=== block 1 ===
Figure 1. Routing congestion (block 1).
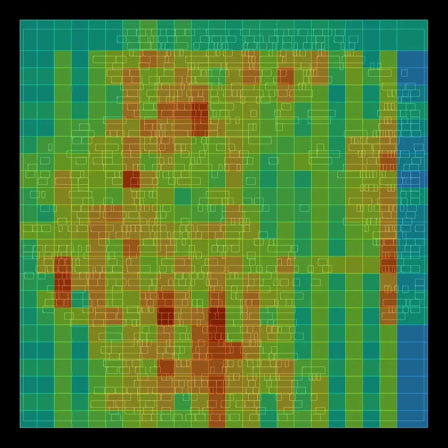

==> config.mk <==
export PLATFORM = sky130hd
export DESIGN_NAME = if_fetch_unit
export DESIGN_NICKNAME = d
export VERILOG_FILES = /design/src/rtl/if_fetch_unit_pkg.sv /design/src/rtl/if_fetch_buffer.sv /design/src/rtl/if_fetch_unit.sv
export SDC_FILE = /design/constraint.sdc
export NUM_CORES = 1
export LEC_CHECK = 0
export CORE_UTILIZATION = 26
export CTS_CLUSTER_DIAMETER = 200
export DETAILED_ROUTE_END_ITERATION = 8
export SYNTH_ARGS = -nofsm -noshare
export SYNTH_HDL_FRONTEND = slang
export SYNTH_SLANG_ARGS = --single-unit
==> constraint.sdc <==
create_clock -name clk -period 5.3 [get_ports clk]
set_clock_uncertainty 0.05 [all_clocks]
set_input_delay 1.06 -clock clk [delete_from_list [all_inputs] [get_ports clk]]
set_output_delay 1.06 -clock clk [all_outputs]
set_load 0.05 [all_outputs]
==> src/rtl/if_fetch_unit_pkg.sv <==
// Shared definitions for the instruction fetch engine: default widths,
// default reset PC and the fetch FSM encoding.
package if_fetch_unit_pkg;

  localparam int DEF_ADDRESS_LEN     = 32;
  localparam int DEF_INSTRUCTION_LEN = 32;
  localparam logic [DEF_ADDRESS_LEN-1:0] DEF_RESET_PC = '0;

  // IDLE: may issue a request this cycle; WAIT: request outstanding, data
  // will be kept; DISCARD: request outstanding, data will be dropped.
  typedef enum logic [1:0] {
    IF_FETCH_IDLE    = 2'd0,
    IF_FETCH_WAIT    = 2'd1,
    IF_FETCH_DISCARD = 2'd2
  } if_fetch_state_e;

endpackage

==> src/rtl/if_fetch_buffer.sv <==
// One-entry holding register between the instruction memory and the IF/ID
// register. Presents an all-zero bubble whenever it is empty.
module if_fetch_buffer
  import if_fetch_unit_pkg::*;
#(
  parameter int ADDRESS_LEN     = DEF_ADDRESS_LEN,
  parameter int INSTRUCTION_LEN = DEF_INSTRUCTION_LEN
) (
  input  logic                       clk,
  input  logic                       rst,
  input  logic                       load,
  input  logic                       consume,
  input  logic                       clear,
  input  logic [ADDRESS_LEN-1:0]     load_pc4,
  input  logic [INSTRUCTION_LEN-1:0] load_instr,
  output logic                       buf_valid,
  output logic [ADDRESS_LEN-1:0]     pc_out,
  output logic [INSTRUCTION_LEN-1:0] instr_out
);

  logic [ADDRESS_LEN-1:0]     buf_pc4;
  logic [INSTRUCTION_LEN-1:0] buf_instr;

  // Entry update: a clear (redirect) beats a load, a load beats a consume
  // because a refill in the consume cycle leaves the entry full.
  always_ff @(posedge clk or posedge rst) begin
    if (rst) begin
      buf_valid <= 1'b0;
      buf_pc4   <= '0;
      buf_instr <= '0;
    end else if (clear) begin
      buf_valid <= 1'b0;
    end else if (load) begin
      buf_valid <= 1'b1;
      buf_pc4   <= load_pc4;
      buf_instr <= load_instr;
    end else if (consume) begin
      buf_valid <= 1'b0;
    end
  end

  // Bubble mux: an empty entry reads as the same zeros a flush would write.
  always_comb begin
    pc_out    = buf_valid ? buf_pc4   : '0;
    instr_out = buf_valid ? buf_instr : '0;
  end

endmodule

==> src/rtl/if_fetch_unit.sv <==
// Instruction fetch engine: owns the PC, drives a req/ack instruction memory
// port with wait states, and feeds the IF/ID register through a one-entry
// buffer. Memory handshake: once imem_req rises with an address, req and
// addr stay constant until the cycle in which imem_ack is high; that cycle
// completes the transfer and imem_rdata is sampled at its closing edge.
module if_fetch_unit
  import if_fetch_unit_pkg::*;
#(
  parameter int ADDRESS_LEN     = DEF_ADDRESS_LEN,
  parameter int INSTRUCTION_LEN = DEF_INSTRUCTION_LEN,
  parameter logic [ADDRESS_LEN-1:0] RESET_PC = '0
) (
  input  logic                       clk,
  input  logic                       rst,
  input  logic                       freeze,
  input  logic                       branch_taken,
  input  logic [ADDRESS_LEN-1:0]     branch_address,
  output logic                       imem_req,
  output logic [ADDRESS_LEN-1:0]     imem_addr,
  input  logic                       imem_ack,
  input  logic [INSTRUCTION_LEN-1:0] imem_rdata,
  output logic [ADDRESS_LEN-1:0]     PC_out,
  output logic [INSTRUCTION_LEN-1:0] instruction_out,
  output logic                       if_valid
);

  if_fetch_state_e        state;
  logic [ADDRESS_LEN-1:0] pc;
  logic [ADDRESS_LEN-1:0] discard_addr;
  logic [ADDRESS_LEN-1:0] pc4;
  logic                   buf_valid;
  logic                   consume;
  logic                   can_issue;
  logic                   load;

  // IF/ID takes the entry this edge; a new fetch may start if the entry
  // is or becomes free.
  always_comb begin
    consume   = buf_valid & ~freeze & ~branch_taken;
    can_issue = ~buf_valid | consume;
    pc4       = pc + ADDRESS_LEN'(4);
    load      = imem_req & imem_ack & ~branch_taken & (state != IF_FETCH_DISCARD);
  end

  // Memory port: requests are never withdrawn once raised, except by reset.
  always_comb begin
    imem_req  = 1'b0;
    imem_addr = pc;
    case (state)
      IF_FETCH_IDLE:    imem_req = can_issue;
      IF_FETCH_WAIT:    imem_req = 1'b1;
      IF_FETCH_DISCARD: begin
        imem_req  = 1'b1;
        imem_addr = discard_addr;
      end
      default:          imem_req = 1'b0;
    endcase
    if (rst) imem_req = 1'b0;
  end

  // PC and fetch FSM: a redirect always reloads the PC; an outstanding
  // request that is not acked in the redirect cycle is drained in DISCARD.
  always_ff @(posedge clk or posedge rst) begin
    if (rst) begin
      state        <= IF_FETCH_IDLE;
      pc           <= RESET_PC;
      discard_addr <= RESET_PC;
    end else begin
      if (branch_taken)  pc <= branch_address;
      else if (load)     pc <= pc4;
      case (state)
        IF_FETCH_IDLE: begin
          if (imem_req && !imem_ack) begin
            if (branch_taken) begin
              state        <= IF_FETCH_DISCARD;
              discard_addr <= pc;
            end else begin
              state <= IF_FETCH_WAIT;
            end
          end
        end
        IF_FETCH_WAIT: begin
          if (imem_ack) begin
            state <= IF_FETCH_IDLE;
          end else if (branch_taken) begin
            state        <= IF_FETCH_DISCARD;
            discard_addr <= pc;
          end
        end
        IF_FETCH_DISCARD: begin
          if (imem_ack) state <= IF_FETCH_IDLE;
        end
        default: state <= IF_FETCH_IDLE;
      endcase
    end
  end

  if_fetch_buffer #(
    .ADDRESS_LEN     (ADDRESS_LEN),
    .INSTRUCTION_LEN (INSTRUCTION_LEN)
  ) u_buffer (
    .clk        (clk),
    .rst        (rst),
    .load       (load),
    .consume    (consume),
    .clear      (branch_taken),
    .load_pc4   (pc4),
    .load_instr (imem_rdata),
    .buf_valid  (buf_valid),
    .pc_out     (PC_out),
    .instr_out  (instruction_out)
  );

  assign if_valid = buf_valid;

endmodule

=== block 2 ===
===== src/rtl/neural_layer_engine_pkg.sv =====
// Shared FSM encoding, end-of-program marker and output saturation for the layer engine.
// Pure definitions: no latency, no flow control.
package neural_layer_engine_pkg;

    typedef enum logic [2:0] {
        IDLE,
        FETCH,
        MAC,
        DRAIN,
        WRITE,
        DONE
    } state_t;

    // Sliced down to ADDR_W at the point of use.
    localparam logic [31:0] END_MARK = '1;

    function automatic logic signed [63:0] sat_relu(
        input logic signed [63:0] v,
        input int                 w,
        input logic               relu
    );
        logic signed [63:0] hi;
        logic signed [63:0] lo;
        logic signed [63:0] r;
        hi = (64'sd1 <<< (w - 1)) - 64'sd1;
        lo = -(64'sd1 <<< (w - 1));
        if (v > hi)
            r = hi;
        else if (v < lo)
            r = lo;
        else
            r = v;
        if (relu && r[63])
            r = '0;
        return r;
    endfunction

endpackage


===== src/rtl/neural_layer_engine_mac_lane.sv =====
// One MAC lane: wrapping signed accumulate, result saturated (and optionally ReLU'd) combinationally.
// Accumulates on the edge where en is high; clear wins over en; no backpressure.
module mac_lane
    import neural_layer_engine_pkg::*;
#(
    parameter int DATA_W  = 8,
    parameter int ACC_W   = 2*DATA_W+4,
    parameter int RELU_EN = 1
) (
    input  logic                     clk,
    input  logic                     reset,
    input  logic                     clear,
    input  logic                     en,
    input  logic signed [DATA_W-1:0] x,
    input  logic signed [DATA_W-1:0] w,
    output logic        [DATA_W-1:0] result
);

    logic signed [ACC_W-1:0]    acc;
    logic signed [2*DATA_W-1:0] prod;

    assign prod = x * w;

    always_ff @(posedge clk) begin
        if (reset)
            acc <= '0;
        else if (clear)
            acc <= '0;
        else if (en)
            acc <= acc + ACC_W'(prod);
    end

    assign result = DATA_W'(sat_relu(64'(acc), DATA_W, RELU_EN != 0));

endmodule


===== src/rtl/neural_layer_engine.sv =====
// Runs a fully-connected layer program from an instruction ROM, ping-ponging neuron buffers.
// Memories have 1-cycle read latency; one input per MAC cycle, one neuron per WRITE cycle; no backpressure.
module neural_layer_engine
    import neural_layer_engine_pkg::*;
#(
    parameter int DATA_W    = 8,
    parameter int ADDR_W    = 8,
    parameter int LANES     = 2,
    parameter int ACC_W     = 2*DATA_W+4,
    parameter int BASE_LOW  = 0,
    parameter int BASE_HIGH = 20,
    parameter int RELU_EN   = 1
) (
    input  logic                    clk,
    input  logic                    reset,
    input  logic                    start,
    output logic                    busy,
    output logic                    done,
    output logic [ADDR_W-1:0]       instr_addr,
    input  logic [ADDR_W-1:0]       instr_data,
    output logic [ADDR_W-1:0]       weight_addr,
    input  logic [LANES*DATA_W-1:0] weight_data,
    output logic [ADDR_W-1:0]       nrd_addr,
    input  logic [DATA_W-1:0]       nrd_data,
    output logic                    nwr_en,
    output logic [ADDR_W-1:0]       nwr_addr,
    output logic [DATA_W-1:0]       nwr_data,
    output logic [ADDR_W-1:0]       result_base,
    output logic [ADDR_W-1:0]       result_count
);

    localparam logic [ADDR_W-1:0] BL        = ADDR_W'(BASE_LOW);
    localparam logic [ADDR_W-1:0] BH        = ADDR_W'(BASE_HIGH);
    localparam logic [ADDR_W-1:0] ONE       = ADDR_W'(1);
    localparam logic [ADDR_W-1:0] LAST_LANE = ADDR_W'(LANES-1);
    localparam logic [ADDR_W:0]   LANES_X   = (ADDR_W+1)'(LANES);

    state_t            state;
    logic [ADDR_W-1:0] ip, wptr, nk, nprev, rd_base, wr_base, g_base, j, wl;
    logic              fcnt, dcnt, v1, v2, acc_clr;
    logic [DATA_W-1:0] lane_res [LANES];

    logic              j_last, grp_last, layer_last;
    logic [ADDR_W:0]   w_next;

    assign j_last     = ({1'b0, j} + (ADDR_W+1)'(1)) >= {1'b0, nprev};
    assign w_next     = {1'b0, g_base} + {1'b0, wl} + (ADDR_W+1)'(1);
    assign grp_last   = (wl == LAST_LANE) || (w_next >= {1'b0, nk});
    assign layer_last = ({1'b0, g_base} + LANES_X) >= {1'b0, nk};

    // v2 marks the cycle in which the memory data for an issued input is valid.
    for (genvar i = 0; i < LANES; i++) begin : g_lane
        mac_lane #(.DATA_W(DATA_W), .ACC_W(ACC_W), .RELU_EN(RELU_EN)) u_lane (
            .clk    (clk),
            .reset  (reset),
            .clear  (acc_clr),
            .en     (v2),
            .x      (nrd_data),
            .w      (weight_data[i*DATA_W +: DATA_W]),
            .result (lane_res[i])
        );
    end

    always_comb begin
        nwr_data = '0;
        for (int i = 0; i < LANES; i++)
            if (wl == ADDR_W'(i))
                nwr_data = lane_res[i];
    end

    always_ff @(posedge clk) begin
        if (reset) begin
            state        <= IDLE;
            ip           <= '0;
            wptr         <= '0;
            nk           <= '0;
            nprev        <= '0;
            rd_base      <= '0;
            wr_base      <= '0;
            g_base       <= '0;
            j            <= '0;
            wl           <= '0;
            fcnt         <= 1'b0;
            dcnt         <= 1'b0;
            v1           <= 1'b0;
            v2           <= 1'b0;
            acc_clr      <= 1'b0;
            busy         <= 1'b0;
            done         <= 1'b0;
            nwr_en       <= 1'b0;
            instr_addr   <= '0;
            weight_addr  <= '0;
            nrd_addr     <= '0;
            nwr_addr     <= '0;
            result_base  <= '0;
            result_count <= '0;
        end else begin
            done    <= 1'b0;
            acc_clr <= 1'b0;
            v1      <= 1'b0;
            v2      <= v1;
            case (state)
                IDLE: if (start) begin
                    ip         <= '0;
                    wptr       <= '0;
                    instr_addr <= '0;
                    fcnt       <= 1'b0;
                    busy       <= 1'b1;
                    state      <= FETCH;
                end
                FETCH: begin
                    fcnt <= ~fcnt;
                    if (fcnt) begin
                        if (ip == '0) begin
                            nprev        <= instr_data;
                            result_base  <= BL;
                            result_count <= instr_data;
                            ip           <= ONE;
                            instr_addr   <= ONE;
                        end else if (instr_data == END_MARK[ADDR_W-1:0] || instr_data == '0) begin
                            done  <= 1'b1;
                            state <= DONE;
                        end else begin
                            nk      <= instr_data;
                            rd_base <= ip[0] ? BL : BH;
                            wr_base <= ip[0] ? BH : BL;
                            g_base  <= '0;
                            j       <= '0;
                            acc_clr <= 1'b1;
                            state   <= MAC;
                        end
                    end
                end
                MAC: begin
                    if (j < nprev) begin
                        nrd_addr    <= rd_base + j;
                        weight_addr <= wptr;
                        wptr        <= wptr + ONE;
                        j           <= j + ONE;
                        v1          <= 1'b1;
                    end
                    if (j_last) begin
                        dcnt  <= 1'b0;
                        state <= DRAIN;
                    end
                end
                DRAIN: begin
                    dcnt <= 1'b1;
                    if (dcnt) begin
                        wl       <= '0;
                        nwr_en   <= 1'b1;
                        nwr_addr <= wr_base + g_base;
                        state    <= WRITE;
                    end
                end
                WRITE: begin
                    if (grp_last) begin
                        nwr_en <= 1'b0;
                        if (layer_last) begin
                            result_base  <= wr_base;
                            result_count <= nk;
                            nprev        <= nk;
                            ip           <= ip + ONE;
                            instr_addr   <= ip + ONE;
                            fcnt         <= 1'b0;
                            state        <= FETCH;
                        end else begin
                            g_base  <= g_base + LANES_X[ADDR_W-1:0];
                            j       <= '0;
                            acc_clr <= 1'b1;
                            state   <= MAC;
                        end
                    end else begin
                        wl       <= wl + ONE;
                        nwr_addr <= wr_base + w_next[ADDR_W-1:0];
                    end
                end
                DONE: begin
                    busy  <= 1'b0;
                    state <= IDLE;
                end
                default: state <= IDLE;
            endcase
        end
    end

endmodule


===== config.mk =====
export PLATFORM = sky130hd
export DESIGN_NAME = neural_layer_engine
export DESIGN_NICKNAME = d
export VERILOG_FILES = /design/src/rtl/neural_layer_engine_pkg.sv /design/src/rtl/neural_layer_engine_mac_lane.sv /design/src/rtl/neural_layer_engine.sv
export SDC_FILE = /design/constraint.sdc
export NUM_CORES = 1
export LEC_CHECK = 0
export CAP_MARGIN = 10
export CORE_UTILIZATION = 46
export DETAILED_ROUTE_END_ITERATION = 6
export GPL_TIMING_DRIVEN = 0
export SLEW_MARGIN = 40
export SYNTH_ARGS = -nofsm -noshare
export SYNTH_HDL_FRONTEND = slang
export SYNTH_SLANG_ARGS = --single-unit

===== constraint.sdc =====
create_clock -name clk -period 6.3 [get_ports clk]
set_input_delay 0.63 -clock clk [delete_from_list [all_inputs] [get_ports clk]]
set_output_delay 0.63 -clock clk [all_outputs]
set_load 0.01 [all_outputs]

=== block 3 ===
--- config.mk ---
export PLATFORM = sky130hd
export DESIGN_NAME = imem
export DESIGN_NICKNAME = d
export VERILOG_FILES = /design/src/rtl/imem_pkg.sv /design/src/rtl/imem_rom.sv /design/src/rtl/imem.sv
export SDC_FILE = /design/constraint.sdc
export NUM_CORES = 1
export LEC_CHECK = 0
export ABC_CLOCK_PERIOD_IN_PS = 4400
export CORE_MARGIN = 2
export CORE_UTILIZATION = 40
export DETAILED_ROUTE_END_ITERATION = 10
export GPL_ROUTABILITY_DRIVEN = 0
export PLACE_DENSITY = 0.68
export SLEW_MARGIN = 20
export SYNTH_ARGS = -nofsm -noshare
export SYNTH_HDL_FRONTEND = slang
export SYNTH_SLANG_ARGS = --single-unit
--- constraint.sdc ---
create_clock -name vclk -period 4.4
set_input_delay 0.44 -clock vclk [all_inputs]
set_output_delay 0.44 -clock vclk [all_outputs]
set_load 0.02 [all_outputs]
--- src/rtl/imem_pkg.sv ---
// imem_pkg: ROM depth and contents shared by the instruction memory.
// ROM_W is the native width of the stored words.
package imem_pkg;

  localparam int ROM_DEPTH = 47;
  localparam int ROM_W     = 32;

  localparam logic [ROM_W-1:0] ROM [0:ROM_DEPTH-1] = '{
    32'hf8000001, 32'hf8008002, 32'hf8000203, 32'h8b050083,
    32'hf8018003, 32'hcb050083, 32'hf8020003, 32'hcb0a03e4,
    32'hf8028004, 32'h8b040064, 32'hf8030004, 32'hcb030025,
    32'hf8038005, 32'h8a1f0145, 32'hf8040005, 32'h8a030145,
    32'hf8048005, 32'h8a140294, 32'hf8050014, 32'haa1f0166,
    32'hf8058006, 32'haa030166, 32'hf8060006, 32'hf840000c,
    32'h8b1f0187, 32'hf8068007, 32'hf807000c, 32'h8b0e01bf,
    32'hf807801f, 32'hb4000040, 32'hf8080015, 32'hf8088015,
    32'h8b0103e2, 32'hcb010042, 32'h8b0103f8, 32'hf8090018,
    32'h8b080000, 32'hb4ffff82, 32'hf809001e, 32'h8b1e03de,
    32'hcb1503f5, 32'h8b1403de, 32'hf85f83d9, 32'h8b1e03de,
    32'h8b1003de, 32'hf81f83d9, 32'hb400001f
  };

  function automatic logic in_rom(input int a);
    return a < ROM_DEPTH;
  endfunction

endpackage

--- src/rtl/imem_rom.sv ---
// imem_rom: combinational word lookup, zero above ROM_DEPTH.
// Ports: addr (word address) -> q (N-bit instruction word).
module imem_rom
  import imem_pkg::*;
#(
  parameter int N      = 32,
  parameter int ADDR_W = 6
) (
  input  logic [ADDR_W-1:0] addr,
  output logic [N-1:0]      q
);

  always_comb begin
    q = '0;
    if (in_rom(int'(addr)))
      q = N'(ROM[int'(addr)]);
  end

endmodule

--- src/rtl/imem.sv ---
// imem: read-only instruction memory with out-of-range status.
// Ports: clk, reset_n, addr -> q, oob, oob_sticky. Macro: IMEM_OOB_STATUS_EN.
module imem
  import imem_pkg::*;
#(
  parameter int N      = 32,
  parameter int ADDR_W = 6
) (
  input  logic              clk,
  input  logic              reset_n,
  input  logic [ADDR_W-1:0] addr,
  output logic [N-1:0]      q,
  output logic              oob,
  output logic              oob_sticky
);

  imem_rom #(
    .N      (N),
    .ADDR_W (ADDR_W)
  ) u_rom (
    .addr (addr),
    .q    (q)
  );

`ifdef IMEM_OOB_STATUS_EN
  assign oob = !in_rom(int'(addr));

  always_ff @(posedge clk or negedge reset_n) begin
    if (!reset_n)
      oob_sticky <= 1'b0;
    else
      oob_sticky <= oob_sticky | oob;
  end
`else
  // Status disabled: ports kept, tied low, clock/reset unused.
  logic unused_status;
  assign unused_status = clk ^ reset_n;
  assign oob           = 1'b0;
  assign oob_sticky    = 1'b0;
`endif

endmodule

=== block 4 ===
<file path="config.mk">
export PLATFORM = sky130hd
export DESIGN_NAME = systolic_mm_ctrl
export DESIGN_NICKNAME = d
export VERILOG_FILES = /design/src/rtl/sysmm_pkg.sv /design/src/rtl/sysmm_skew_mux.sv /design/src/rtl/systolic_mm_ctrl.sv
export SDC_FILE = /design/constraint.sdc
export NUM_CORES = 2
export LEC_CHECK = 0
export ABC_AREA = 1
export CELL_PAD_IN_SITES_DETAIL_PLACEMENT = 1
export CELL_PAD_IN_SITES_GLOBAL_PLACEMENT = 1
export CORE_MARGIN = 2
export CORE_UTILIZATION = 39
export CTS_CLUSTER_SIZE = 14
export DETAILED_ROUTE_END_ITERATION = 7
export PLACE_DENSITY_LB_ADDON = 0.1
export SLEW_MARGIN = 20
export SYNTH_ARGS = -nofsm -noshare
export SYNTH_HDL_FRONTEND = slang
export SYNTH_SLANG_ARGS = --single-unit
</file>
<file path="constraint.sdc">
create_clock -name clk -period 10.65 [get_ports clk]
set_input_delay 1.065 -clock clk [delete_from_list [all_inputs] [get_ports clk]]
set_output_delay 1.065 -clock clk [all_outputs]
set_load 0.005 [all_outputs]
</file>
<file path="src/rtl/sysmm_pkg.sv">
// sysmm_pkg: shared constants and state encoding for the 4x4 systolic
// multiplier sequencer (systolic_mm_ctrl, sysmm_skew_mux).
package sysmm_pkg;

  localparam int unsigned N         = 4;
  localparam int unsigned DW        = 32;
  localparam int unsigned AW        = 5;
  localparam int unsigned FEED_CYC  = 3 * N - 2;
  localparam int unsigned DRAIN_CYC = N;

  typedef enum logic [2:0] {
    IDLE,
    CLEAR,
    FEED,
    DRAIN,
    DONE
  } state_e;

endpackage

</file>
<file path="src/rtl/sysmm_skew_mux.sv">
// sysmm_skew_mux: combinational edge decode for the systolic array.
//   en_i      : 1 = FEED state, else both edges are forced to 0
//   t_i       : feed count
//   a_buf_i   : A operands, element [r][c] at bits (r*N+c)*DW +: DW
//   b_buf_i   : B operands, same layout
//   a_edge_o  : lane i = A[i][t-i] when 0 <= t-i < N, else 0
//   b_edge_o  : lane j = B[t-j][j] when 0 <= t-j < N, else 0
module sysmm_skew_mux #(
  parameter int unsigned N  = 4,
  parameter int unsigned DW = 32,
  parameter int unsigned CW = 4
) (
  input  logic              en_i,
  input  logic [CW-1:0]     t_i,
  input  logic [N*N*DW-1:0] a_buf_i,
  input  logic [N*N*DW-1:0] b_buf_i,
  output logic [N*DW-1:0]   a_edge_o,
  output logic [N*DW-1:0]   b_edge_o
);

  import sysmm_pkg::*;

  int unsigned tu;

  always_comb begin
    a_edge_o = '0;
    b_edge_o = '0;
    tu       = 32'(t_i);
    if (en_i) begin
      for (int unsigned i = 0; i < N; i++) begin
        // Lane i carries diagonal element k = t - i of its row/column.
        if ((tu >= i) && ((tu - i) < N)) begin
          a_edge_o[i*DW +: DW] = a_buf_i[(i * N + (tu - i)) * DW +: DW];
          b_edge_o[i*DW +: DW] = b_buf_i[((tu - i) * N + i) * DW +: DW];
        end
      end
    end
  end

endmodule

</file>
<file path="src/rtl/systolic_mm_ctrl.sv">
// systolic_mm_ctrl: sequencer for a 4x4 output-stationary systolic array.
//   clk, rst          : clock, synchronous active-high reset
//   ld_valid/ld_ready : operand load handshake (accepted in IDLE only)
//   ld_addr, ld_data  : 0..15 -> A row-major, 16..31 -> B row-major
//   start             : begin a run (sampled in IDLE only)
//   busy              : CLEAR, FEED or DRAIN
//   done              : one-cycle pulse, array results valid
//   pe_clr            : accumulator clear (CLEAR state or rst)
//   a_edge, b_edge    : skewed row/column operand lanes
// Optional: SYSMM_RUN_CNT_EN adds run_cnt[15:0], completed-run counter.
module systolic_mm_ctrl #(
  parameter int unsigned N  = sysmm_pkg::N,
  parameter int unsigned DW = sysmm_pkg::DW,
  parameter int unsigned AW = sysmm_pkg::AW
) (
  input  logic            clk,
  input  logic            rst,
  input  logic            ld_valid,
  output logic            ld_ready,
  input  logic [AW-1:0]   ld_addr,
  input  logic [DW-1:0]   ld_data,
  input  logic            start,
  output logic            busy,
  output logic            done,
  output logic            pe_clr,
  output logic [N*DW-1:0] a_edge,
  output logic [N*DW-1:0] b_edge
`ifdef SYSMM_RUN_CNT_EN
  ,
  output logic [15:0]     run_cnt
`endif
);

  import sysmm_pkg::*;

  localparam int unsigned FEED_LEN  = 3 * N - 2;
  localparam int unsigned DRAIN_LEN = N;
  localparam int unsigned CW        = $clog2(FEED_LEN);

  state_e              state_q, state_d;
  logic [CW-1:0]       cnt_q, cnt_d;
  logic [N*N*DW-1:0]   a_buf_q, b_buf_q;

  logic                ld_fire;
  logic                ld_is_b;
  int unsigned         ld_idx;
  int unsigned         ld_off;

  // Load address decode
  always_comb begin
    ld_idx  = 32'(ld_addr);
    ld_is_b = (ld_idx >= N * N);
    ld_off  = ld_is_b ? (ld_idx - N * N) : ld_idx;
    ld_fire = ld_valid && ld_ready && (ld_off < N * N);
  end

  always_ff @(posedge clk) begin
    if (rst) begin
      state_q <= IDLE;
      cnt_q   <= '0;
      a_buf_q <= '0;
      b_buf_q <= '0;
    end else begin
      state_q <= state_d;
      cnt_q   <= cnt_d;
      if (ld_fire) begin
        if (ld_is_b) begin
          b_buf_q[ld_off*DW +: DW] <= ld_data;
        end else begin
          a_buf_q[ld_off*DW +: DW] <= ld_data;
        end
      end
    end
  end

  // Next state; counter restarts from 0 on every state entry
  always_comb begin
    state_d = state_q;
    cnt_d   = cnt_q + 1'b1;
    unique case (state_q)
      IDLE: begin
        cnt_d = '0;
        if (start) state_d = CLEAR;
      end
      CLEAR: begin
        cnt_d   = '0;
        state_d = FEED;
      end
      FEED: begin
        if (cnt_q == CW'(FEED_LEN - 1)) begin
          cnt_d   = '0;
          state_d = DRAIN;
        end
      end
      DRAIN: begin
        if (cnt_q == CW'(DRAIN_LEN - 1)) begin
          cnt_d   = '0;
          state_d = DONE;
        end
      end
      DONE: begin
        cnt_d   = '0;
        state_d = IDLE;
      end
      default: begin
        cnt_d   = '0;
        state_d = IDLE;
      end
    endcase
  end

  always_comb begin
    ld_ready = (state_q == IDLE);
    busy     = (state_q == CLEAR) || (state_q == FEED) || (state_q == DRAIN);
    done     = (state_q == DONE);
    pe_clr   = rst || (state_q == CLEAR);
  end

  sysmm_skew_mux #(
    .N  (N),
    .DW (DW),
    .CW (CW)
  ) u_skew (
    .en_i     (state_q == FEED),
    .t_i      (cnt_q),
    .a_buf_i  (a_buf_q),
    .b_buf_i  (b_buf_q),
    .a_edge_o (a_edge),
    .b_edge_o (b_edge)
  );

`ifdef SYSMM_RUN_CNT_EN
  logic [15:0] run_cnt_q;

  always_ff @(posedge clk) begin
    if (rst) begin
      run_cnt_q <= '0;
    end else if (state_q == DONE) begin
      run_cnt_q <= run_cnt_q + 16'd1;
    end
  end

  assign run_cnt = run_cnt_q;
`endif

endmodule

</file>
Figure 2. Wiring by layer (block 1).
Two of the layers only.
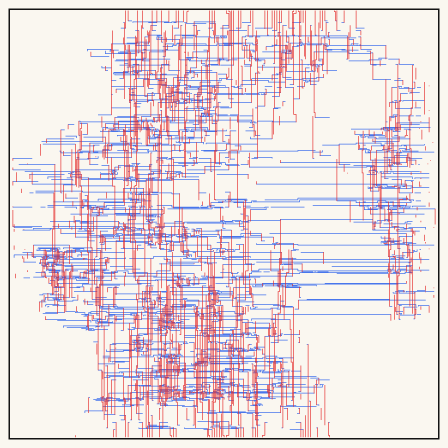
[M1] blue | wire length: 9,600 µm
[M2] red | wire length: 8,370 µm

## Picture notes: Figure 1
met1 Track Usage GR: 22.02%
Tot GR Track Use: 14.97%
routed len/inst: 16.20 µm
Util after Layout: 36.92%
Most Used Layer, Global Route: met1

==> flow_metrics.tcl, block 1 <==
# flow metrics
set metrics [dict create \
    status "finished clean" \
    p_sw_w 0.001867 \
    cp_data_required_time_ns 4.19 \
    grt_pass1_vias 5377 \
    synth-xor-area-share_pct 2.050 \
    largest_area_cell "dfrtp_1" \
    synth_area_um2 6837 \
    rsz0062_at_grt "false" \
    holdPathStages 2 \
    pwr-share-comb_pct 39.4 \
    yosysMostFrequentCell "nand2_1" \
    synthFlopType "dfrtp_1" \
    buf_share_pct 18.28 \
    slew_viol_final 0 \
    synth_cells 728 \
    drv_cap 0 \
    comb-power_w 0.00192 \
    io_buffer_count 166 \
    ys_top_cells_by_count "157 x nand2_1, 131 x dfrtp_1, 64 x and2_1, 60 x mux2_2, 41 x o21ai_0" \
    io-pin-count 167 \
    post-dp-hpwl_um 13190 \
    clkTransAtPathRegs_ns 0.06 \
    clock_buffer_count 20 \
    critPathBufInv 3 \
    htree_levels 4 \
    hold_violations 0 \
    switching_share_pct 38.40 \
    die_y_um 164.2 \
    clk_share_pct 7.024 \
    seqPwrFrac_pct 33.4 \
]
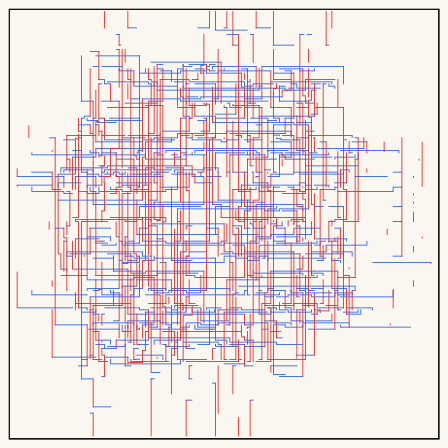
Figure 3: block 3, wiring by layer.
Two of the layers only.
[M2] red | wire length: 2,360 µm
[M1] blue | wire length: 2,170 µm

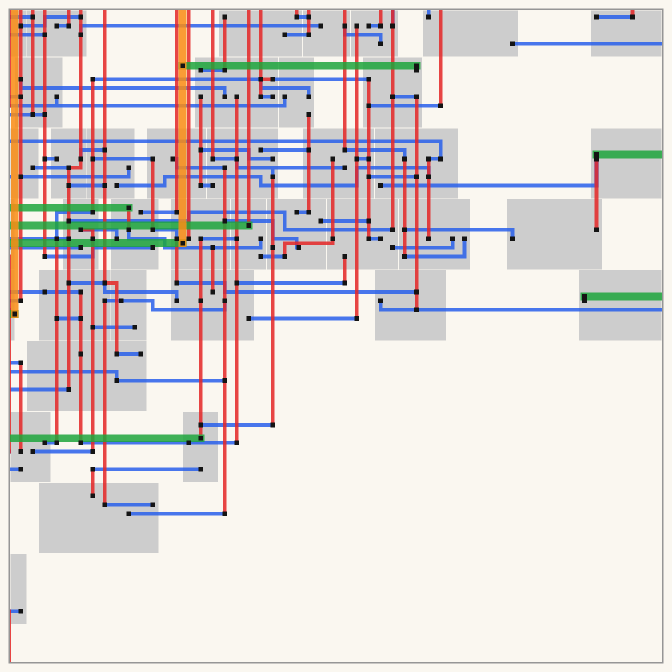
Figure 4: block 3, zoomed window.
Window x 38 to 63, y 4 to 29 µm. Cells in grey, sequential cells in the stronger grey; small squares are vias.
[M3] green
[M2] red
[M1] blue
[M4] orange
sequential cells in the window: 0
most frequent: clkdlybuf4s50_1 (5), nand2_1 (3), o21ai_1 (3)
cells with their middle in the window: 35

==> flow_metrics.tcl, block 3 <==
# flow metrics
set metrics [dict create \
    status "finished clean" \
    critPathCaptureType "output pin" \
    cp_data_required_time_ns 3.96 \
    dieWidth_um 67.60 \
    fin_hold_ws_ns 1.937 \
    post-dp-hpwl_um 3530 \
    hp-class "in -> out" \
    rsz0062_at_grt "false" \
    rows 23 \
    muxShareOfSynthArea_pct 7.115 \
    cp_common_cell "clkdlybuf4s50_1" \
    nonClockBufferCount 47 \
    drc 0 \
    use_met2_pct 37.13 \
    comb-power_w 0.000236 \
    timing.setup.tns_ns 0 \
    yosysUniqueCellTypes 54 \
    n_fill_cell 407 \
    placedCellCount 308 \
    lay_top_count "clkdlybuf4s50_1" \
    ys_sh_simple_pct 24.36 \
    worst_pin_slew_ns 0.5994 \
    buf_share_pct 23.06 \
    wire_per_inst_um 16.41 \
    fin_area_um2 1899 \
    slowest_delay_ns 0.72 \
    yosysMostFrequentCell "a21oi_1" \
    wl_met3_um 451 \
]
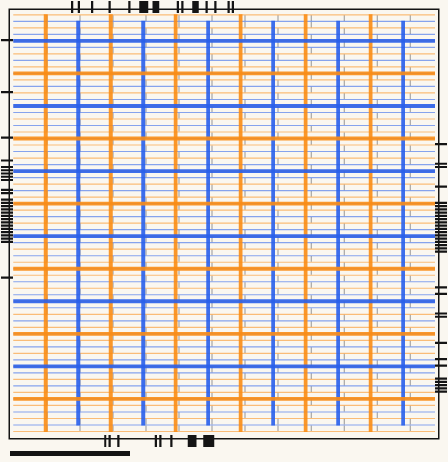
Figure 5: block 2, floorplan with the power grid.
Bar = 50 µm. Pins as bars on the die edge. Tap cells in grey.
[VDD] blue
[VSS] orange
met4 straps: 12
rows: 64

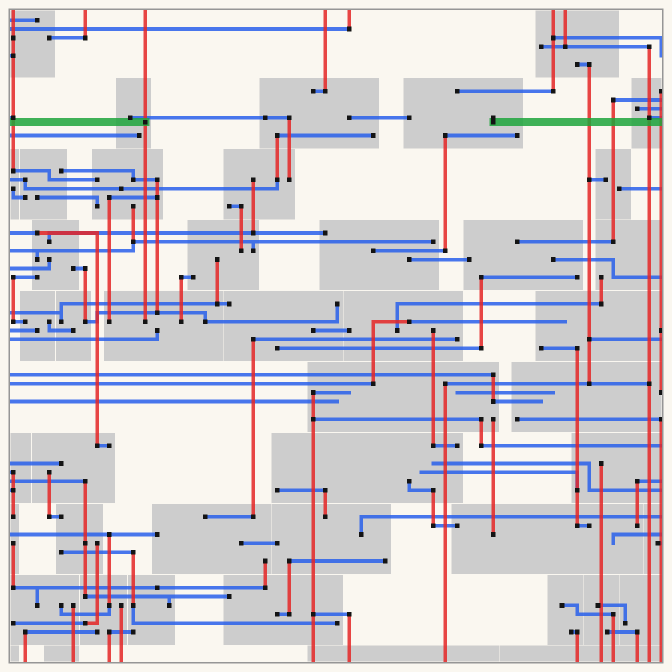
Figure 6: block 2, zoomed window.
Window x 122 to 147, y 32 to 57 µm. Cells in grey, sequential cells in the stronger grey; small squares are vias.
[M3] green
[M2] red
[M1] blue
sequential cells in the window: 0
cells with their middle in the window: 34
most frequent: ha_1 (9), inv_1 (5), fa_1 (5)

==> flow_metrics.tcl, block 2 <==
# flow metrics
set metrics [dict create \
    ff_count 133 \
    clkLatencyLatePin_ns 0.43 \
    rows 64 \
    dr_wl_met2_um 16590 \
    slowest_delay_ns 0.71 \
    fmax_ghz 0.1668 \
    via_count 11319 \
    drt-met1-wl_um 16380 \
    comb-power_w 0.00282 \
    seqPwrFrac_pct 18.3 \
    yosysMostFrequentCell "inv_1" \
    instances_no_fill 2142 \
    rsz0062_at_grt "false" \
    pwr-share-comb_pct 60.8 \
    final_core_util_pct 53.26 \
    yosys_area_um2 14380 \
    crit_cells 18 \
    cts-root-buf "clkbuf_16" \
    endpoint "g_lane[0].u_lane.acc[19]" \
    path_cells "clkdlybuf4s50_1, clkbuf_2, nand2_1, fa_1, fa_1, inv_1, fa_1, fa_1, fa_1, ha_1, o211a_1, nor2b_1, a311o_1, a211oi_2, nor3_1, or3_1, a31o_1, a21oi_1" \
    edf_count 0 \
    min_from "v1" \
    path_class "in -> reg" \
    final_cell_mix "222 x inv_1, 177 x fa_1, 155 x nor2_1, 146 x ha_1, 137 x nand2_1" \
    critPathSlowestCell "clkdlybuf4s50_1" \
    p_sw_w 0.002007 \
    clockBufferDepth 2 \
    status "finished clean" \
    power-top-group "combinational cells" \
    yosys_warnings 0 \
    clock-sinks 133 \
    topCellsByArea "fa_1 25%, dfxtp_1 19%, ha_1 13%" \
    buf_share_pct 6.886 \
    postCtsHoldBufs 0 \
    grt_overflow 0 \
    clkTransAtPathRegs_ns 0.06 \
    critPathBufInv 3 \
    ys_sh_simple_pct 16.80 \
    wl_um 35480 \
    ys_top_cells_by_count "222 x inv_1, 177 x fa_1, 155 x nor2_1, 146 x ha_1, 137 x nand2_1" \
    cts_resized 5 \
    synthFlopType "dfxtp_1" \
    clock_skew_ns 0.01009 \
    placed_cell_area_um2 15750 \
]
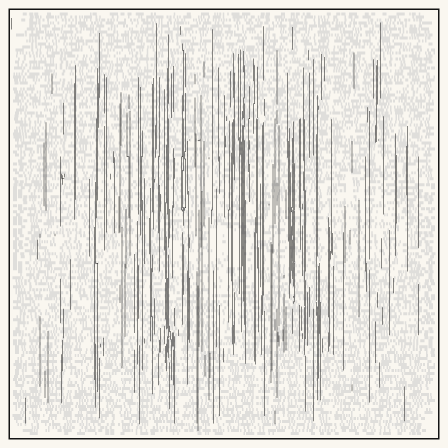
Figure 7: block 4, metal 4.
share of all routed wire: 5.6%
wire length on this layer: 18,500 µm

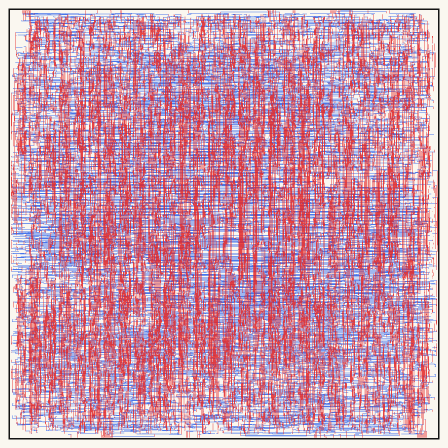
Figure 8: block 4, wiring by layer.
Two of the layers only.
[M2] red | wire length: 132 mm
[M1] blue | wire length: 141 mm

==> flow_metrics.tcl, block 4 <==
# flow metrics
set metrics [dict create \
    drc 0 \
    io_buffer_count 300 \
    worst_pin_slew_ns 1.380 \
    comb-power_w 0.00132 \
    top_usage_layer "met2" \
    instances_no_fill 11489 \
    endpoint "a_edge[33]" \
    grt_pass1_vias 63000 \
    reg_top3 "a_buf_q (512), b_buf_q (512), cnt_q (4)" \
    status "finished clean" \
    final_cell_mix "2,121 x nand2_1, 1,769 x nor2_1, 1,248 x inv_1, 1,032 x o21ai_0, 1,029 x dfxtp_1" \
    slowest_delay_ns 0.93 \
    cp_max_fo 185 \
    path_cells "clkinv_2, ha_4, buf_12, buf_4, o21ai_0, o22ai_1, o21ai_0, a31oi_1, clkdlybuf4s50_1" \
    htree_levels 4 \
    synthArstFlopShare_pct 0 \
    seq_area_um2 20650 \
    buf_share_pct 6.860 \
    io-pin-count 301 \
    antenna_found_initial 32 \
    fmax_ghz 0.1312 \
    holdPathStages 2 \
    hold_violations 0 \
    cp-start-kind "register" \
    grt_use_total_pct 41.98 \
    critPathSlowestCell "clkinv_2" \
    postCtsHoldBufs 0 \
    wl_met3_um 37100 \
    clkTransAtPathRegs_ns 0.06 \
    p_per_area_nw_per_um2 147.3 \
    cts_resized 0 \
    ant_nets 0 \
    placed_cell_area_um2 62110 \
    clkLatencyLatePin_ns 0.78 \
    ys_sh_simple_pct 33.08 \
    comb_area_um2 29720 \
    finalCriticalPeriod_ns 7.622 \
    timing.setup.tns_ns 0 \
    die_y_um 388.6 \
    grt_pass1_wl_um 460700 \
    yosys_area_um2 57690 \
]

=== block 5 ===
Figure 9. Zoomed window (block 5).
Window x 86 to 111, y 21 to 46 µm. Cells in grey, sequential cells in the stronger grey; small squares are vias.
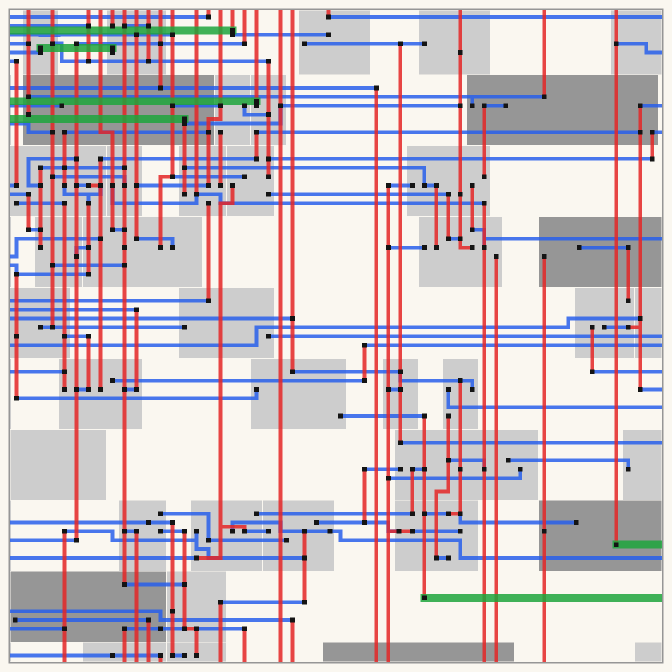

$ cat config.mk
export PLATFORM = sky130hd
export DESIGN_NAME = fetch_stage
export DESIGN_NICKNAME = d
export VERILOG_FILES = /design/src/rtl/fetch_stage_pkg.sv /design/src/rtl/fetch_stage.sv
export SDC_FILE = /design/constraint.sdc
export NUM_CORES = 1
export LEC_CHECK = 0
export CAP_MARGIN = 10
export CELL_PAD_IN_SITES_DETAIL_PLACEMENT = 0
export CELL_PAD_IN_SITES_GLOBAL_PLACEMENT = 1
export CORE_AREA = 3 3 128 130
export CTS_CLUSTER_SIZE = 24
export DETAILED_ROUTE_END_ITERATION = 10
export DIE_AREA = 0 0 131 133
export PLACE_DENSITY = 0.71
export REMOVE_ABC_BUFFERS = 1
export SYNTH_ARGS = -nofsm -noshare
export SYNTH_HDL_FRONTEND = slang
export SYNTH_SLANG_ARGS = --single-unit
$ cat constraint.sdc
create_clock -name clk -period 3.5 [get_ports clk]
set_input_delay 0.525 -clock clk [delete_from_list [all_inputs] [get_ports clk]]
set_output_delay 0.525 -clock clk [all_outputs]
set_load 0.02 [all_outputs]
$ cat src/rtl/fetch_stage_pkg.sv
//==============================================================================
// Module      : fetch_stage_pkg
// Description : Shared RV32I core constants: boot vector, canonical NOP,
//               base opcodes and fetch-stage state encoding.
// Revision    : 1.0 - initial release
//==============================================================================
`default_nettype none

package fetch_stage_pkg;

    localparam logic [31:0] c_RESET_PC   = 32'h4000_0000;
    localparam logic [31:0] c_NOP        = 32'h0000_0013;  // addi x0, x0, 0
    localparam logic [31:0] c_INST_BYTES = 32'd4;
    localparam logic [31:0] c_WORD_MASK  = 32'hFFFF_FFFC;

    // RV32I base opcodes, shared with the decoder and immediate generator
    localparam logic [6:0] c_OPC_LUI      = 7'b0110111;
    localparam logic [6:0] c_OPC_AUIPC    = 7'b0010111;
    localparam logic [6:0] c_OPC_JAL      = 7'b1101111;
    localparam logic [6:0] c_OPC_JALR     = 7'b1100111;
    localparam logic [6:0] c_OPC_BRANCH   = 7'b1100011;
    localparam logic [6:0] c_OPC_LOAD     = 7'b0000011;
    localparam logic [6:0] c_OPC_STORE    = 7'b0100011;
    localparam logic [6:0] c_OPC_OP_IMM   = 7'b0010011;
    localparam logic [6:0] c_OPC_OP       = 7'b0110011;
    localparam logic [6:0] c_OPC_MISC_MEM = 7'b0001111;
    localparam logic [6:0] c_OPC_SYSTEM   = 7'b1110011;

    typedef enum logic [0:0] {
        ST_BOOT = 1'b0,
        ST_RUN  = 1'b1
    } fetch_state_e;

    function automatic logic [31:0] word_align(input logic [31:0] addr);
        return addr & c_WORD_MASK;
    endfunction

endpackage

`default_nettype wire

$ cat src/rtl/fetch_stage.sv
//==============================================================================
// Module      : fetch_stage
// Description : RV32I instruction fetch: PC ownership, synchronous imem
//               addressing, stall hold and execute-stage redirects.
// Revision    : 1.0 - initial release
//==============================================================================
`default_nettype none

module fetch_stage
    import fetch_stage_pkg::*;
#(
    parameter logic [31:0] RESET_PC = c_RESET_PC
) (
    input  logic        clk,
    input  logic        rst,
    input  logic        stall,
    input  logic        redirect_valid,
    input  logic [31:0] redirect_pc,
    output logic [31:0] imem_addr,
    input  logic [31:0] imem_rdata,
    output logic [31:0] inst,
    output logic [31:0] inst_pc,
    output logic        inst_valid,
    output logic [31:0] fetch_count
);

    fetch_state_e r_state;
    logic [31:0]  r_f_pc;
    logic [31:0]  r_fetch_count;

    logic [31:0]  w_imem_addr;
    logic [31:0]  w_seq_pc;
    logic         w_f_valid;
    logic         w_inst_valid;
    logic         w_accept;

    assign w_f_valid    = (r_state == ST_RUN);
    // The word arriving during a redirect belongs to the wrong path.
    assign w_inst_valid = w_f_valid & ~redirect_valid;
    assign w_accept     = w_inst_valid & ~stall;
    assign w_seq_pc     = r_f_pc + c_INST_BYTES;

    always_comb begin
        w_imem_addr = w_seq_pc;
        if (rst) begin
            w_imem_addr = RESET_PC;
        end else if (redirect_valid) begin
            w_imem_addr = word_align(redirect_pc);
        end else if ((r_state == ST_BOOT) || stall) begin
            // Re-read the current word so it is still on imem_rdata next cycle.
            w_imem_addr = r_f_pc;
        end
    end

    always_ff @(posedge clk) begin
        if (rst) begin
            r_state       <= ST_BOOT;
            r_f_pc        <= RESET_PC;
            r_fetch_count <= '0;
        end else begin
            r_f_pc <= w_imem_addr;
            case (r_state)
                ST_BOOT: r_state <= ST_RUN;
                ST_RUN:  r_state <= ST_RUN;
                default: r_state <= ST_BOOT;
            endcase
            if (w_accept) begin
                r_fetch_count <= r_fetch_count + 32'd1;
            end
        end
    end

    assign imem_addr   = w_imem_addr;
    assign inst        = w_inst_valid ? imem_rdata : c_NOP;
    assign inst_pc     = r_f_pc;
    assign inst_valid  = w_inst_valid;
    assign fetch_count = r_fetch_count;

endmodule

`default_nettype wire

=== block 6 ===
==> src/rtl/setup_pkg.sv <==
// rtl/setup_pkg.sv - shared state encoding and default widths for setup capture
//
// Purpose : common typedefs and default parameter values for setup_capture
//           and the input blocks that reuse its conventions.
// Contents: state_t (IDLE=0, CAPT=1, CHECK=2, LOCK=3), *_DEF width defaults.
package setup_pkg;

    localparam int SW_W_DEF      = 8;
    localparam int LVL_W_DEF     = 2;
    localparam int SEQ_W_DEF     = 2;
    localparam int MAX_LVL_DEF   = 3;
    localparam int EDGE_MODE_DEF = 1;

    typedef enum logic [1:0] {
        IDLE  = 2'd0,
        CAPT  = 2'd1,
        CHECK = 2'd2,
        LOCK  = 2'd3
    } state_t;

endpackage

==> src/rtl/rise_det.sv <==
// rtl/rise_det.sv - single-bit rising-edge detector with configurable reset history
//
// Purpose : q_rise is high in the cycle where d is high and was low one clock
//           earlier. RST_VAL sets the remembered history after reset; using 1
//           means a level held high through reset is not seen as an edge.
// Ports   : clk    in  system clock
//           R      in  synchronous active-high reset
//           d      in  level to watch
//           q_rise out rising-edge strobe (d & ~d delayed)
module rise_det #(
    parameter logic RST_VAL = 1'b1
) (
    input  logic clk,
    input  logic R,
    input  logic d,
    output logic q_rise
);

    logic d_q;

    always_ff @(posedge clk) begin
        if (R) begin
            d_q <= RST_VAL;
        end else begin
            d_q <= d;
        end
    end

    assign q_rise = d & ~d_q;

endmodule

==> src/rtl/setup_capture.sv <==
// rtl/setup_capture.sv - switch setup capture FSM with level clamp and lock
//
// Purpose : samples the switch bus on a capture request, clamps the level
//           field, then commits setup/level/seq and holds them in LOCK until
//           clr re-arms capture.
// Ports   : clk   in  system clock
//           R     in  synchronous active-high reset
//           E     in  capture request
//           clr   in  unlock / abort request
//           sw    in  raw switch bus [SW_W-1:0]
//           setup out raw copy of sw at last accepted capture
//           level out clamped level field
//           seq   out sequence-select field
//           valid out high while a committed setup is held
//           done  out one-cycle commit pulse
//           err   out one-cycle pulse with done when the level was clamped
module setup_capture
    import setup_pkg::*;
#(
    parameter int SW_W      = SW_W_DEF,
    parameter int LVL_W     = LVL_W_DEF,
    parameter int SEQ_W     = SEQ_W_DEF,
    parameter int MAX_LVL   = MAX_LVL_DEF,
    parameter int EDGE_MODE = EDGE_MODE_DEF
) (
    input  logic             clk,
    input  logic             R,
    input  logic             E,
    input  logic             clr,
    input  logic [SW_W-1:0]  sw,
    output logic [SW_W-1:0]  setup,
    output logic [LVL_W-1:0] level,
    output logic [SEQ_W-1:0] seq,
    output logic             valid,
    output logic             done,
    output logic             err
);

    if (SW_W < LVL_W + SEQ_W || MAX_LVL > (1 << LVL_W) - 1) begin : g_param_check
        $error("setup_capture: illegal SW_W/LVL_W/SEQ_W/MAX_LVL combination");
    end

    localparam logic [LVL_W-1:0] MAX_L = LVL_W'(MAX_LVL);

    state_t            state;
    logic [SW_W-1:0]   shadow;
    logic [LVL_W-1:0]  lvl_c;
    logic              over;
    logic              e_rise;
    logic              req;
    logic [LVL_W-1:0]  shadow_lvl;

    // History resets to 1 so E already high when reset lifts is not an edge.
    rise_det #(.RST_VAL(1'b1)) u_rise (
        .clk    (clk),
        .R      (R),
        .d      (E),
        .q_rise (e_rise)
    );

    assign req        = (EDGE_MODE != 0) ? e_rise : E;
    assign shadow_lvl = shadow[LVL_W-1:0];

    always_ff @(posedge clk) begin
        if (R) begin
            state  <= IDLE;
            shadow <= '0;
            lvl_c  <= '0;
            over   <= 1'b0;
            setup  <= '0;
            level  <= '0;
            seq    <= '0;
            valid  <= 1'b0;
            done   <= 1'b0;
            err    <= 1'b0;
        end else begin
            done <= 1'b0;
            err  <= 1'b0;
            case (state)
                IDLE: begin
                    // clr beats a simultaneous request; the edge is still
                    // consumed because the detector history keeps tracking E.
                    if (!clr && req) begin
                        shadow <= sw;
                        state  <= CAPT;
                    end
                end
                CAPT: begin
                    if (clr) begin
                        state <= IDLE;
                    end else begin
                        over  <= (shadow_lvl > MAX_L);
                        lvl_c <= (shadow_lvl > MAX_L) ? MAX_L : shadow_lvl;
                        state <= CHECK;
                    end
                end
                CHECK: begin
                    if (clr) begin
                        state <= IDLE;
                    end else begin
                        setup <= shadow;
                        level <= lvl_c;
                        seq   <= shadow[LVL_W+SEQ_W-1:LVL_W];
                        valid <= 1'b1;
                        done  <= 1'b1;
                        err   <= over;
                        state <= LOCK;
                    end
                end
                LOCK: begin
                    // E is ignored here; committed values survive unlock.
                    if (clr) begin
                        valid <= 1'b0;
                        state <= IDLE;
                    end
                end
                default: state <= IDLE;
            endcase
        end
    end

endmodule

==> config.mk <==
export PLATFORM = sky130hd
export DESIGN_NAME = setup_capture
export DESIGN_NICKNAME = d
export VERILOG_FILES = /design/src/rtl/setup_pkg.sv /design/src/rtl/rise_det.sv /design/src/rtl/setup_capture.sv
export SDC_FILE = /design/constraint.sdc
export NUM_CORES = 1
export LEC_CHECK = 0
export CORE_MARGIN = 3
export CORE_UTILIZATION = 40
export DETAILED_ROUTE_END_ITERATION = 10
export PLACE_DENSITY = 0.66
export SLEW_MARGIN = 10
export SYNTH_ARGS = -nofsm -noshare
export SYNTH_HDL_FRONTEND = slang
export SYNTH_SLANG_ARGS = --single-unit
==> constraint.sdc <==
create_clock -name clk -period 1.5 [get_ports clk]
set_input_delay 0.3 -clock clk [delete_from_list [all_inputs] [get_ports clk]]
set_output_delay 0.3 -clock clk [all_outputs]
set_load 0.03 [all_outputs]
Figure 10. Routing congestion (block 5).
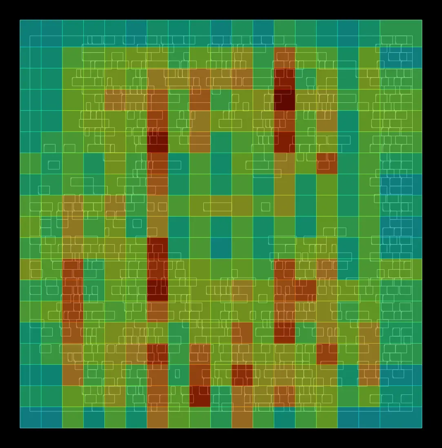
M3 GR Usage: 3.553%
routed len/inst: 16.26 µm
met1 Track Usage GR: 19.60%
Most Used Layer, Global Route: met2

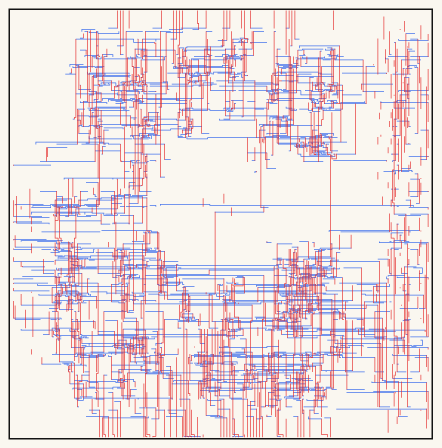
Figure 11: block 5, wiring by layer.
Two of the layers only.
[M1] blue | wire length: 6,330 µm
[M2] red | wire length: 6,780 µm

About Figure 9:
[M2] red
[M1] blue
[M3] green
most frequent: dfxtp_1 (5)
sequential cells in the window: 5
cells with their middle in the window: 34
netlist names of flops here include: `inst_pc` (5)

==> flow_metrics.tcl, block 5 <==
# flow metrics
set metrics [dict create \
    clock_skew_ns 0.008117 \
    placedCellCount 878 \
    clock_buffer_count 9 \
    endpoint "imem_addr[22]" \
    synth-xor-area-share_pct 4.805 \
    p_sw_w 0.0006092 \
    clk_share_pct 4.915 \
    cts_tree "built" \
    clockBufferDepth 2 \
    yosysMostFrequentCell "dfxtp_1" \
    relSlewSlack_pct 59.66 \
    ys_cells 473 \
    gp_congestion 0.8198 \
    edf_count 0 \
    io_buffer_count 194 \
    synth_area_um2 3827 \
    n_antenna_cell 0 \
    layout-drive-gt1-share_pct 11.57 \
    drc 0 \
    rr_worst_depth 5 \
    largest_area_cell "dfxtp_1" \
    top_layer "met4" \
    placed_cell_area_um2 6171 \
    grt_max_degree 44 \
    holdPathStages 1 \
    synth_cells 473 \
    r2r_end "fetch_count[31]" \
    rows 45 \
    use_met2_pct 26.24 \
    ys_top_cells_by_count "65 x dfxtp_1, 36 x nor2_1, 33 x and2_1, 30 x clkbuf_1, 24 x nand2_1" \
    n_fill_cell 1516 \
    warnings 27 \
    cts-root-buf "clkbuf_16" \
    status "finished clean" \
    die_y_um 133 \
    chipArea_um2 17420 \
    final_core_util_pct 42.71 \
    via_count 4595 \
    synthToLayoutAreaGrowth_pct 70.28 \
    crit_cells 7 \
    critPathCaptureType "output pin" \
    clkLatencyLatePin_ns 0.33 \
    antenna_found_initial 0 \
]
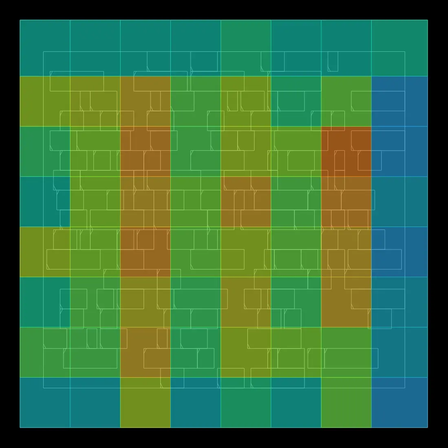
Figure 12: block 6, routing congestion.
Most Used Layer, Global Route: met2
Util after Layout: 56.86%
Tot GR Track Use: 11.56%

==> flow_metrics.tcl, block 6 <==
# flow metrics
set metrics [dict create \
    drt-met1-wl_um 770 \
    wire_per_inst_um 11.17 \
    timing.setup.tns_ns 0 \
    final_cell_mix "25 x dfxtp_1, 20 x mux2i_1, 16 x nand2b_1, 14 x dlygate4sd2_1, 13 x nor2_1" \
    sh_comb_area_pct 34.00 \
    topCellsByArea "dfxtp_1 50%, mux2i_1 20%, nand2b_1 10%" \
    synthFlopType "dfxtp_1" \
    cp_data_required_time_ns 1.20 \
    holdPathStages 2 \
    cts_tree "built" \
    vias_per_cell 4.651 \
    cts_setup_buffers 0 \
    placedCellCount 145 \
    warnings 26 \
    switching_share_pct 21.68 \
    status "finished clean" \
    die_y_um 56.03 \
    seqPwrFrac_pct 63.8 \
    finalSetupViolCount 0 \
    compound_area_share_pct 2.250 \
    cts_inserted_buffers 3 \
    drt_iter0_drc 4 \
    synth_area_um2 1001 \
    cp-start-kind "register" \
    clk-power_w 0.000289 \
    grt_overflow 0 \
]

=== block 7 ===
Figure 13. Zoomed window (block 7).
Window x 23 to 48, y 5 to 30 µm. Cells in grey, sequential cells in the stronger grey; small squares are vias.
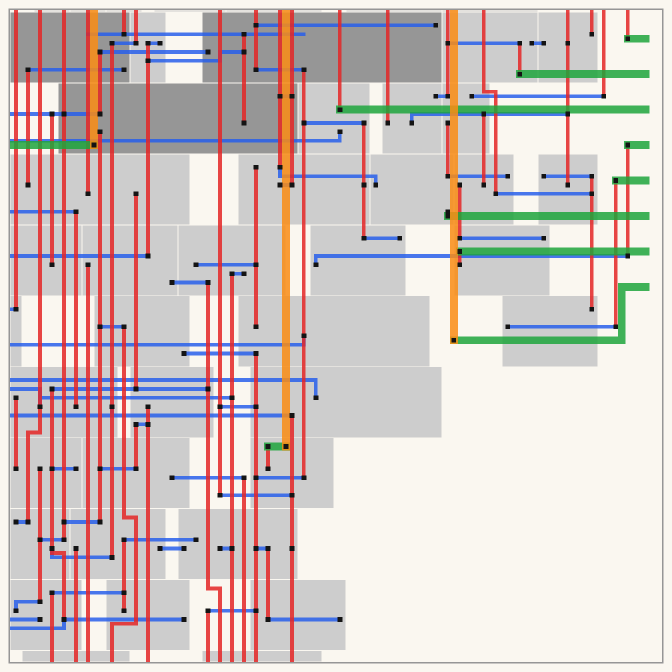

==> src/rtl/wb_pkg.sv <==
// Shared types for the round-robin Wishbone arbiter.
// Also supplies default ADDR_WIDTH / DATA_WIDTH when the build does not define them.
`ifndef ADDR_WIDTH
`define ADDR_WIDTH 8
`endif
`ifndef DATA_WIDTH
`define DATA_WIDTH 8
`endif

package wb_pkg;

  typedef enum logic {
    WB_ARB_IDLE = 1'b0,
    WB_ARB_BUSY = 1'b1
  } wb_arb_state_t;

  function automatic int wb_idx_width(input int n);
    return (n > 1) ? $clog2(n) : 1;
  endfunction

endpackage

==> src/rtl/wb_rr_picker.sv <==
// Combinational round-robin picker: first requester strictly after last_i,
// wrapping modulo N, so last_i itself is chosen only when it is the sole requester.
module wb_rr_picker #(
  parameter int N  = 2,
  parameter int IW = 1
) (
  input  logic [N-1:0]  req_i,
  input  logic [IW-1:0] last_i,
  output logic          valid_o,
  output logic [IW-1:0] idx_o
);

  // Scan from the farthest candidate back to the nearest so the nearest hit wins.
  always_comb begin : p_scan
    int          j;
    logic [IW-1:0] sel;
    j       = 0;
    sel     = '0;
    valid_o = 1'b0;
    idx_o   = '0;
    for (int k = N; k >= 1; k--) begin
      j   = (int'(last_i) + k) % N;
      sel = IW'(j);
      if (req_i[sel]) begin
        valid_o = 1'b1;
        idx_o   = sel;
      end
    end
  end

endmodule

==> src/rtl/wb_arbiter.sv <==
// Round-robin arbiter sharing one classic-cycle Wishbone slave between NUM_MASTERS.
// Optional watchdog (ack timeout with m_err_o) enabled by defining WB_ARB_TIMEOUT_EN.
module wb_arbiter
  import wb_pkg::*;
#(
  parameter int NUM_MASTERS    = 2,
  parameter int TIMEOUT_CYCLES = 16
) (
  input  logic                               clk_i,
  input  logic                               rst_i,
  input  logic [NUM_MASTERS-1:0]             m_cyc_i,
  input  logic [NUM_MASTERS-1:0]             m_stb_i,
  input  logic [NUM_MASTERS-1:0]             m_we_i,
  input  logic [NUM_MASTERS*`ADDR_WIDTH-1:0] m_adr_i,
  input  logic [NUM_MASTERS*`DATA_WIDTH-1:0] m_dat_i,
  output logic [`DATA_WIDTH-1:0]             m_dat_o,
  output logic [NUM_MASTERS-1:0]             m_ack_o,
`ifdef WB_ARB_TIMEOUT_EN
  output logic [NUM_MASTERS-1:0]             m_err_o,
`endif
  output logic                               s_cyc_o,
  output logic                               s_stb_o,
  output logic                               s_we_o,
  output logic [`ADDR_WIDTH-1:0]             s_adr_o,
  output logic [`DATA_WIDTH-1:0]             s_dat_o,
  input  logic [`DATA_WIDTH-1:0]             s_dat_i,
  input  logic                               s_ack_i,
  output logic [NUM_MASTERS-1:0]             grant_o
);

  localparam int IW = wb_idx_width(NUM_MASTERS);
  localparam int AW = `ADDR_WIDTH;
  localparam int DW = `DATA_WIDTH;

  wb_arb_state_t          state_q, state_d;
  logic [IW-1:0]          owner_q, owner_d;
  logic [IW-1:0]          last_q, last_d;
  logic [NUM_MASTERS-1:0] grant_q, grant_d;
  logic [IW-1:0]          pick_idx;
  logic                   pick_valid;
  logic                   busy;
  logic                   active;
  logic                   timeout;

  wb_rr_picker #(
    .N  (NUM_MASTERS),
    .IW (IW)
  ) u_picker (
    .req_i   (m_cyc_i),
    .last_i  (last_q),
    .valid_o (pick_valid),
    .idx_o   (pick_idx)
  );

  assign busy    = (state_q == WB_ARB_BUSY);
  assign active  = busy && m_cyc_i[owner_q];
  assign grant_o = grant_q;

  // Slave side follows the owner only while it still holds cyc.
  always_comb begin
    s_cyc_o = active;
    s_stb_o = active && m_stb_i[owner_q];
    s_we_o  = active && m_we_i[owner_q];
    s_adr_o = active ? m_adr_i[int'(owner_q)*AW +: AW] : '0;
    s_dat_o = active ? m_dat_i[int'(owner_q)*DW +: DW] : '0;
    m_ack_o = '0;
    if (busy) m_ack_o[owner_q] = s_ack_i;
    m_dat_o = rst_i ? '0 : s_dat_i;
  end

`ifdef WB_ARB_TIMEOUT_EN
  localparam int CW = $clog2(TIMEOUT_CYCLES + 1);

  logic [CW-1:0] cnt_q, cnt_d;

  assign timeout = busy && (cnt_q == CW'(TIMEOUT_CYCLES));

  always_comb begin
    cnt_d = cnt_q;
    if (!busy || timeout || s_ack_i) cnt_d = '0;
    else if (s_stb_o)                cnt_d = cnt_q + 1'b1;
    m_err_o = '0;
    if (timeout) m_err_o[owner_q] = 1'b1;
  end

  always_ff @(posedge clk_i or posedge rst_i) begin
    if (rst_i) cnt_q <= '0;
    else       cnt_q <= cnt_d;
  end
`else
  assign timeout = 1'b0;
`endif

  always_comb begin
    state_d = state_q;
    owner_d = owner_q;
    last_d  = last_q;
    grant_d = grant_q;
    case (state_q)
      WB_ARB_IDLE: begin
        if (pick_valid) begin
          state_d           = WB_ARB_BUSY;
          owner_d           = pick_idx;
          last_d            = pick_idx;
          grant_d           = '0;
          grant_d[pick_idx] = 1'b1;
        end
      end
      WB_ARB_BUSY: begin
        // Release and watchdog both pass through IDLE, forcing a gap between owners.
        if (timeout || !m_cyc_i[owner_q]) begin
          state_d = WB_ARB_IDLE;
          last_d  = owner_q;
          grant_d = '0;
        end
      end
      default: begin
        state_d = WB_ARB_IDLE;
        grant_d = '0;
      end
    endcase
  end

  always_ff @(posedge clk_i or posedge rst_i) begin
    if (rst_i) begin
      state_q <= WB_ARB_IDLE;
      owner_q <= '0;
      last_q  <= IW'(NUM_MASTERS - 1);
      grant_q <= '0;
    end else begin
      state_q <= state_d;
      owner_q <= owner_d;
      last_q  <= last_d;
      grant_q <= grant_d;
    end
  end

endmodule

==> config.mk <==
export PLATFORM = sky130hd
export DESIGN_NAME = wb_arbiter
export DESIGN_NICKNAME = d
export VERILOG_FILES = /design/src/rtl/wb_pkg.sv /design/src/rtl/wb_rr_picker.sv /design/src/rtl/wb_arbiter.sv
export SDC_FILE = /design/constraint.sdc
export NUM_CORES = 1
export LEC_CHECK = 0
export CAP_MARGIN = 15
export CORE_ASPECT_RATIO = 1.5
export CORE_MARGIN = 2
export CORE_UTILIZATION = 25
export DETAILED_ROUTE_END_ITERATION = 10
export GPL_ROUTABILITY_DRIVEN = 0
export PLACE_DENSITY = 0.77
export SLEW_MARGIN = 20
export SYNTH_ARGS = -nofsm -noshare
export SYNTH_HDL_FRONTEND = slang
export SYNTH_SLANG_ARGS = --single-unit
==> constraint.sdc <==
create_clock -name clk_i -period 1.1 [get_ports clk_i]
set_input_delay 0.11 -clock clk_i [delete_from_list [all_inputs] [get_ports clk_i]]
set_output_delay 0.11 -clock clk_i [all_outputs]
set_load 0.02 [all_outputs]
=== block 8 ===
### src/rtl/hazard_forward_ctrl_pkg.sv
// Shared definitions for the hazard and forwarding controller.
// Contents:
//   FWD_NONE / FWD_EX_MEM / FWD_MEM_WB  per-source EX-stage operand selects
//   state_t                             load-use stall FSM states
package hazard_pkg;

  localparam logic [1:0] FWD_NONE   = 2'b00;
  localparam logic [1:0] FWD_EX_MEM = 2'b10;
  localparam logic [1:0] FWD_MEM_WB = 2'b01;

  typedef enum logic {
    RUN        = 1'b0,
    LOAD_STALL = 1'b1
  } state_t;

endpackage

### src/rtl/hazard_forward_ctrl_if.sv
// Pipeline-side bundle for hazard_forward_ctrl.
// master: the pipeline, which drives register addresses and stage flags and
//         receives the forwarding selects and hold/flush controls.
// slave : the controller.
// All per-source buses are packed, with source 0 in the LSBs.
interface hazard_forward_ctrl_if #(
  parameter int REG_AW  = 5,
  parameter int NUM_SRC = 2,
  parameter int CNT_W   = 16
);
  logic [NUM_SRC*REG_AW-1:0] id_rs;
  logic [NUM_SRC-1:0]        id_rs_used;
  logic [NUM_SRC*REG_AW-1:0] ex_rs;
  logic [REG_AW-1:0]         id_ex_rd;
  logic [REG_AW-1:0]         ex_mem_rd;
  logic [REG_AW-1:0]         mem_wb_rd;
  logic                      id_ex_reg_write;
  logic                      ex_mem_reg_write;
  logic                      mem_wb_reg_write;
  logic                      id_ex_mem_read;
  logic                      ex_mem_mem_read;
  logic                      dmem_ready;
  logic                      cnt_clr;
  logic [2*NUM_SRC-1:0]      fwd_sel;
  logic                      pc_write;
  logic                      if_id_write;
  logic                      id_ex_flush;
  logic                      ex_mem_hold;
  logic [CNT_W-1:0]          stall_cnt;

  modport master (
    output id_rs, id_rs_used, ex_rs, id_ex_rd, ex_mem_rd, mem_wb_rd,
           id_ex_reg_write, ex_mem_reg_write, mem_wb_reg_write,
           id_ex_mem_read, ex_mem_mem_read, dmem_ready, cnt_clr,
    input  fwd_sel, pc_write, if_id_write, id_ex_flush, ex_mem_hold, stall_cnt
  );

  modport slave (
    input  id_rs, id_rs_used, ex_rs, id_ex_rd, ex_mem_rd, mem_wb_rd,
           id_ex_reg_write, ex_mem_reg_write, mem_wb_reg_write,
           id_ex_mem_read, ex_mem_mem_read, dmem_ready, cnt_clr,
    output fwd_sel, pc_write, if_id_write, id_ex_flush, ex_mem_hold, stall_cnt
  );
endinterface

### src/rtl/hazard_forward_ctrl_fwd_select.sv
// Forwarding select for one EX-stage source operand.
// Ports:
//   i_ex_rs                 source register held in ID/EX
//   i_ex_mem_rd / i_mem_wb_rd  destination registers of the later stages
//   i_*_reg_write, i_ex_mem_mem_read  stage qualifiers
//   o_sel                   FWD_NONE / FWD_EX_MEM / FWD_MEM_WB
// A load in EX/MEM has no data yet, so it is skipped and the older MEM/WB
// value is considered instead.
module fwd_select
  import hazard_pkg::*;
#(
  parameter int REG_AW = 5,
  parameter bit FWD_EN = 1'b1
) (
  input  logic [REG_AW-1:0] i_ex_rs,
  input  logic [REG_AW-1:0] i_ex_mem_rd,
  input  logic [REG_AW-1:0] i_mem_wb_rd,
  input  logic              i_ex_mem_reg_write,
  input  logic              i_ex_mem_mem_read,
  input  logic              i_mem_wb_reg_write,
  output logic [1:0]        o_sel
);
  logic w_ex_mem_hit;
  logic w_mem_wb_hit;

  assign w_ex_mem_hit = i_ex_mem_reg_write && (i_ex_mem_rd != '0) &&
                        (i_ex_mem_rd == i_ex_rs) && !i_ex_mem_mem_read;
  assign w_mem_wb_hit = i_mem_wb_reg_write && (i_mem_wb_rd != '0) &&
                        (i_mem_wb_rd == i_ex_rs);

  // NOTE: every always_comb output gets a default first so no path leaves it
  // unassigned, which would otherwise infer a latch.
  always_comb begin
    o_sel = FWD_NONE;
    if (FWD_EN) begin
      if (w_ex_mem_hit)      o_sel = FWD_EX_MEM;
      else if (w_mem_wb_hit) o_sel = FWD_MEM_WB;
    end
  end
endmodule

### src/rtl/hazard_forward_ctrl.sv
// Hazard and forwarding controller for the 5-stage pipeline.
// Ports:
//   clk, rst_n  clock (rising edge) and asynchronous active-low reset
//   bus         hazard_forward_ctrl_if.slave: stage registers/flags in,
//               fwd_sel, pc_write, if_id_write, id_ex_flush, ex_mem_hold,
//               stall_cnt out
// FWD_EN=1 forwards and stalls only on load-use for LOAD_LAT cycles;
// FWD_EN=0 stalls on any RAW against ID/EX or EX/MEM. A data-memory wait
// freezes the back end and overrides every other stall.
module hazard_forward_ctrl
  import hazard_pkg::*;
#(
  parameter int REG_AW   = 5,
  parameter int NUM_SRC  = 2,
  parameter int LOAD_LAT = 1,
  parameter bit FWD_EN   = 1'b1,
  parameter int CNT_W    = 16
) (
  input logic                  clk,
  input logic                  rst_n,
  hazard_forward_ctrl_if.slave bus
);
  localparam int LCNT_W = ($clog2(LOAD_LAT + 1) > 4) ? $clog2(LOAD_LAT + 1) : 4;

  state_t              r_state, w_state_nxt;
  logic [LCNT_W-1:0]   r_lcnt, w_lcnt_nxt;
  logic [CNT_W-1:0]    r_stall_cnt;
  logic [2*NUM_SRC-1:0] w_fwd_sel;
  logic w_load_use, w_raw, w_mem_wait, w_stall;
  logic w_pc_write, w_if_id_write, w_id_ex_flush, w_ex_mem_hold;

  for (genvar g = 0; g < NUM_SRC; g++) begin : g_fwd
    fwd_select #(.REG_AW(REG_AW), .FWD_EN(FWD_EN)) u_fwd_select (
      .i_ex_rs            (bus.ex_rs[g*REG_AW +: REG_AW]),
      .i_ex_mem_rd        (bus.ex_mem_rd),
      .i_mem_wb_rd        (bus.mem_wb_rd),
      .i_ex_mem_reg_write (bus.ex_mem_reg_write),
      .i_ex_mem_mem_read  (bus.ex_mem_mem_read),
      .i_mem_wb_reg_write (bus.mem_wb_reg_write),
      .o_sel              (w_fwd_sel[2*g +: 2])
    );
  end

  // ID-stage hazard detection: load-use in forwarding mode, plain RAW
  // against both in-flight writers in stall-only mode.
  always_comb begin
    w_load_use = 1'b0;
    w_raw      = 1'b0;
    for (int i = 0; i < NUM_SRC; i++) begin
      if (bus.id_rs_used[i] && (bus.id_rs[i*REG_AW +: REG_AW] == bus.id_ex_rd))
        w_load_use = 1'b1;
      if (bus.id_rs_used[i] && (bus.id_rs[i*REG_AW +: REG_AW] != '0) &&
          ((bus.id_ex_reg_write  && (bus.id_rs[i*REG_AW +: REG_AW] == bus.id_ex_rd)) ||
           (bus.ex_mem_reg_write && (bus.id_rs[i*REG_AW +: REG_AW] == bus.ex_mem_rd))))
        w_raw = 1'b1;
    end
    w_load_use = w_load_use && FWD_EN && bus.id_ex_mem_read && (bus.id_ex_rd != '0);
    w_raw      = w_raw && !FWD_EN;
  end

  assign w_mem_wait = bus.ex_mem_mem_read && !bus.dmem_ready;

  // Next state and stall decision. A memory wait freezes state and lcnt.
  // A load-use seen while already in LOAD_STALL is ignored here; the ID
  // instruction is re-checked after the return to RUN.
  always_comb begin
    w_state_nxt = r_state;
    w_lcnt_nxt  = r_lcnt;
    w_stall     = 1'b0;
    if (!w_mem_wait) begin
      case (r_state)
        RUN: begin
          if (w_load_use) begin
            w_stall = 1'b1;
            if (LOAD_LAT > 1) begin
              w_state_nxt = LOAD_STALL;
              w_lcnt_nxt  = LCNT_W'(LOAD_LAT - 1);
            end
          end else if (w_raw) begin
            w_stall = 1'b1;
          end
        end
        LOAD_STALL: begin
          w_stall    = 1'b1;
          w_lcnt_nxt = r_lcnt - LCNT_W'(1);
          if (r_lcnt == LCNT_W'(1)) w_state_nxt = RUN;
        end
        default: w_state_nxt = RUN;
      endcase
    end
  end

  always_comb begin
    w_pc_write    = 1'b1;
    w_if_id_write = 1'b1;
    w_id_ex_flush = 1'b0;
    w_ex_mem_hold = 1'b0;
    if (w_mem_wait) begin
      w_pc_write    = 1'b0;
      w_if_id_write = 1'b0;
      w_ex_mem_hold = 1'b1;
    end else if (w_stall) begin
      w_pc_write    = 1'b0;
      w_if_id_write = 1'b0;
      w_id_ex_flush = 1'b1;
    end
  end

  // NOTE: sequential state uses non-blocking assignments so every register
  // samples pre-edge values regardless of statement order.
  always_ff @(posedge clk or negedge rst_n) begin
    if (!rst_n) begin
      r_state <= RUN;
      r_lcnt  <= '0;
    end else begin
      r_state <= w_state_nxt;
      r_lcnt  <= w_lcnt_nxt;
    end
  end

  // Saturating stalled-cycle counter; a clear beats an increment.
  always_ff @(posedge clk or negedge rst_n) begin
    if (!rst_n)                                  r_stall_cnt <= '0;
    else if (bus.cnt_clr)                        r_stall_cnt <= '0;
    else if (!w_pc_write && (r_stall_cnt != '1)) r_stall_cnt <= r_stall_cnt + CNT_W'(1);
  end

  assign bus.fwd_sel     = w_fwd_sel;
  assign bus.pc_write    = w_pc_write;
  assign bus.if_id_write = w_if_id_write;
  assign bus.id_ex_flush = w_id_ex_flush;
  assign bus.ex_mem_hold = w_ex_mem_hold;
  assign bus.stall_cnt   = r_stall_cnt;
endmodule

### src/flat_wrapper.sv
// flat-port wrapper written by rule: the top's interface ports become plain ports
module hazard_forward_ctrl_flat import hazard_pkg::*;
#(
  parameter int REG_AW   = 5,
  parameter int NUM_SRC  = 2,
  parameter int LOAD_LAT = 1,
  parameter bit FWD_EN   = 1'b1,
  parameter int CNT_W    = 16
)
  (clk, rst_n, bus_id_rs, bus_id_rs_used, bus_ex_rs, bus_id_ex_rd, bus_ex_mem_rd, bus_mem_wb_rd, bus_id_ex_reg_write, bus_ex_mem_reg_write, bus_mem_wb_reg_write, bus_id_ex_mem_read, bus_ex_mem_mem_read, bus_dmem_ready, bus_cnt_clr, bus_fwd_sel, bus_pc_write, bus_if_id_write, bus_id_ex_flush, bus_ex_mem_hold, bus_stall_cnt);
  hazard_forward_ctrl_if #(.REG_AW(REG_AW), .NUM_SRC(NUM_SRC), .CNT_W(CNT_W)) bus_i ();
  input logic clk;
  input logic rst_n;
  input wire logic [$bits(bus_i.id_rs)-1:0] bus_id_rs;
  input wire logic [$bits(bus_i.id_rs_used)-1:0] bus_id_rs_used;
  input wire logic [$bits(bus_i.ex_rs)-1:0] bus_ex_rs;
  input wire logic [$bits(bus_i.id_ex_rd)-1:0] bus_id_ex_rd;
  input wire logic [$bits(bus_i.ex_mem_rd)-1:0] bus_ex_mem_rd;
  input wire logic [$bits(bus_i.mem_wb_rd)-1:0] bus_mem_wb_rd;
  input wire logic [$bits(bus_i.id_ex_reg_write)-1:0] bus_id_ex_reg_write;
  input wire logic [$bits(bus_i.ex_mem_reg_write)-1:0] bus_ex_mem_reg_write;
  input wire logic [$bits(bus_i.mem_wb_reg_write)-1:0] bus_mem_wb_reg_write;
  input wire logic [$bits(bus_i.id_ex_mem_read)-1:0] bus_id_ex_mem_read;
  input wire logic [$bits(bus_i.ex_mem_mem_read)-1:0] bus_ex_mem_mem_read;
  input wire logic [$bits(bus_i.dmem_ready)-1:0] bus_dmem_ready;
  input wire logic [$bits(bus_i.cnt_clr)-1:0] bus_cnt_clr;
  output wire logic [$bits(bus_i.fwd_sel)-1:0] bus_fwd_sel;
  output wire logic [$bits(bus_i.pc_write)-1:0] bus_pc_write;
  output wire logic [$bits(bus_i.if_id_write)-1:0] bus_if_id_write;
  output wire logic [$bits(bus_i.id_ex_flush)-1:0] bus_id_ex_flush;
  output wire logic [$bits(bus_i.ex_mem_hold)-1:0] bus_ex_mem_hold;
  output wire logic [$bits(bus_i.stall_cnt)-1:0] bus_stall_cnt;
  assign bus_i.id_rs = bus_id_rs;
  assign bus_i.id_rs_used = bus_id_rs_used;
  assign bus_i.ex_rs = bus_ex_rs;
  assign bus_i.id_ex_rd = bus_id_ex_rd;
  assign bus_i.ex_mem_rd = bus_ex_mem_rd;
  assign bus_i.mem_wb_rd = bus_mem_wb_rd;
  assign bus_i.id_ex_reg_write = bus_id_ex_reg_write;
  assign bus_i.ex_mem_reg_write = bus_ex_mem_reg_write;
  assign bus_i.mem_wb_reg_write = bus_mem_wb_reg_write;
  assign bus_i.id_ex_mem_read = bus_id_ex_mem_read;
  assign bus_i.ex_mem_mem_read = bus_ex_mem_mem_read;
  assign bus_i.dmem_ready = bus_dmem_ready;
  assign bus_i.cnt_clr = bus_cnt_clr;
  assign bus_fwd_sel = bus_i.fwd_sel;
  assign bus_pc_write = bus_i.pc_write;
  assign bus_if_id_write = bus_i.if_id_write;
  assign bus_id_ex_flush = bus_i.id_ex_flush;
  assign bus_ex_mem_hold = bus_i.ex_mem_hold;
  assign bus_stall_cnt = bus_i.stall_cnt;
  hazard_forward_ctrl #(.REG_AW(REG_AW), .NUM_SRC(NUM_SRC), .LOAD_LAT(LOAD_LAT), .FWD_EN(FWD_EN), .CNT_W(CNT_W)) u_core (.clk(clk), .rst_n(rst_n), .bus(bus_i));
endmodule
### config.mk
export PLATFORM = sky130hd
export DESIGN_NAME = hazard_forward_ctrl_flat
export DESIGN_NICKNAME = d
export VERILOG_FILES = /design/src/rtl/hazard_forward_ctrl_pkg.sv /design/src/rtl/hazard_forward_ctrl_if.sv /design/src/rtl/hazard_forward_ctrl_fwd_select.sv /design/src/rtl/hazard_forward_ctrl.sv /design/src/flat_wrapper.sv
export SDC_FILE = /design/constraint.sdc
export NUM_CORES = 1
export LEC_CHECK = 0
export CAP_MARGIN = 20
export CORE_AREA = 8 8 72 74
export DETAILED_ROUTE_END_ITERATION = 12
export DIE_AREA = 0 0 80 82
export PLACE_DENSITY = 0.76
export SYNTH_ARGS = -nofsm -noshare
export SYNTH_HDL_FRONTEND = slang
export SYNTH_SLANG_ARGS = --single-unit
### constraint.sdc
create_clock -name clk -period 3.87 [get_ports clk]
set_input_delay 1.161 -clock clk [delete_from_list [all_inputs] [get_ports clk]]
set_output_delay 1.161 -clock clk [all_outputs]
set_load 0.1 [all_outputs]

## Gallery

Floorplan with the power grid.
shot_01.png
Bar = 10 µm. Pins as bars on the die edge. Tap cells in grey.
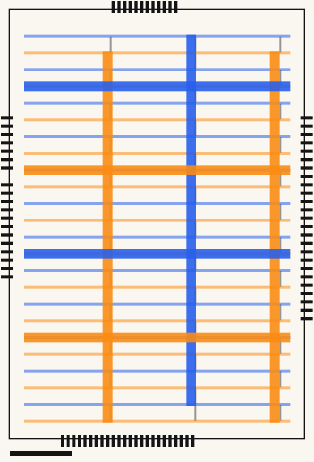
shot_02.png
Bar = 20 µm. Pins as bars on the die edge. Tap cells in grey.
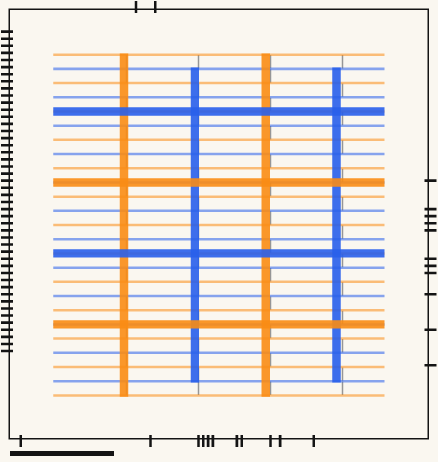
| from | picture |
|---|---|
| block 7 | shot_01.png |
| block 8 | shot_02.png |
- largest die: shot_02.png

Key to shot_01.png:
[VSS] orange
[VDD] blue
tap cells: 37
signal pins: 80

Figure 14. Routing congestion (block 7).
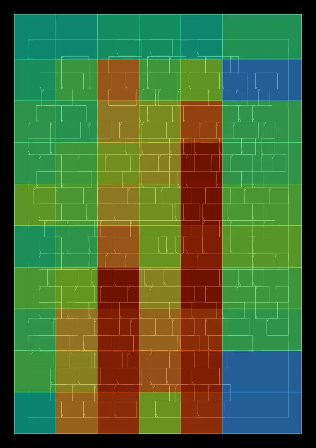
met1 Track Usage GR: 20.76%
routed len/inst: 16.57 µm
Util after Layout: 69.29%
Most Used Layer, Global Route: met2

About Figure 13:
[M1] blue
[M3] green
[M2] red
[M4] orange
cells with their middle in the window: 34
sequential cells in the window: 3
most frequent: clkdlybuf4s50_1 (8), nor2b_1 (4)

==> flow_metrics.tcl, block 7 <==
# flow metrics
set metrics [dict create \
    cp_data_required_time_ns 0.99 \
    drc 0 \
    finalSetupViolCount 26 \
    leakage_nw 0.7856 \
    hp-class "in -> async" \
    die_y_um 69.53 \
    n_antenna_cell 0 \
    grt_pass1_wl_um 5388 \
    seqPwrFrac_pct 10.1 \
    status "finished, violations left" \
    drt_iter0_drc 25 \
    cts_setup_buffers 4 \
    topCellsByArea "a22oi_2 17%, nor2b_1 17%, dfrtp_1 14%" \
    timing.setup.tns_ns -8.853 \
    yosysMostFrequentCell "nor2b_1" \
    clock_buffer_count 3 \
    topCombFamilyByArea "simple AND/OR/NAND/NOR gates" \
    via_count 1046 \
    switching_share_pct 41.04 \
    violations "setup timing" \
    post-dp-hpwl_um 2447 \
    worst_slack_ns -0.4445 \
    drt-met1-wl_um 1045 \
    path_class "reg -> out" \
    finalCriticalPeriod_ns 1.545 \
    power-top-group "combinational cells" \
    pwr-share-comb_pct 79.8 \
    ys_seq_share_pct 17.66 \
    rr_worst_depth 6 \
    endpoint "s_stb_o" \
    comb-power_w 0.00279 \
    chipArea_um2 3316 \
    io_buffer_count 79 \
    muxShareOfSynthArea_pct 0 \
    avgSynthCellArea_um2 8.420 \
    compound_area_share_pct 33.39 \
]
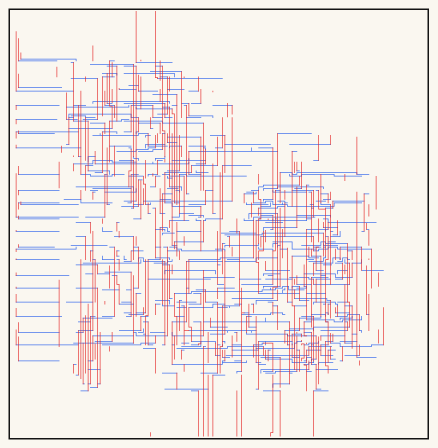
Figure 15: block 8, wiring by layer.
Two of the layers only.
[M2] red | wire length: 2,090 µm
[M1] blue | wire length: 1,960 µm

==> flow_metrics.tcl, block 8 <==
# flow metrics
set metrics [dict create \
    via_count 1670 \
    cp-start-kind "input port" \
    fmax_ghz 0.2594 \
    sh_comb_area_pct 42.29 \
    largest_area_cell "dfrtp_1" \
    edf_count 0 \
    grt_pass1_wl_um 7810 \
    core_area_um2 4144 \
    yosysMostFrequentCell "dfrtp_1" \
    postCtsHoldBufs 0 \
    ff2ff_setup_slack_ns 1.26 \
    yosys_area_um2 1619 \
    met3_usage_pct 7.877 \
    grtUsageMet1_pct 16.29 \
    switching_share_pct 44.55 \
    gp_congestion 0.8248 \
    grt_max_degree 31 \
    nonClockBufferCount 87 \
    relSlewSlack_pct 35.51 \
    status "finished clean" \
    drt_iter0_drc 82 \
    vias_per_cell 5.422 \
    io-pin-count 70 \
    cts_inserted_buffers 3 \
    wl_um 4691 \
    cp-startpoint "bus_ex_mem_rd[2]" \
    final_core_util_pct 62.89 \
    wl_met3_um 595 \
    placedCellCount 303 \
    cp_data_required_time_ns 2.71 \
    holdPathStages 1 \
    cts_tree "built" \
    r2r_start "u_core.bus.stall_cnt[0]" \
    final_cell_mix "34 x buf_4, 21 x dfrtp_1, 20 x clkdlybuf4s50_1, 18 x xnor2_1, 16 x a21oi_1" \
]

=== block 9 ===
Figure 16. Floorplan with the power grid (block 9).
Bar = 20 µm. Pins as bars on the die edge. Tap cells in grey.
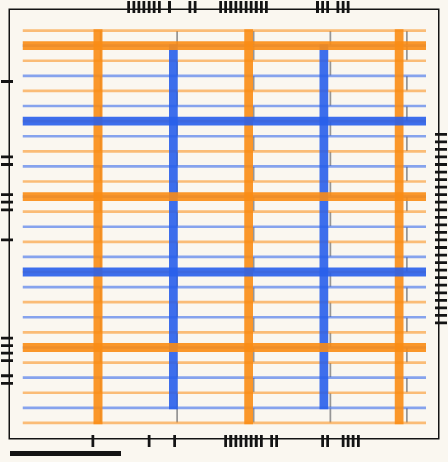

`src/rtl/regfile_dump_reader_pkg.sv`:
```
// Types and default geometry shared by the register file and its dump reader.
package regfile_dump_reader_pkg;

    localparam int REG_ADDR_W    = 5;
    localparam int REG_DATA_W    = 32;
    localparam int NUM_ARCH_REGS = 32;

    typedef enum logic [1:0] {
        IDLE = 2'd0,
        READ = 2'd1,
        SEND = 2'd2,
        DONE = 2'd3
    } dumpState_t;

endpackage

```
`src/rtl/regfile_dump_reader.sv`:
```
// Freezes the core and streams registers 0..NUM_REGS-1 out over valid/ready,
// reading each word through the register file's combinational read port.
module regfile_dump_reader
    import regfile_dump_reader_pkg::*;
#(
    parameter int NUM_REGS = NUM_ARCH_REGS,
    parameter int ADDR_W   = REG_ADDR_W,
    parameter int DATA_W   = REG_DATA_W
) (
    input  logic              clk,
    input  logic              rst,
    input  logic              start,
    input  logic              abort,
    output logic [ADDR_W-1:0] rf_addr,
    input  logic [DATA_W-1:0] rf_data,
    output logic              out_valid,
    input  logic              out_ready,
    output logic [DATA_W-1:0] out_data,
    output logic [ADDR_W-1:0] out_index,
    output logic              out_last,
    output logic              busy,
    output logic              freeze,
    output logic              done
);

    localparam logic [ADDR_W-1:0] LAST_IDX = ADDR_W'(NUM_REGS - 1);

    dumpState_t        state;
    dumpState_t        stateNext;
    logic [ADDR_W-1:0] idx;
    logic [ADDR_W-1:0] idxNext;
    logic              xfer;

    // Handshake outputs are decoded from state so they never lag the FSM.
    assign out_valid = (state == SEND);
    assign out_last  = (state == SEND) && (idx == LAST_IDX);
    assign busy      = (state != IDLE);
    assign freeze    = busy;
    assign done      = (state == DONE);
    assign rf_addr   = (state == IDLE) ? '0 : idx;
    assign xfer      = out_valid && out_ready;

    always_comb begin
        stateNext = state;
        idxNext   = idx;
        case (state)
            IDLE: begin
                // abort beats a simultaneous start
                if (start && !abort) begin
                    stateNext = READ;
                    idxNext   = '0;
                end
            end
            READ: begin
                if (abort) begin
                    stateNext = IDLE;
                    idxNext   = '0;
                end else begin
                    stateNext = SEND;
                end
            end
            SEND: begin
                if (abort) begin
                    stateNext = IDLE;
                    idxNext   = '0;
                end else if (xfer) begin
                    if (idx == LAST_IDX) begin
                        stateNext = DONE;
                    end else begin
                        stateNext = READ;
                        idxNext   = idx + ADDR_W'(1);
                    end
                end
            end
            DONE: begin
                stateNext = IDLE;
                idxNext   = '0;
            end
            default: begin
                stateNext = IDLE;
                idxNext   = '0;
            end
        endcase
    end

    // The capture register only loads in READ, so the word holds through stalls.
    always_ff @(posedge clk or posedge rst) begin
        if (rst) begin
            state     <= IDLE;
            idx       <= '0;
            out_data  <= '0;
            out_index <= '0;
        end else begin
            state <= stateNext;
            idx   <= idxNext;
            if (state == READ) begin
                out_data  <= rf_data;
                out_index <= idx;
            end
        end
    end

endmodule

```
`config.mk`:
```
export PLATFORM = sky130hd
export DESIGN_NAME = regfile_dump_reader
export DESIGN_NICKNAME = d
export VERILOG_FILES = /design/src/rtl/regfile_dump_reader_pkg.sv /design/src/rtl/regfile_dump_reader.sv
export SDC_FILE = /design/constraint.sdc
export NUM_CORES = 1
export LEC_CHECK = 0
export CELL_PAD_IN_SITES_DETAIL_PLACEMENT = 1
export CELL_PAD_IN_SITES_GLOBAL_PLACEMENT = 1
export CORE_MARGIN = 2
export CORE_UTILIZATION = 34
export DETAILED_ROUTE_END_ITERATION = 7
export GPL_TIMING_DRIVEN = 0
export PLACE_DENSITY_LB_ADDON = 0.1
export RECOVER_POWER = 25
export SETUP_SLACK_MARGIN = 0.4
export SYNTH_ARGS = -nofsm -noshare
export SYNTH_HDL_FRONTEND = slang
export SYNTH_SLANG_ARGS = --single-unit
```
`constraint.sdc`:
```
create_clock -name clk -period 2.9 [get_ports clk]
set_input_delay 0.58 -clock clk [delete_from_list [all_inputs] [get_ports clk]]
set_output_delay 0.58 -clock clk [all_outputs]
set_load 0.005 [all_outputs]
```
=== block 10 ===
### src/rtl/regfile_wr_arbiter.sv
// Write-port arbiter for the 16x16 register file: zero-fill sweep after reset, then round-robin grants with lockable bursts.
// Optional REGFILE_ARB_STATS_EN adds per-requester accept counters and a stall counter.
module regfile_wr_arbiter #(
   parameter int NUM_REQ        = 3,
   parameter int DW             = 16,
   parameter int AW             = 4,
   parameter bit CLEAR_ON_RESET = 1'b1
) (
   input  logic                       clk,
   input  logic                       rst_n,
   input  logic [NUM_REQ-1:0]         req_valid,
   input  logic [NUM_REQ-1:0]         req_lock,
   input  logic [NUM_REQ*AW-1:0]      req_addr,
   input  logic [NUM_REQ*DW-1:0]      req_data,
   output logic [NUM_REQ-1:0]         req_ready,
   output logic [AW-1:0]              rf_rw,
   output logic                       rf_we,
   output logic [DW-1:0]              rf_wd,
   output logic [$clog2(NUM_REQ)-1:0] grant_id,
   output logic                       init_done
`ifdef REGFILE_ARB_STATS_EN
   ,
   output logic [NUM_REQ*16-1:0]      stat_grants,
   output logic [15:0]                stat_stalls
`endif
);

   localparam int IW = $clog2(NUM_REQ);
   localparam logic [IW:0] NREQ_W = (IW+1)'(NUM_REQ);

   typedef enum logic [1:0] {
      S_CLEAR = 2'd0,
      S_ARB   = 2'd1,
      S_LOCK  = 2'd2
   } state_t;

   state_t               state_r;
   state_t               state_next_s;
   logic [AW-1:0]        clr_cnt_r;
   logic [IW-1:0]        rr_r;
   logic [IW-1:0]        lock_id_r;
   logic [NUM_REQ-1:0]   ready_s;
   logic                 accept_s;
   logic [IW-1:0]        acc_idx_s;
   logic [IW-1:0]        rr_next_s;
   logic [IW-1:0]        pick_s;
   logic                 found_s;
   logic [IW:0]          cand_s;
   logic [IW:0]          inc_s;

   function automatic logic [NUM_REQ-1:0] onehot(input logic [IW-1:0] idx);
      logic [NUM_REQ-1:0] v;
      v = {{(NUM_REQ-1){1'b0}}, 1'b1};
      return v << idx;
   endfunction

   // Round-robin search starting at the pointer, wrapping modulo NUM_REQ.
   always_comb begin
      found_s = 1'b0;
      pick_s  = '0;
      cand_s  = '0;
      for (int k = 0; k < NUM_REQ; k++) begin
         cand_s = {1'b0, rr_r} + (IW+1)'(k);
         if (cand_s >= NREQ_W) begin
            cand_s = cand_s - NREQ_W;
         end else begin
            cand_s = cand_s;
         end
         if (!found_s && req_valid[cand_s[IW-1:0]]) begin
            found_s = 1'b1;
            pick_s  = cand_s[IW-1:0];
         end else begin
            found_s = found_s;
         end
      end
   end

   // Next-state, grant vector and accept decode.
   always_comb begin
      state_next_s = state_r;
      ready_s      = '0;
      accept_s     = 1'b0;
      acc_idx_s    = pick_s;
      case (state_r)
         S_CLEAR: begin
            if (&clr_cnt_r) begin
               state_next_s = S_ARB;
            end else begin
               state_next_s = S_CLEAR;
            end
         end
         S_ARB: begin
            ready_s   = found_s ? onehot(pick_s) : '0;
            accept_s  = found_s;
            acc_idx_s = pick_s;
            if (found_s && req_lock[pick_s]) begin
               state_next_s = S_LOCK;
            end else begin
               state_next_s = S_ARB;
            end
         end
         S_LOCK: begin
            ready_s   = onehot(lock_id_r);
            accept_s  = req_valid[lock_id_r];
            acc_idx_s = lock_id_r;
            if (accept_s && !req_lock[lock_id_r]) begin
               state_next_s = S_ARB;
            end else begin
               state_next_s = S_LOCK;
            end
         end
         default: begin
            state_next_s = CLEAR_ON_RESET ? S_CLEAR : S_ARB;
         end
      endcase
   end

   // Pointer advance past the accepted requester.
   always_comb begin
      inc_s = {1'b0, acc_idx_s} + {{IW{1'b0}}, 1'b1};
      if (inc_s >= NREQ_W) begin
         rr_next_s = '0;
      end else begin
         rr_next_s = inc_s[IW-1:0];
      end
   end

   // Grants drop immediately while reset is asserted, whatever the state encoding.
   assign req_ready = rst_n ? ready_s : '0;

   // FSM state register.
   always_ff @(posedge clk or negedge rst_n) begin
      if (!rst_n) begin
         state_r <= CLEAR_ON_RESET ? S_CLEAR : S_ARB;
      end else begin
         state_r <= state_next_s;
      end
   end

   // Registered write port, sweep counter, pointer and lock owner.
   always_ff @(posedge clk or negedge rst_n) begin
      if (!rst_n) begin
         rf_we     <= 1'b0;
         rf_rw     <= '0;
         rf_wd     <= '0;
         grant_id  <= '0;
         init_done <= !CLEAR_ON_RESET;
         rr_r      <= '0;
         clr_cnt_r <= '0;
         lock_id_r <= '0;
      end else begin
         case (state_r)
            S_CLEAR: begin
               rf_we     <= 1'b1;
               rf_rw     <= clr_cnt_r;
               rf_wd     <= '0;
               clr_cnt_r <= clr_cnt_r + AW'(1);
               if (&clr_cnt_r) begin
                  init_done <= 1'b1;
               end
            end
            S_ARB, S_LOCK: begin
               rf_we <= accept_s;
               if (accept_s) begin
                  rf_rw     <= req_addr[acc_idx_s*AW +: AW];
                  rf_wd     <= req_data[acc_idx_s*DW +: DW];
                  grant_id  <= acc_idx_s;
                  rr_r      <= rr_next_s;
                  lock_id_r <= acc_idx_s;
               end
            end
            default: begin
               rf_we <= 1'b0;
            end
         endcase
      end
   end

`ifdef REGFILE_ARB_STATS_EN
   logic [15:0] grant_cnt_r [NUM_REQ];
   logic [15:0] stall_cnt_r;
   logic        stall_s;

   assign stall_s = ((state_r == S_ARB) || (state_r == S_LOCK)) && (|(req_valid & ~ready_s));

   // Saturating statistics; idle during the sweep because accept_s and stall_s are low there.
   always_ff @(posedge clk or negedge rst_n) begin
      if (!rst_n) begin
         for (int i = 0; i < NUM_REQ; i++) begin
            grant_cnt_r[i] <= 16'h0000;
         end
         stall_cnt_r <= 16'h0000;
      end else begin
         for (int i = 0; i < NUM_REQ; i++) begin
            if (accept_s && (acc_idx_s == IW'(i)) && (grant_cnt_r[i] != 16'hFFFF)) begin
               grant_cnt_r[i] <= grant_cnt_r[i] + 16'h0001;
            end
         end
         if (stall_s && (stall_cnt_r != 16'hFFFF)) begin
            stall_cnt_r <= stall_cnt_r + 16'h0001;
         end
      end
   end

   for (genvar g = 0; g < NUM_REQ; g++) begin : g_stat
      assign stat_grants[g*16 +: 16] = grant_cnt_r[g];
   end
   assign stat_stalls = stall_cnt_r;
`endif

endmodule

### config.mk
export PLATFORM = sky130hd
export DESIGN_NAME = regfile_wr_arbiter
export DESIGN_NICKNAME = d
export VERILOG_FILES = /design/src/rtl/regfile_wr_arbiter.sv
export SDC_FILE = /design/constraint.sdc
export NUM_CORES = 1
export LEC_CHECK = 0
export CAP_MARGIN = 10
export CORE_ASPECT_RATIO = 0.7
export CORE_MARGIN = 2
export CORE_UTILIZATION = 39
export DETAILED_ROUTE_END_ITERATION = 8
export PLACE_DENSITY_LB_ADDON = 0.2
export SLEW_MARGIN = 20
export SYNTH_ARGS = -nofsm -noshare
export SYNTH_HDL_FRONTEND = slang
export SYNTH_SLANG_ARGS = --single-unit
### constraint.sdc
create_clock -name clk -period 2.6 [get_ports clk]
set_input_delay 0.26 -clock clk [delete_from_list [all_inputs] [get_ports clk]]
set_output_delay 0.26 -clock clk [all_outputs]
set_load 0.05 [all_outputs]
=== block 11 ===
[config.mk]
export PLATFORM = sky130hd
export DESIGN_NAME = tone_meter_flat
export DESIGN_NICKNAME = d
export VERILOG_FILES = /design/src/rtl/tone_pkg.sv /design/src/rtl/tone_meter_if.sv /design/src/rtl/tone_sync_edge.sv /design/src/rtl/tone_meter.sv /design/src/flat_wrapper.sv
export SDC_FILE = /design/constraint.sdc
export NUM_CORES = 1
export LEC_CHECK = 0
export CORE_UTILIZATION = 65
export CTS_BUF_LIST = sky130_fd_sc_hd__clkbuf_8
export CTS_CLUSTER_SIZE = 12
export DETAILED_ROUTE_END_ITERATION = 8
export MAX_ROUTING_LAYER = met4
export PLACE_DENSITY = 0.88
export REMOVE_ABC_BUFFERS = 1
export SETUP_SLACK_MARGIN = 0.2
export SYNTH_ARGS = -nofsm -noshare
export SYNTH_HDL_FRONTEND = slang
export SYNTH_SLANG_ARGS = --single-unit
[constraint.sdc]
create_clock -name clk -period 4.85 [get_ports clk]
set_input_delay 1.455 -clock clk [delete_from_list [all_inputs] [get_ports clk]]
set_output_delay 1.455 -clock clk [all_outputs]
set_load 0.1 [all_outputs]
[src/rtl/tone_pkg.sv]
// Shared definitions for the tone measurement block and its tonegen companion:
// divider overhead constant, FSM state encoding and the divider type.
package tone_pkg;

    // A tonegen half-period lasts divider + TONEGEN_OVERHEAD clk cycles.
    localparam int TONEGEN_OVERHEAD = 2;

    // Default width of a divider value.
    localparam int DIV_W = 32;

    typedef logic [DIV_W-1:0] divider_t;

    typedef enum logic [1:0] {
        IDLE    = 2'd0,
        ARMED   = 2'd1,
        MEASURE = 2'd2
    } state_t;

endpackage

[src/rtl/tone_meter_if.sv]
// CPU-side read port of the tone meter: pulse-read data register plus status.
// master = CPU/bus side, slave = tone_meter.
interface tone_meter_if #(
    parameter int CNT_W = 32
);
    logic             rd_re;
    logic [CNT_W-1:0] rd_do;
    logic             rd_valid;
    logic             silent;

    modport master (
        output rd_re,
        input  rd_do,
        input  rd_valid,
        input  silent
    );

    modport slave (
        input  rd_re,
        output rd_do,
        output rd_valid,
        output silent
    );
endinterface

[src/rtl/tone_sync_edge.sv]
// Multi-flop synchroniser for an asynchronous pin followed by a one-flop
// history register; reports the synchronised level and a one-cycle pulse on
// every rising or falling edge.
module tone_sync_edge #(
    parameter int SYNC_STAGES = 2
) (
    input  logic clk,
    input  logic resetn,
    input  logic din,
    output logic level,
    output logic edge_pulse
);

    logic [SYNC_STAGES-1:0] sync_reg;
    logic                   hist_reg;

    genvar gi;
    generate
        for (gi = 0; gi < SYNC_STAGES; gi++) begin : g_sync
            if (gi == 0) begin : g_first
                // First stage samples the raw pin.
                always_ff @(posedge clk or negedge resetn) begin
                    if (!resetn) sync_reg[0] <= 1'b0;
                    else         sync_reg[0] <= din;
                end
            end else begin : g_next
                // Later stages resolve metastability of the previous stage.
                always_ff @(posedge clk or negedge resetn) begin
                    if (!resetn) sync_reg[gi] <= 1'b0;
                    else         sync_reg[gi] <= sync_reg[gi-1];
                end
            end
        end
    endgenerate

    assign level = sync_reg[SYNC_STAGES-1];

    // History of the synchronised level for edge detection.
    always_ff @(posedge clk or negedge resetn) begin
        if (!resetn) hist_reg <= 1'b0;
        else         hist_reg <= level;
    end

    assign edge_pulse = level ^ hist_reg;

endmodule

[src/rtl/tone_meter.sv]
// tone_meter: measures the half-period of a square wave on tone_in and reports
// it as a tonegen divider (half-period - 2), 0 meaning silence.
// Optional build macro TONE_METER_AVG_EN: average the current and previous
// half-period so duty-cycle asymmetry cancels out.
module tone_meter
    import tone_pkg::*;
#(
    parameter int SYNC_STAGES = 2,
    parameter int CNT_W       = 32,
    parameter int TIMEOUT     = 16000000
) (
    input  logic         clk,
    input  logic         resetn,
    input  logic         tone_in,
    tone_meter_if.slave  bus
);

    localparam logic [CNT_W-1:0] TIMEOUT_C = CNT_W'(TIMEOUT);
    // Half-periods need one extra bit (cnt+1), the average sum one more.
    localparam int               H_W       = CNT_W + 2;
    localparam logic [H_W-1:0]   OVH       = H_W'(TONEGEN_OVERHEAD);

    logic             level_unused;
    logic             edge_pulse;

    logic [CNT_W-1:0] cnt_reg;
    state_t           state_reg,    state_next;
    logic [CNT_W-1:0] rd_do_reg,    rd_do_next;
    logic             rd_valid_reg, rd_valid_next;
    logic             silent_reg,   silent_next;

    logic [H_W-1:0]   h_cur;
    logic [H_W-1:0]   h_eff;
    logic [CNT_W-1:0] d_val;
    logic             timeout;

    tone_sync_edge #(
        .SYNC_STAGES (SYNC_STAGES)
    ) u_sync_edge (
        .clk        (clk),
        .resetn     (resetn),
        .din        (tone_in),
        .level      (level_unused),
        .edge_pulse (edge_pulse)
    );

    // Interval counter: restarts on each edge, saturates at the timeout.
    always_ff @(posedge clk or negedge resetn) begin
        if (!resetn)                  cnt_reg <= '0;
        else if (edge_pulse)          cnt_reg <= '0;
        else if (cnt_reg != TIMEOUT_C) cnt_reg <= cnt_reg + 1'b1;
    end

    assign timeout = (cnt_reg == TIMEOUT_C);
    // The edge cycle itself belongs to the interval, hence +1.
    assign h_cur   = H_W'(cnt_reg) + H_W'(1);

`ifdef TONE_METER_AVG_EN
    logic [H_W-1:0] hp_reg, hp_next;

    // The first sample after arming has no previous half-period to average.
    assign h_eff = (state_reg == MEASURE) ? ((h_cur + hp_reg) >> 1) : h_cur;

    // Previous half-period, cleared whenever the input goes silent.
    always_ff @(posedge clk or negedge resetn) begin
        if (!resetn) hp_reg <= '0;
        else         hp_reg <= hp_next;
    end
`else
    assign h_eff = h_cur;
`endif

    // Divider = half-period minus tonegen overhead, floored at zero.
    assign d_val = (h_eff < OVH) ? '0 : CNT_W'(h_eff - OVH);

    // State and read-register updates.
    always_ff @(posedge clk or negedge resetn) begin
        if (!resetn) begin
            state_reg    <= IDLE;
            rd_do_reg    <= '0;
            rd_valid_reg <= 1'b0;
            silent_reg   <= 1'b1;
        end else begin
            state_reg    <= state_next;
            rd_do_reg    <= rd_do_next;
            rd_valid_reg <= rd_valid_next;
            silent_reg   <= silent_next;
        end
    end

    // Next-state logic; a written sample overrides a coincident read.
    always_comb begin
        state_next    = state_reg;
        rd_do_next    = rd_do_reg;
        rd_valid_next = rd_valid_reg & ~bus.rd_re;
        silent_next   = silent_reg;
`ifdef TONE_METER_AVG_EN
        hp_next       = hp_reg;
`endif
        case (state_reg)
            IDLE: begin
                // First edge only arms: its interval start is unknown.
                if (edge_pulse) state_next = ARMED;
            end
            ARMED: begin
                if (edge_pulse) begin
                    state_next    = MEASURE;
                    rd_do_next    = d_val;
                    rd_valid_next = 1'b1;
                    silent_next   = 1'b0;
`ifdef TONE_METER_AVG_EN
                    hp_next       = h_cur;
`endif
                end else if (timeout) begin
                    // Nothing was reported yet, so the data register is left alone.
                    state_next  = IDLE;
                    silent_next = 1'b1;
`ifdef TONE_METER_AVG_EN
                    hp_next     = '0;
`endif
                end
            end
            MEASURE: begin
                if (edge_pulse) begin
                    rd_do_next    = d_val;
                    rd_valid_next = 1'b1;
`ifdef TONE_METER_AVG_EN
                    hp_next       = h_cur;
`endif
                end else if (timeout) begin
                    // Silence is reported once as a zero sample.
                    state_next    = IDLE;
                    rd_do_next    = '0;
                    rd_valid_next = 1'b1;
                    silent_next   = 1'b1;
`ifdef TONE_METER_AVG_EN
                    hp_next       = '0;
`endif
                end
            end
            default: state_next = IDLE;
        endcase
    end

    assign bus.rd_do    = rd_do_reg;
    assign bus.rd_valid = rd_valid_reg;
    assign bus.silent   = silent_reg;

endmodule

[src/flat_wrapper.sv]
// flat-port wrapper written by rule: the top's interface ports become plain ports
module tone_meter_flat import tone_pkg::*;
#(
    parameter int SYNC_STAGES = 2,
    parameter int CNT_W       = 32,
    parameter int TIMEOUT     = 16000000
)
  (clk, resetn, tone_in, bus_rd_re, bus_rd_do, bus_rd_valid, bus_silent);
  tone_meter_if #(.CNT_W(CNT_W)) bus_i ();
  input  logic clk;
  input  logic resetn;
  input  logic tone_in;
  input wire logic [$bits(bus_i.rd_re)-1:0] bus_rd_re;
  output wire logic [$bits(bus_i.rd_do)-1:0] bus_rd_do;
  output wire logic [$bits(bus_i.rd_valid)-1:0] bus_rd_valid;
  output wire logic [$bits(bus_i.silent)-1:0] bus_silent;
  assign bus_i.rd_re = bus_rd_re;
  assign bus_rd_do = bus_i.rd_do;
  assign bus_rd_valid = bus_i.rd_valid;
  assign bus_silent = bus_i.silent;
  tone_meter #(.SYNC_STAGES(SYNC_STAGES), .CNT_W(CNT_W), .TIMEOUT(TIMEOUT)) u_core (.clk(clk), .resetn(resetn), .tone_in(tone_in), .bus(bus_i));
endmodule
Figure 17. Floorplan with the power grid (block 10).
Bar = 20 µm. Pins as bars on the die edge. Tap cells in grey.
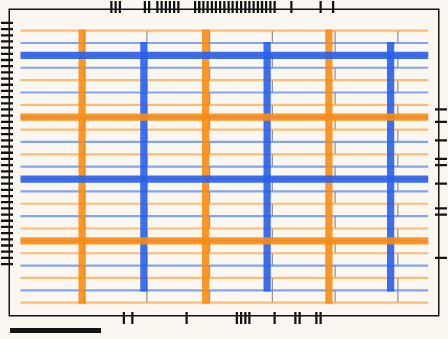
[VDD] blue
[VSS] orange
tap cells: 72
met5 straps: 4
met1 rails: 23

==> flow_metrics.tcl, block 10 <==
# flow metrics
set metrics [dict create \
    worst_slack_ns -0.1012 \
    grt_overflow 0 \
    dr_wl_met2_um 3358 \
    nonClockBufferCount 132 \
    rows 22 \
    finalSetupViolCount 11 \
    cts_setup_buffers 10 \
    slew_viol_final 0 \
    dominant_cells "combinational gates" \
    r2r_end "rf_wd[5]" \
    muxShareOfSynthArea_pct 15.91 \
    r2r_start "rr_r[1]" \
    clk_share_pct 2.481 \
    violations "setup timing" \
    chipArea_um2 6317 \
    rr_worst_depth 12 \
    path_cells "buf_6, ha_4, buf_6, o21ai_4, buf_6, nor2_2, a221o_1, nand2_2, a31oi_1, nor2_1, clkbuf_16" \
    synthArstFlopShare_pct 100.0 \
    status "finished, violations left" \
    wire_per_inst_um 16.82 \
    endpoint "req_ready[0]" \
]
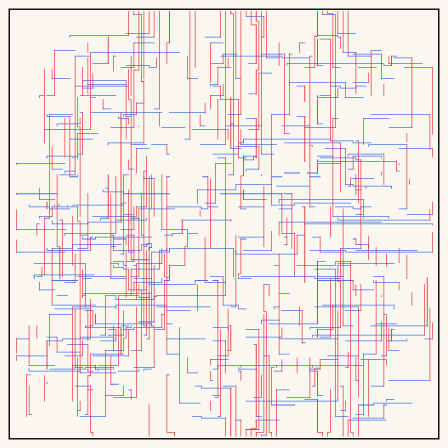
Figure 18: block 9, wiring by layer.
Two of the layers only.
[M1] blue | wire length: 1,800 µm
[M2] red | wire length: 2,450 µm

About Figure 16:
[VDD] blue
[VSS] orange
signal pins: 84
met5 straps: 5

==> flow_metrics.tcl, block 9 <==
# flow metrics
set metrics [dict create \
    timing.setup.tns_ns 0 \
    path_cells "nor2_2, inv_1, buf_4, clkdlybuf4s50_1" \
    pwr-share-comb_pct 43.2 \
    die_y_um 77.15 \
    placedCellCount 286 \
    chipArea_um2 5952 \
    clk_share_pct 3.733 \
    violations "capacitance limit, slew limit" \
    synth_cells 133 \
    final_cell_mix "80 x clkdlybuf4s50_1, 44 x dfrtp_1, 34 x mux2_2, 6 x inv_1" \
    grt_overflow 0 \
    synthArstFlopShare_pct 100.0 \
    min_from "out_index[2]" \
    top_usage_layer "met2" \
    topCellsByArea "dfrtp_1 61%, mux2_2 21%, mux2i_1 1.7%" \
    min_to "out_index[2]" \
    fin_nets 266 \
    synthToLayoutAreaGrowth_pct 58.46 \
    drv_cap 1 \
    fa_ha_area_share_pct 1.376 \
    ys_cells 133 \
    yosys_area_um2 1819 \
    pg_seq_w 0.00101 \
    critPathCaptureType "output pin" \
    nonClockBufferCount 92 \
    ff2ff_setup_slack_ns 0.98 \
    postCtsHoldBufs 0 \
    dpl_worst_slack_ns 0.7264 \
    topCombFamilyByArea "multiplexers" \
    cp-startpoint "state[1]" \
    drtPass1Iterations 2 \
    cp_data_required_time_ns 2.32 \
    yosysMostFrequentCell "dfrtp_1" \
    fmax_ghz 0.4256 \
    p_total_w 0.002568 \
    hold_violations 0 \
    core_area_um2 5140 \
    rows 26 \
    clkTransAtPathRegs_ns 0.08 \
    status "finished, violations left" \
    layout-drive-gt1-share_pct 22.81 \
    worst_slack_ns 0.5504 \
    slew_viol_final 45 \
    rr_worst_depth 7 \
    buf_share_pct 30.73 \
]
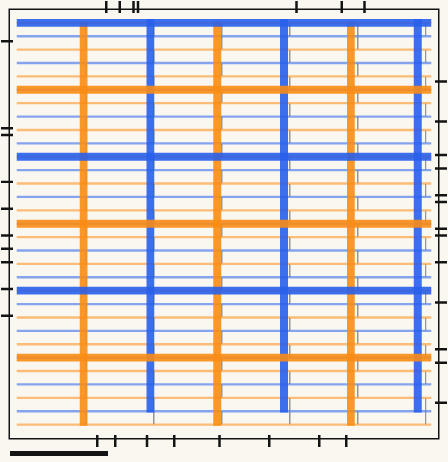
Figure 19: block 11, floorplan with the power grid.
Bar = 20 µm. Pins as bars on the die edge. Tap cells in grey.
[VSS] orange
[VDD] blue
tap cells: 96
rows: 30

==> flow_metrics.tcl, block 11 <==
# flow metrics
set metrics [dict create \
    status "finished clean" \
    cp-start-kind "register" \
    buf_share_pct 8.073 \
    n_fill_cell 487 \
    edf_count 0 \
    synth_area_um2 4688 \
    num-multi-input-gates 373 \
    wire_per_inst_um 17.87 \
    ff2ff_setup_slack_ns 1.50 \
    warnings 29 \
    synthFlopType "dfrtp_1" \
    yosys_area_um2 4688 \
    seq_area_share_pct 34.35 \
    placed_cell_area_um2 5011 \
    die_y_um 86.93 \
    pwr-share-comb_pct 59.7 \
    final_cell_mix "70 x dfrtp_1, 49 x nand2_1, 47 x nor2_1, 36 x clkdlybuf4s50_1, 27 x xnor2_1" \
    timing.setup.tns_ns 0 \
    post-dp-hpwl_um 7701 \
    synthArstFlopShare_pct 100.0 \
    crit_cells 1 \
    drt_iter0_drc 397 \
    ys_cells 496 \
    placedCellCount 597 \
    intPower_w 0.001362 \
    synth_flop_count 71 \
    clockBufferDepth 2 \
    cp_max_fo 3 \
    clock_skew_ns 0.01048 \
    yosysMostFrequentCell "dfrtp_1" \
    critPathSlowestCell "clkdlybuf4s50_1" \
    core_area_um2 6869 \
    dpl_worst_slack_ns 1.553 \
    finalCriticalPeriod_ns 3.481 \
    slew_viol_final 0 \
    wl_um 10950 \
    endpoint "bus_silent" \
    min_to "u_core.u_sync_edge.level" \
]

==> layout pictures side by side <==
Routing congestion.
Plate I
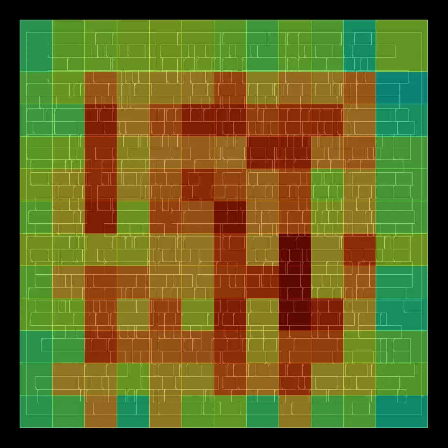
Plate II
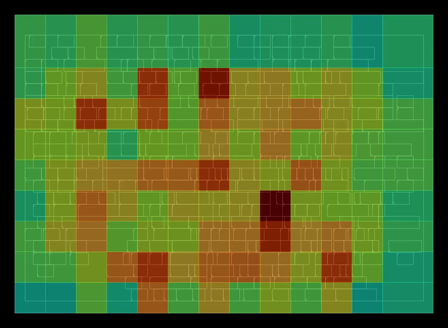
Plate III
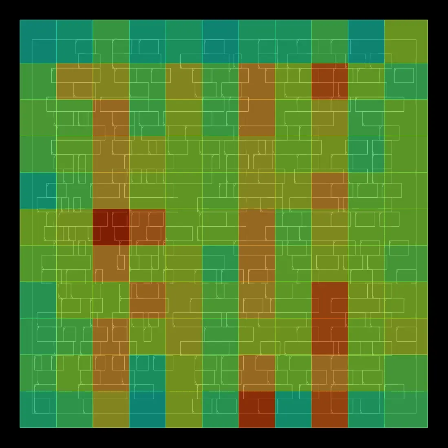
The one with the highest track usage is Plate I.
The one with the lowest track usage is Plate III.
Plate I is block 11.
Plate II is block 10.
Plate III is block 9.



==> layout pictures side by side <==
Routing congestion.
image #1
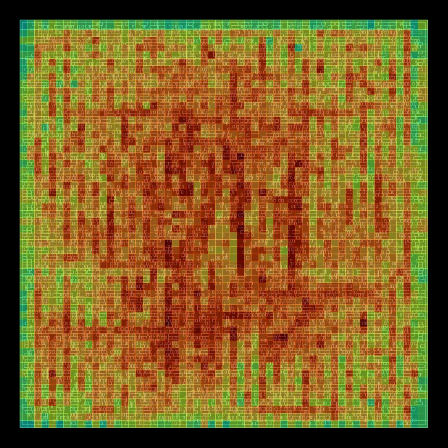
image #2
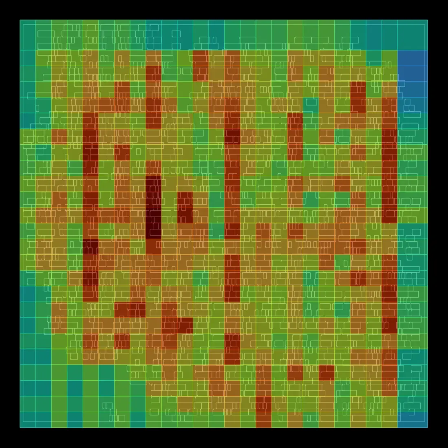
image #3
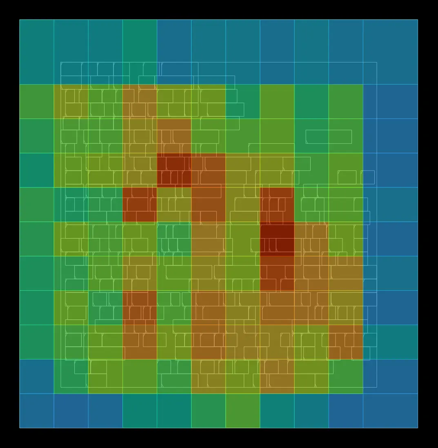
image #4
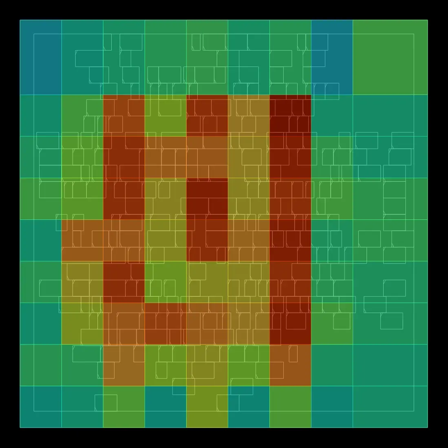
- block 3 = image #4
- block 4 = image #1
- block 2 = image #2
- block 8 = image #3


==> gallery <==
Metal 4.
picture 1
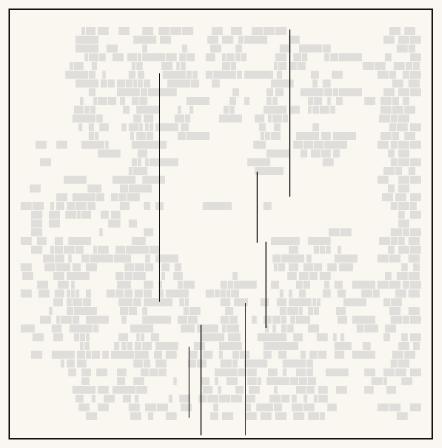
picture 2
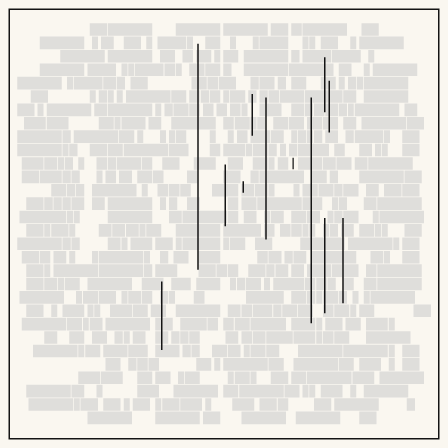
picture 3
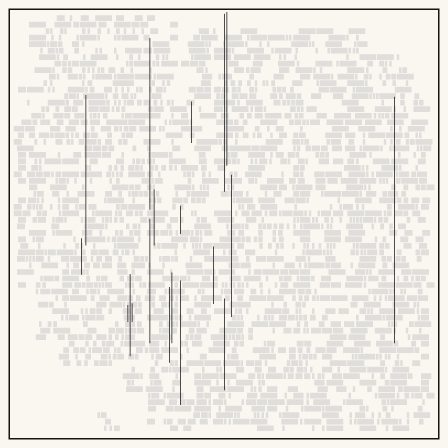
For block 2, see picture 3.
For block 11, see picture 2.
For block 5, see picture 1.

Key to picture 1:
share of all routed wire: 1.8%
wire length on this layer: 267 µm

Power is estimated from default activity; no workload was simulated.
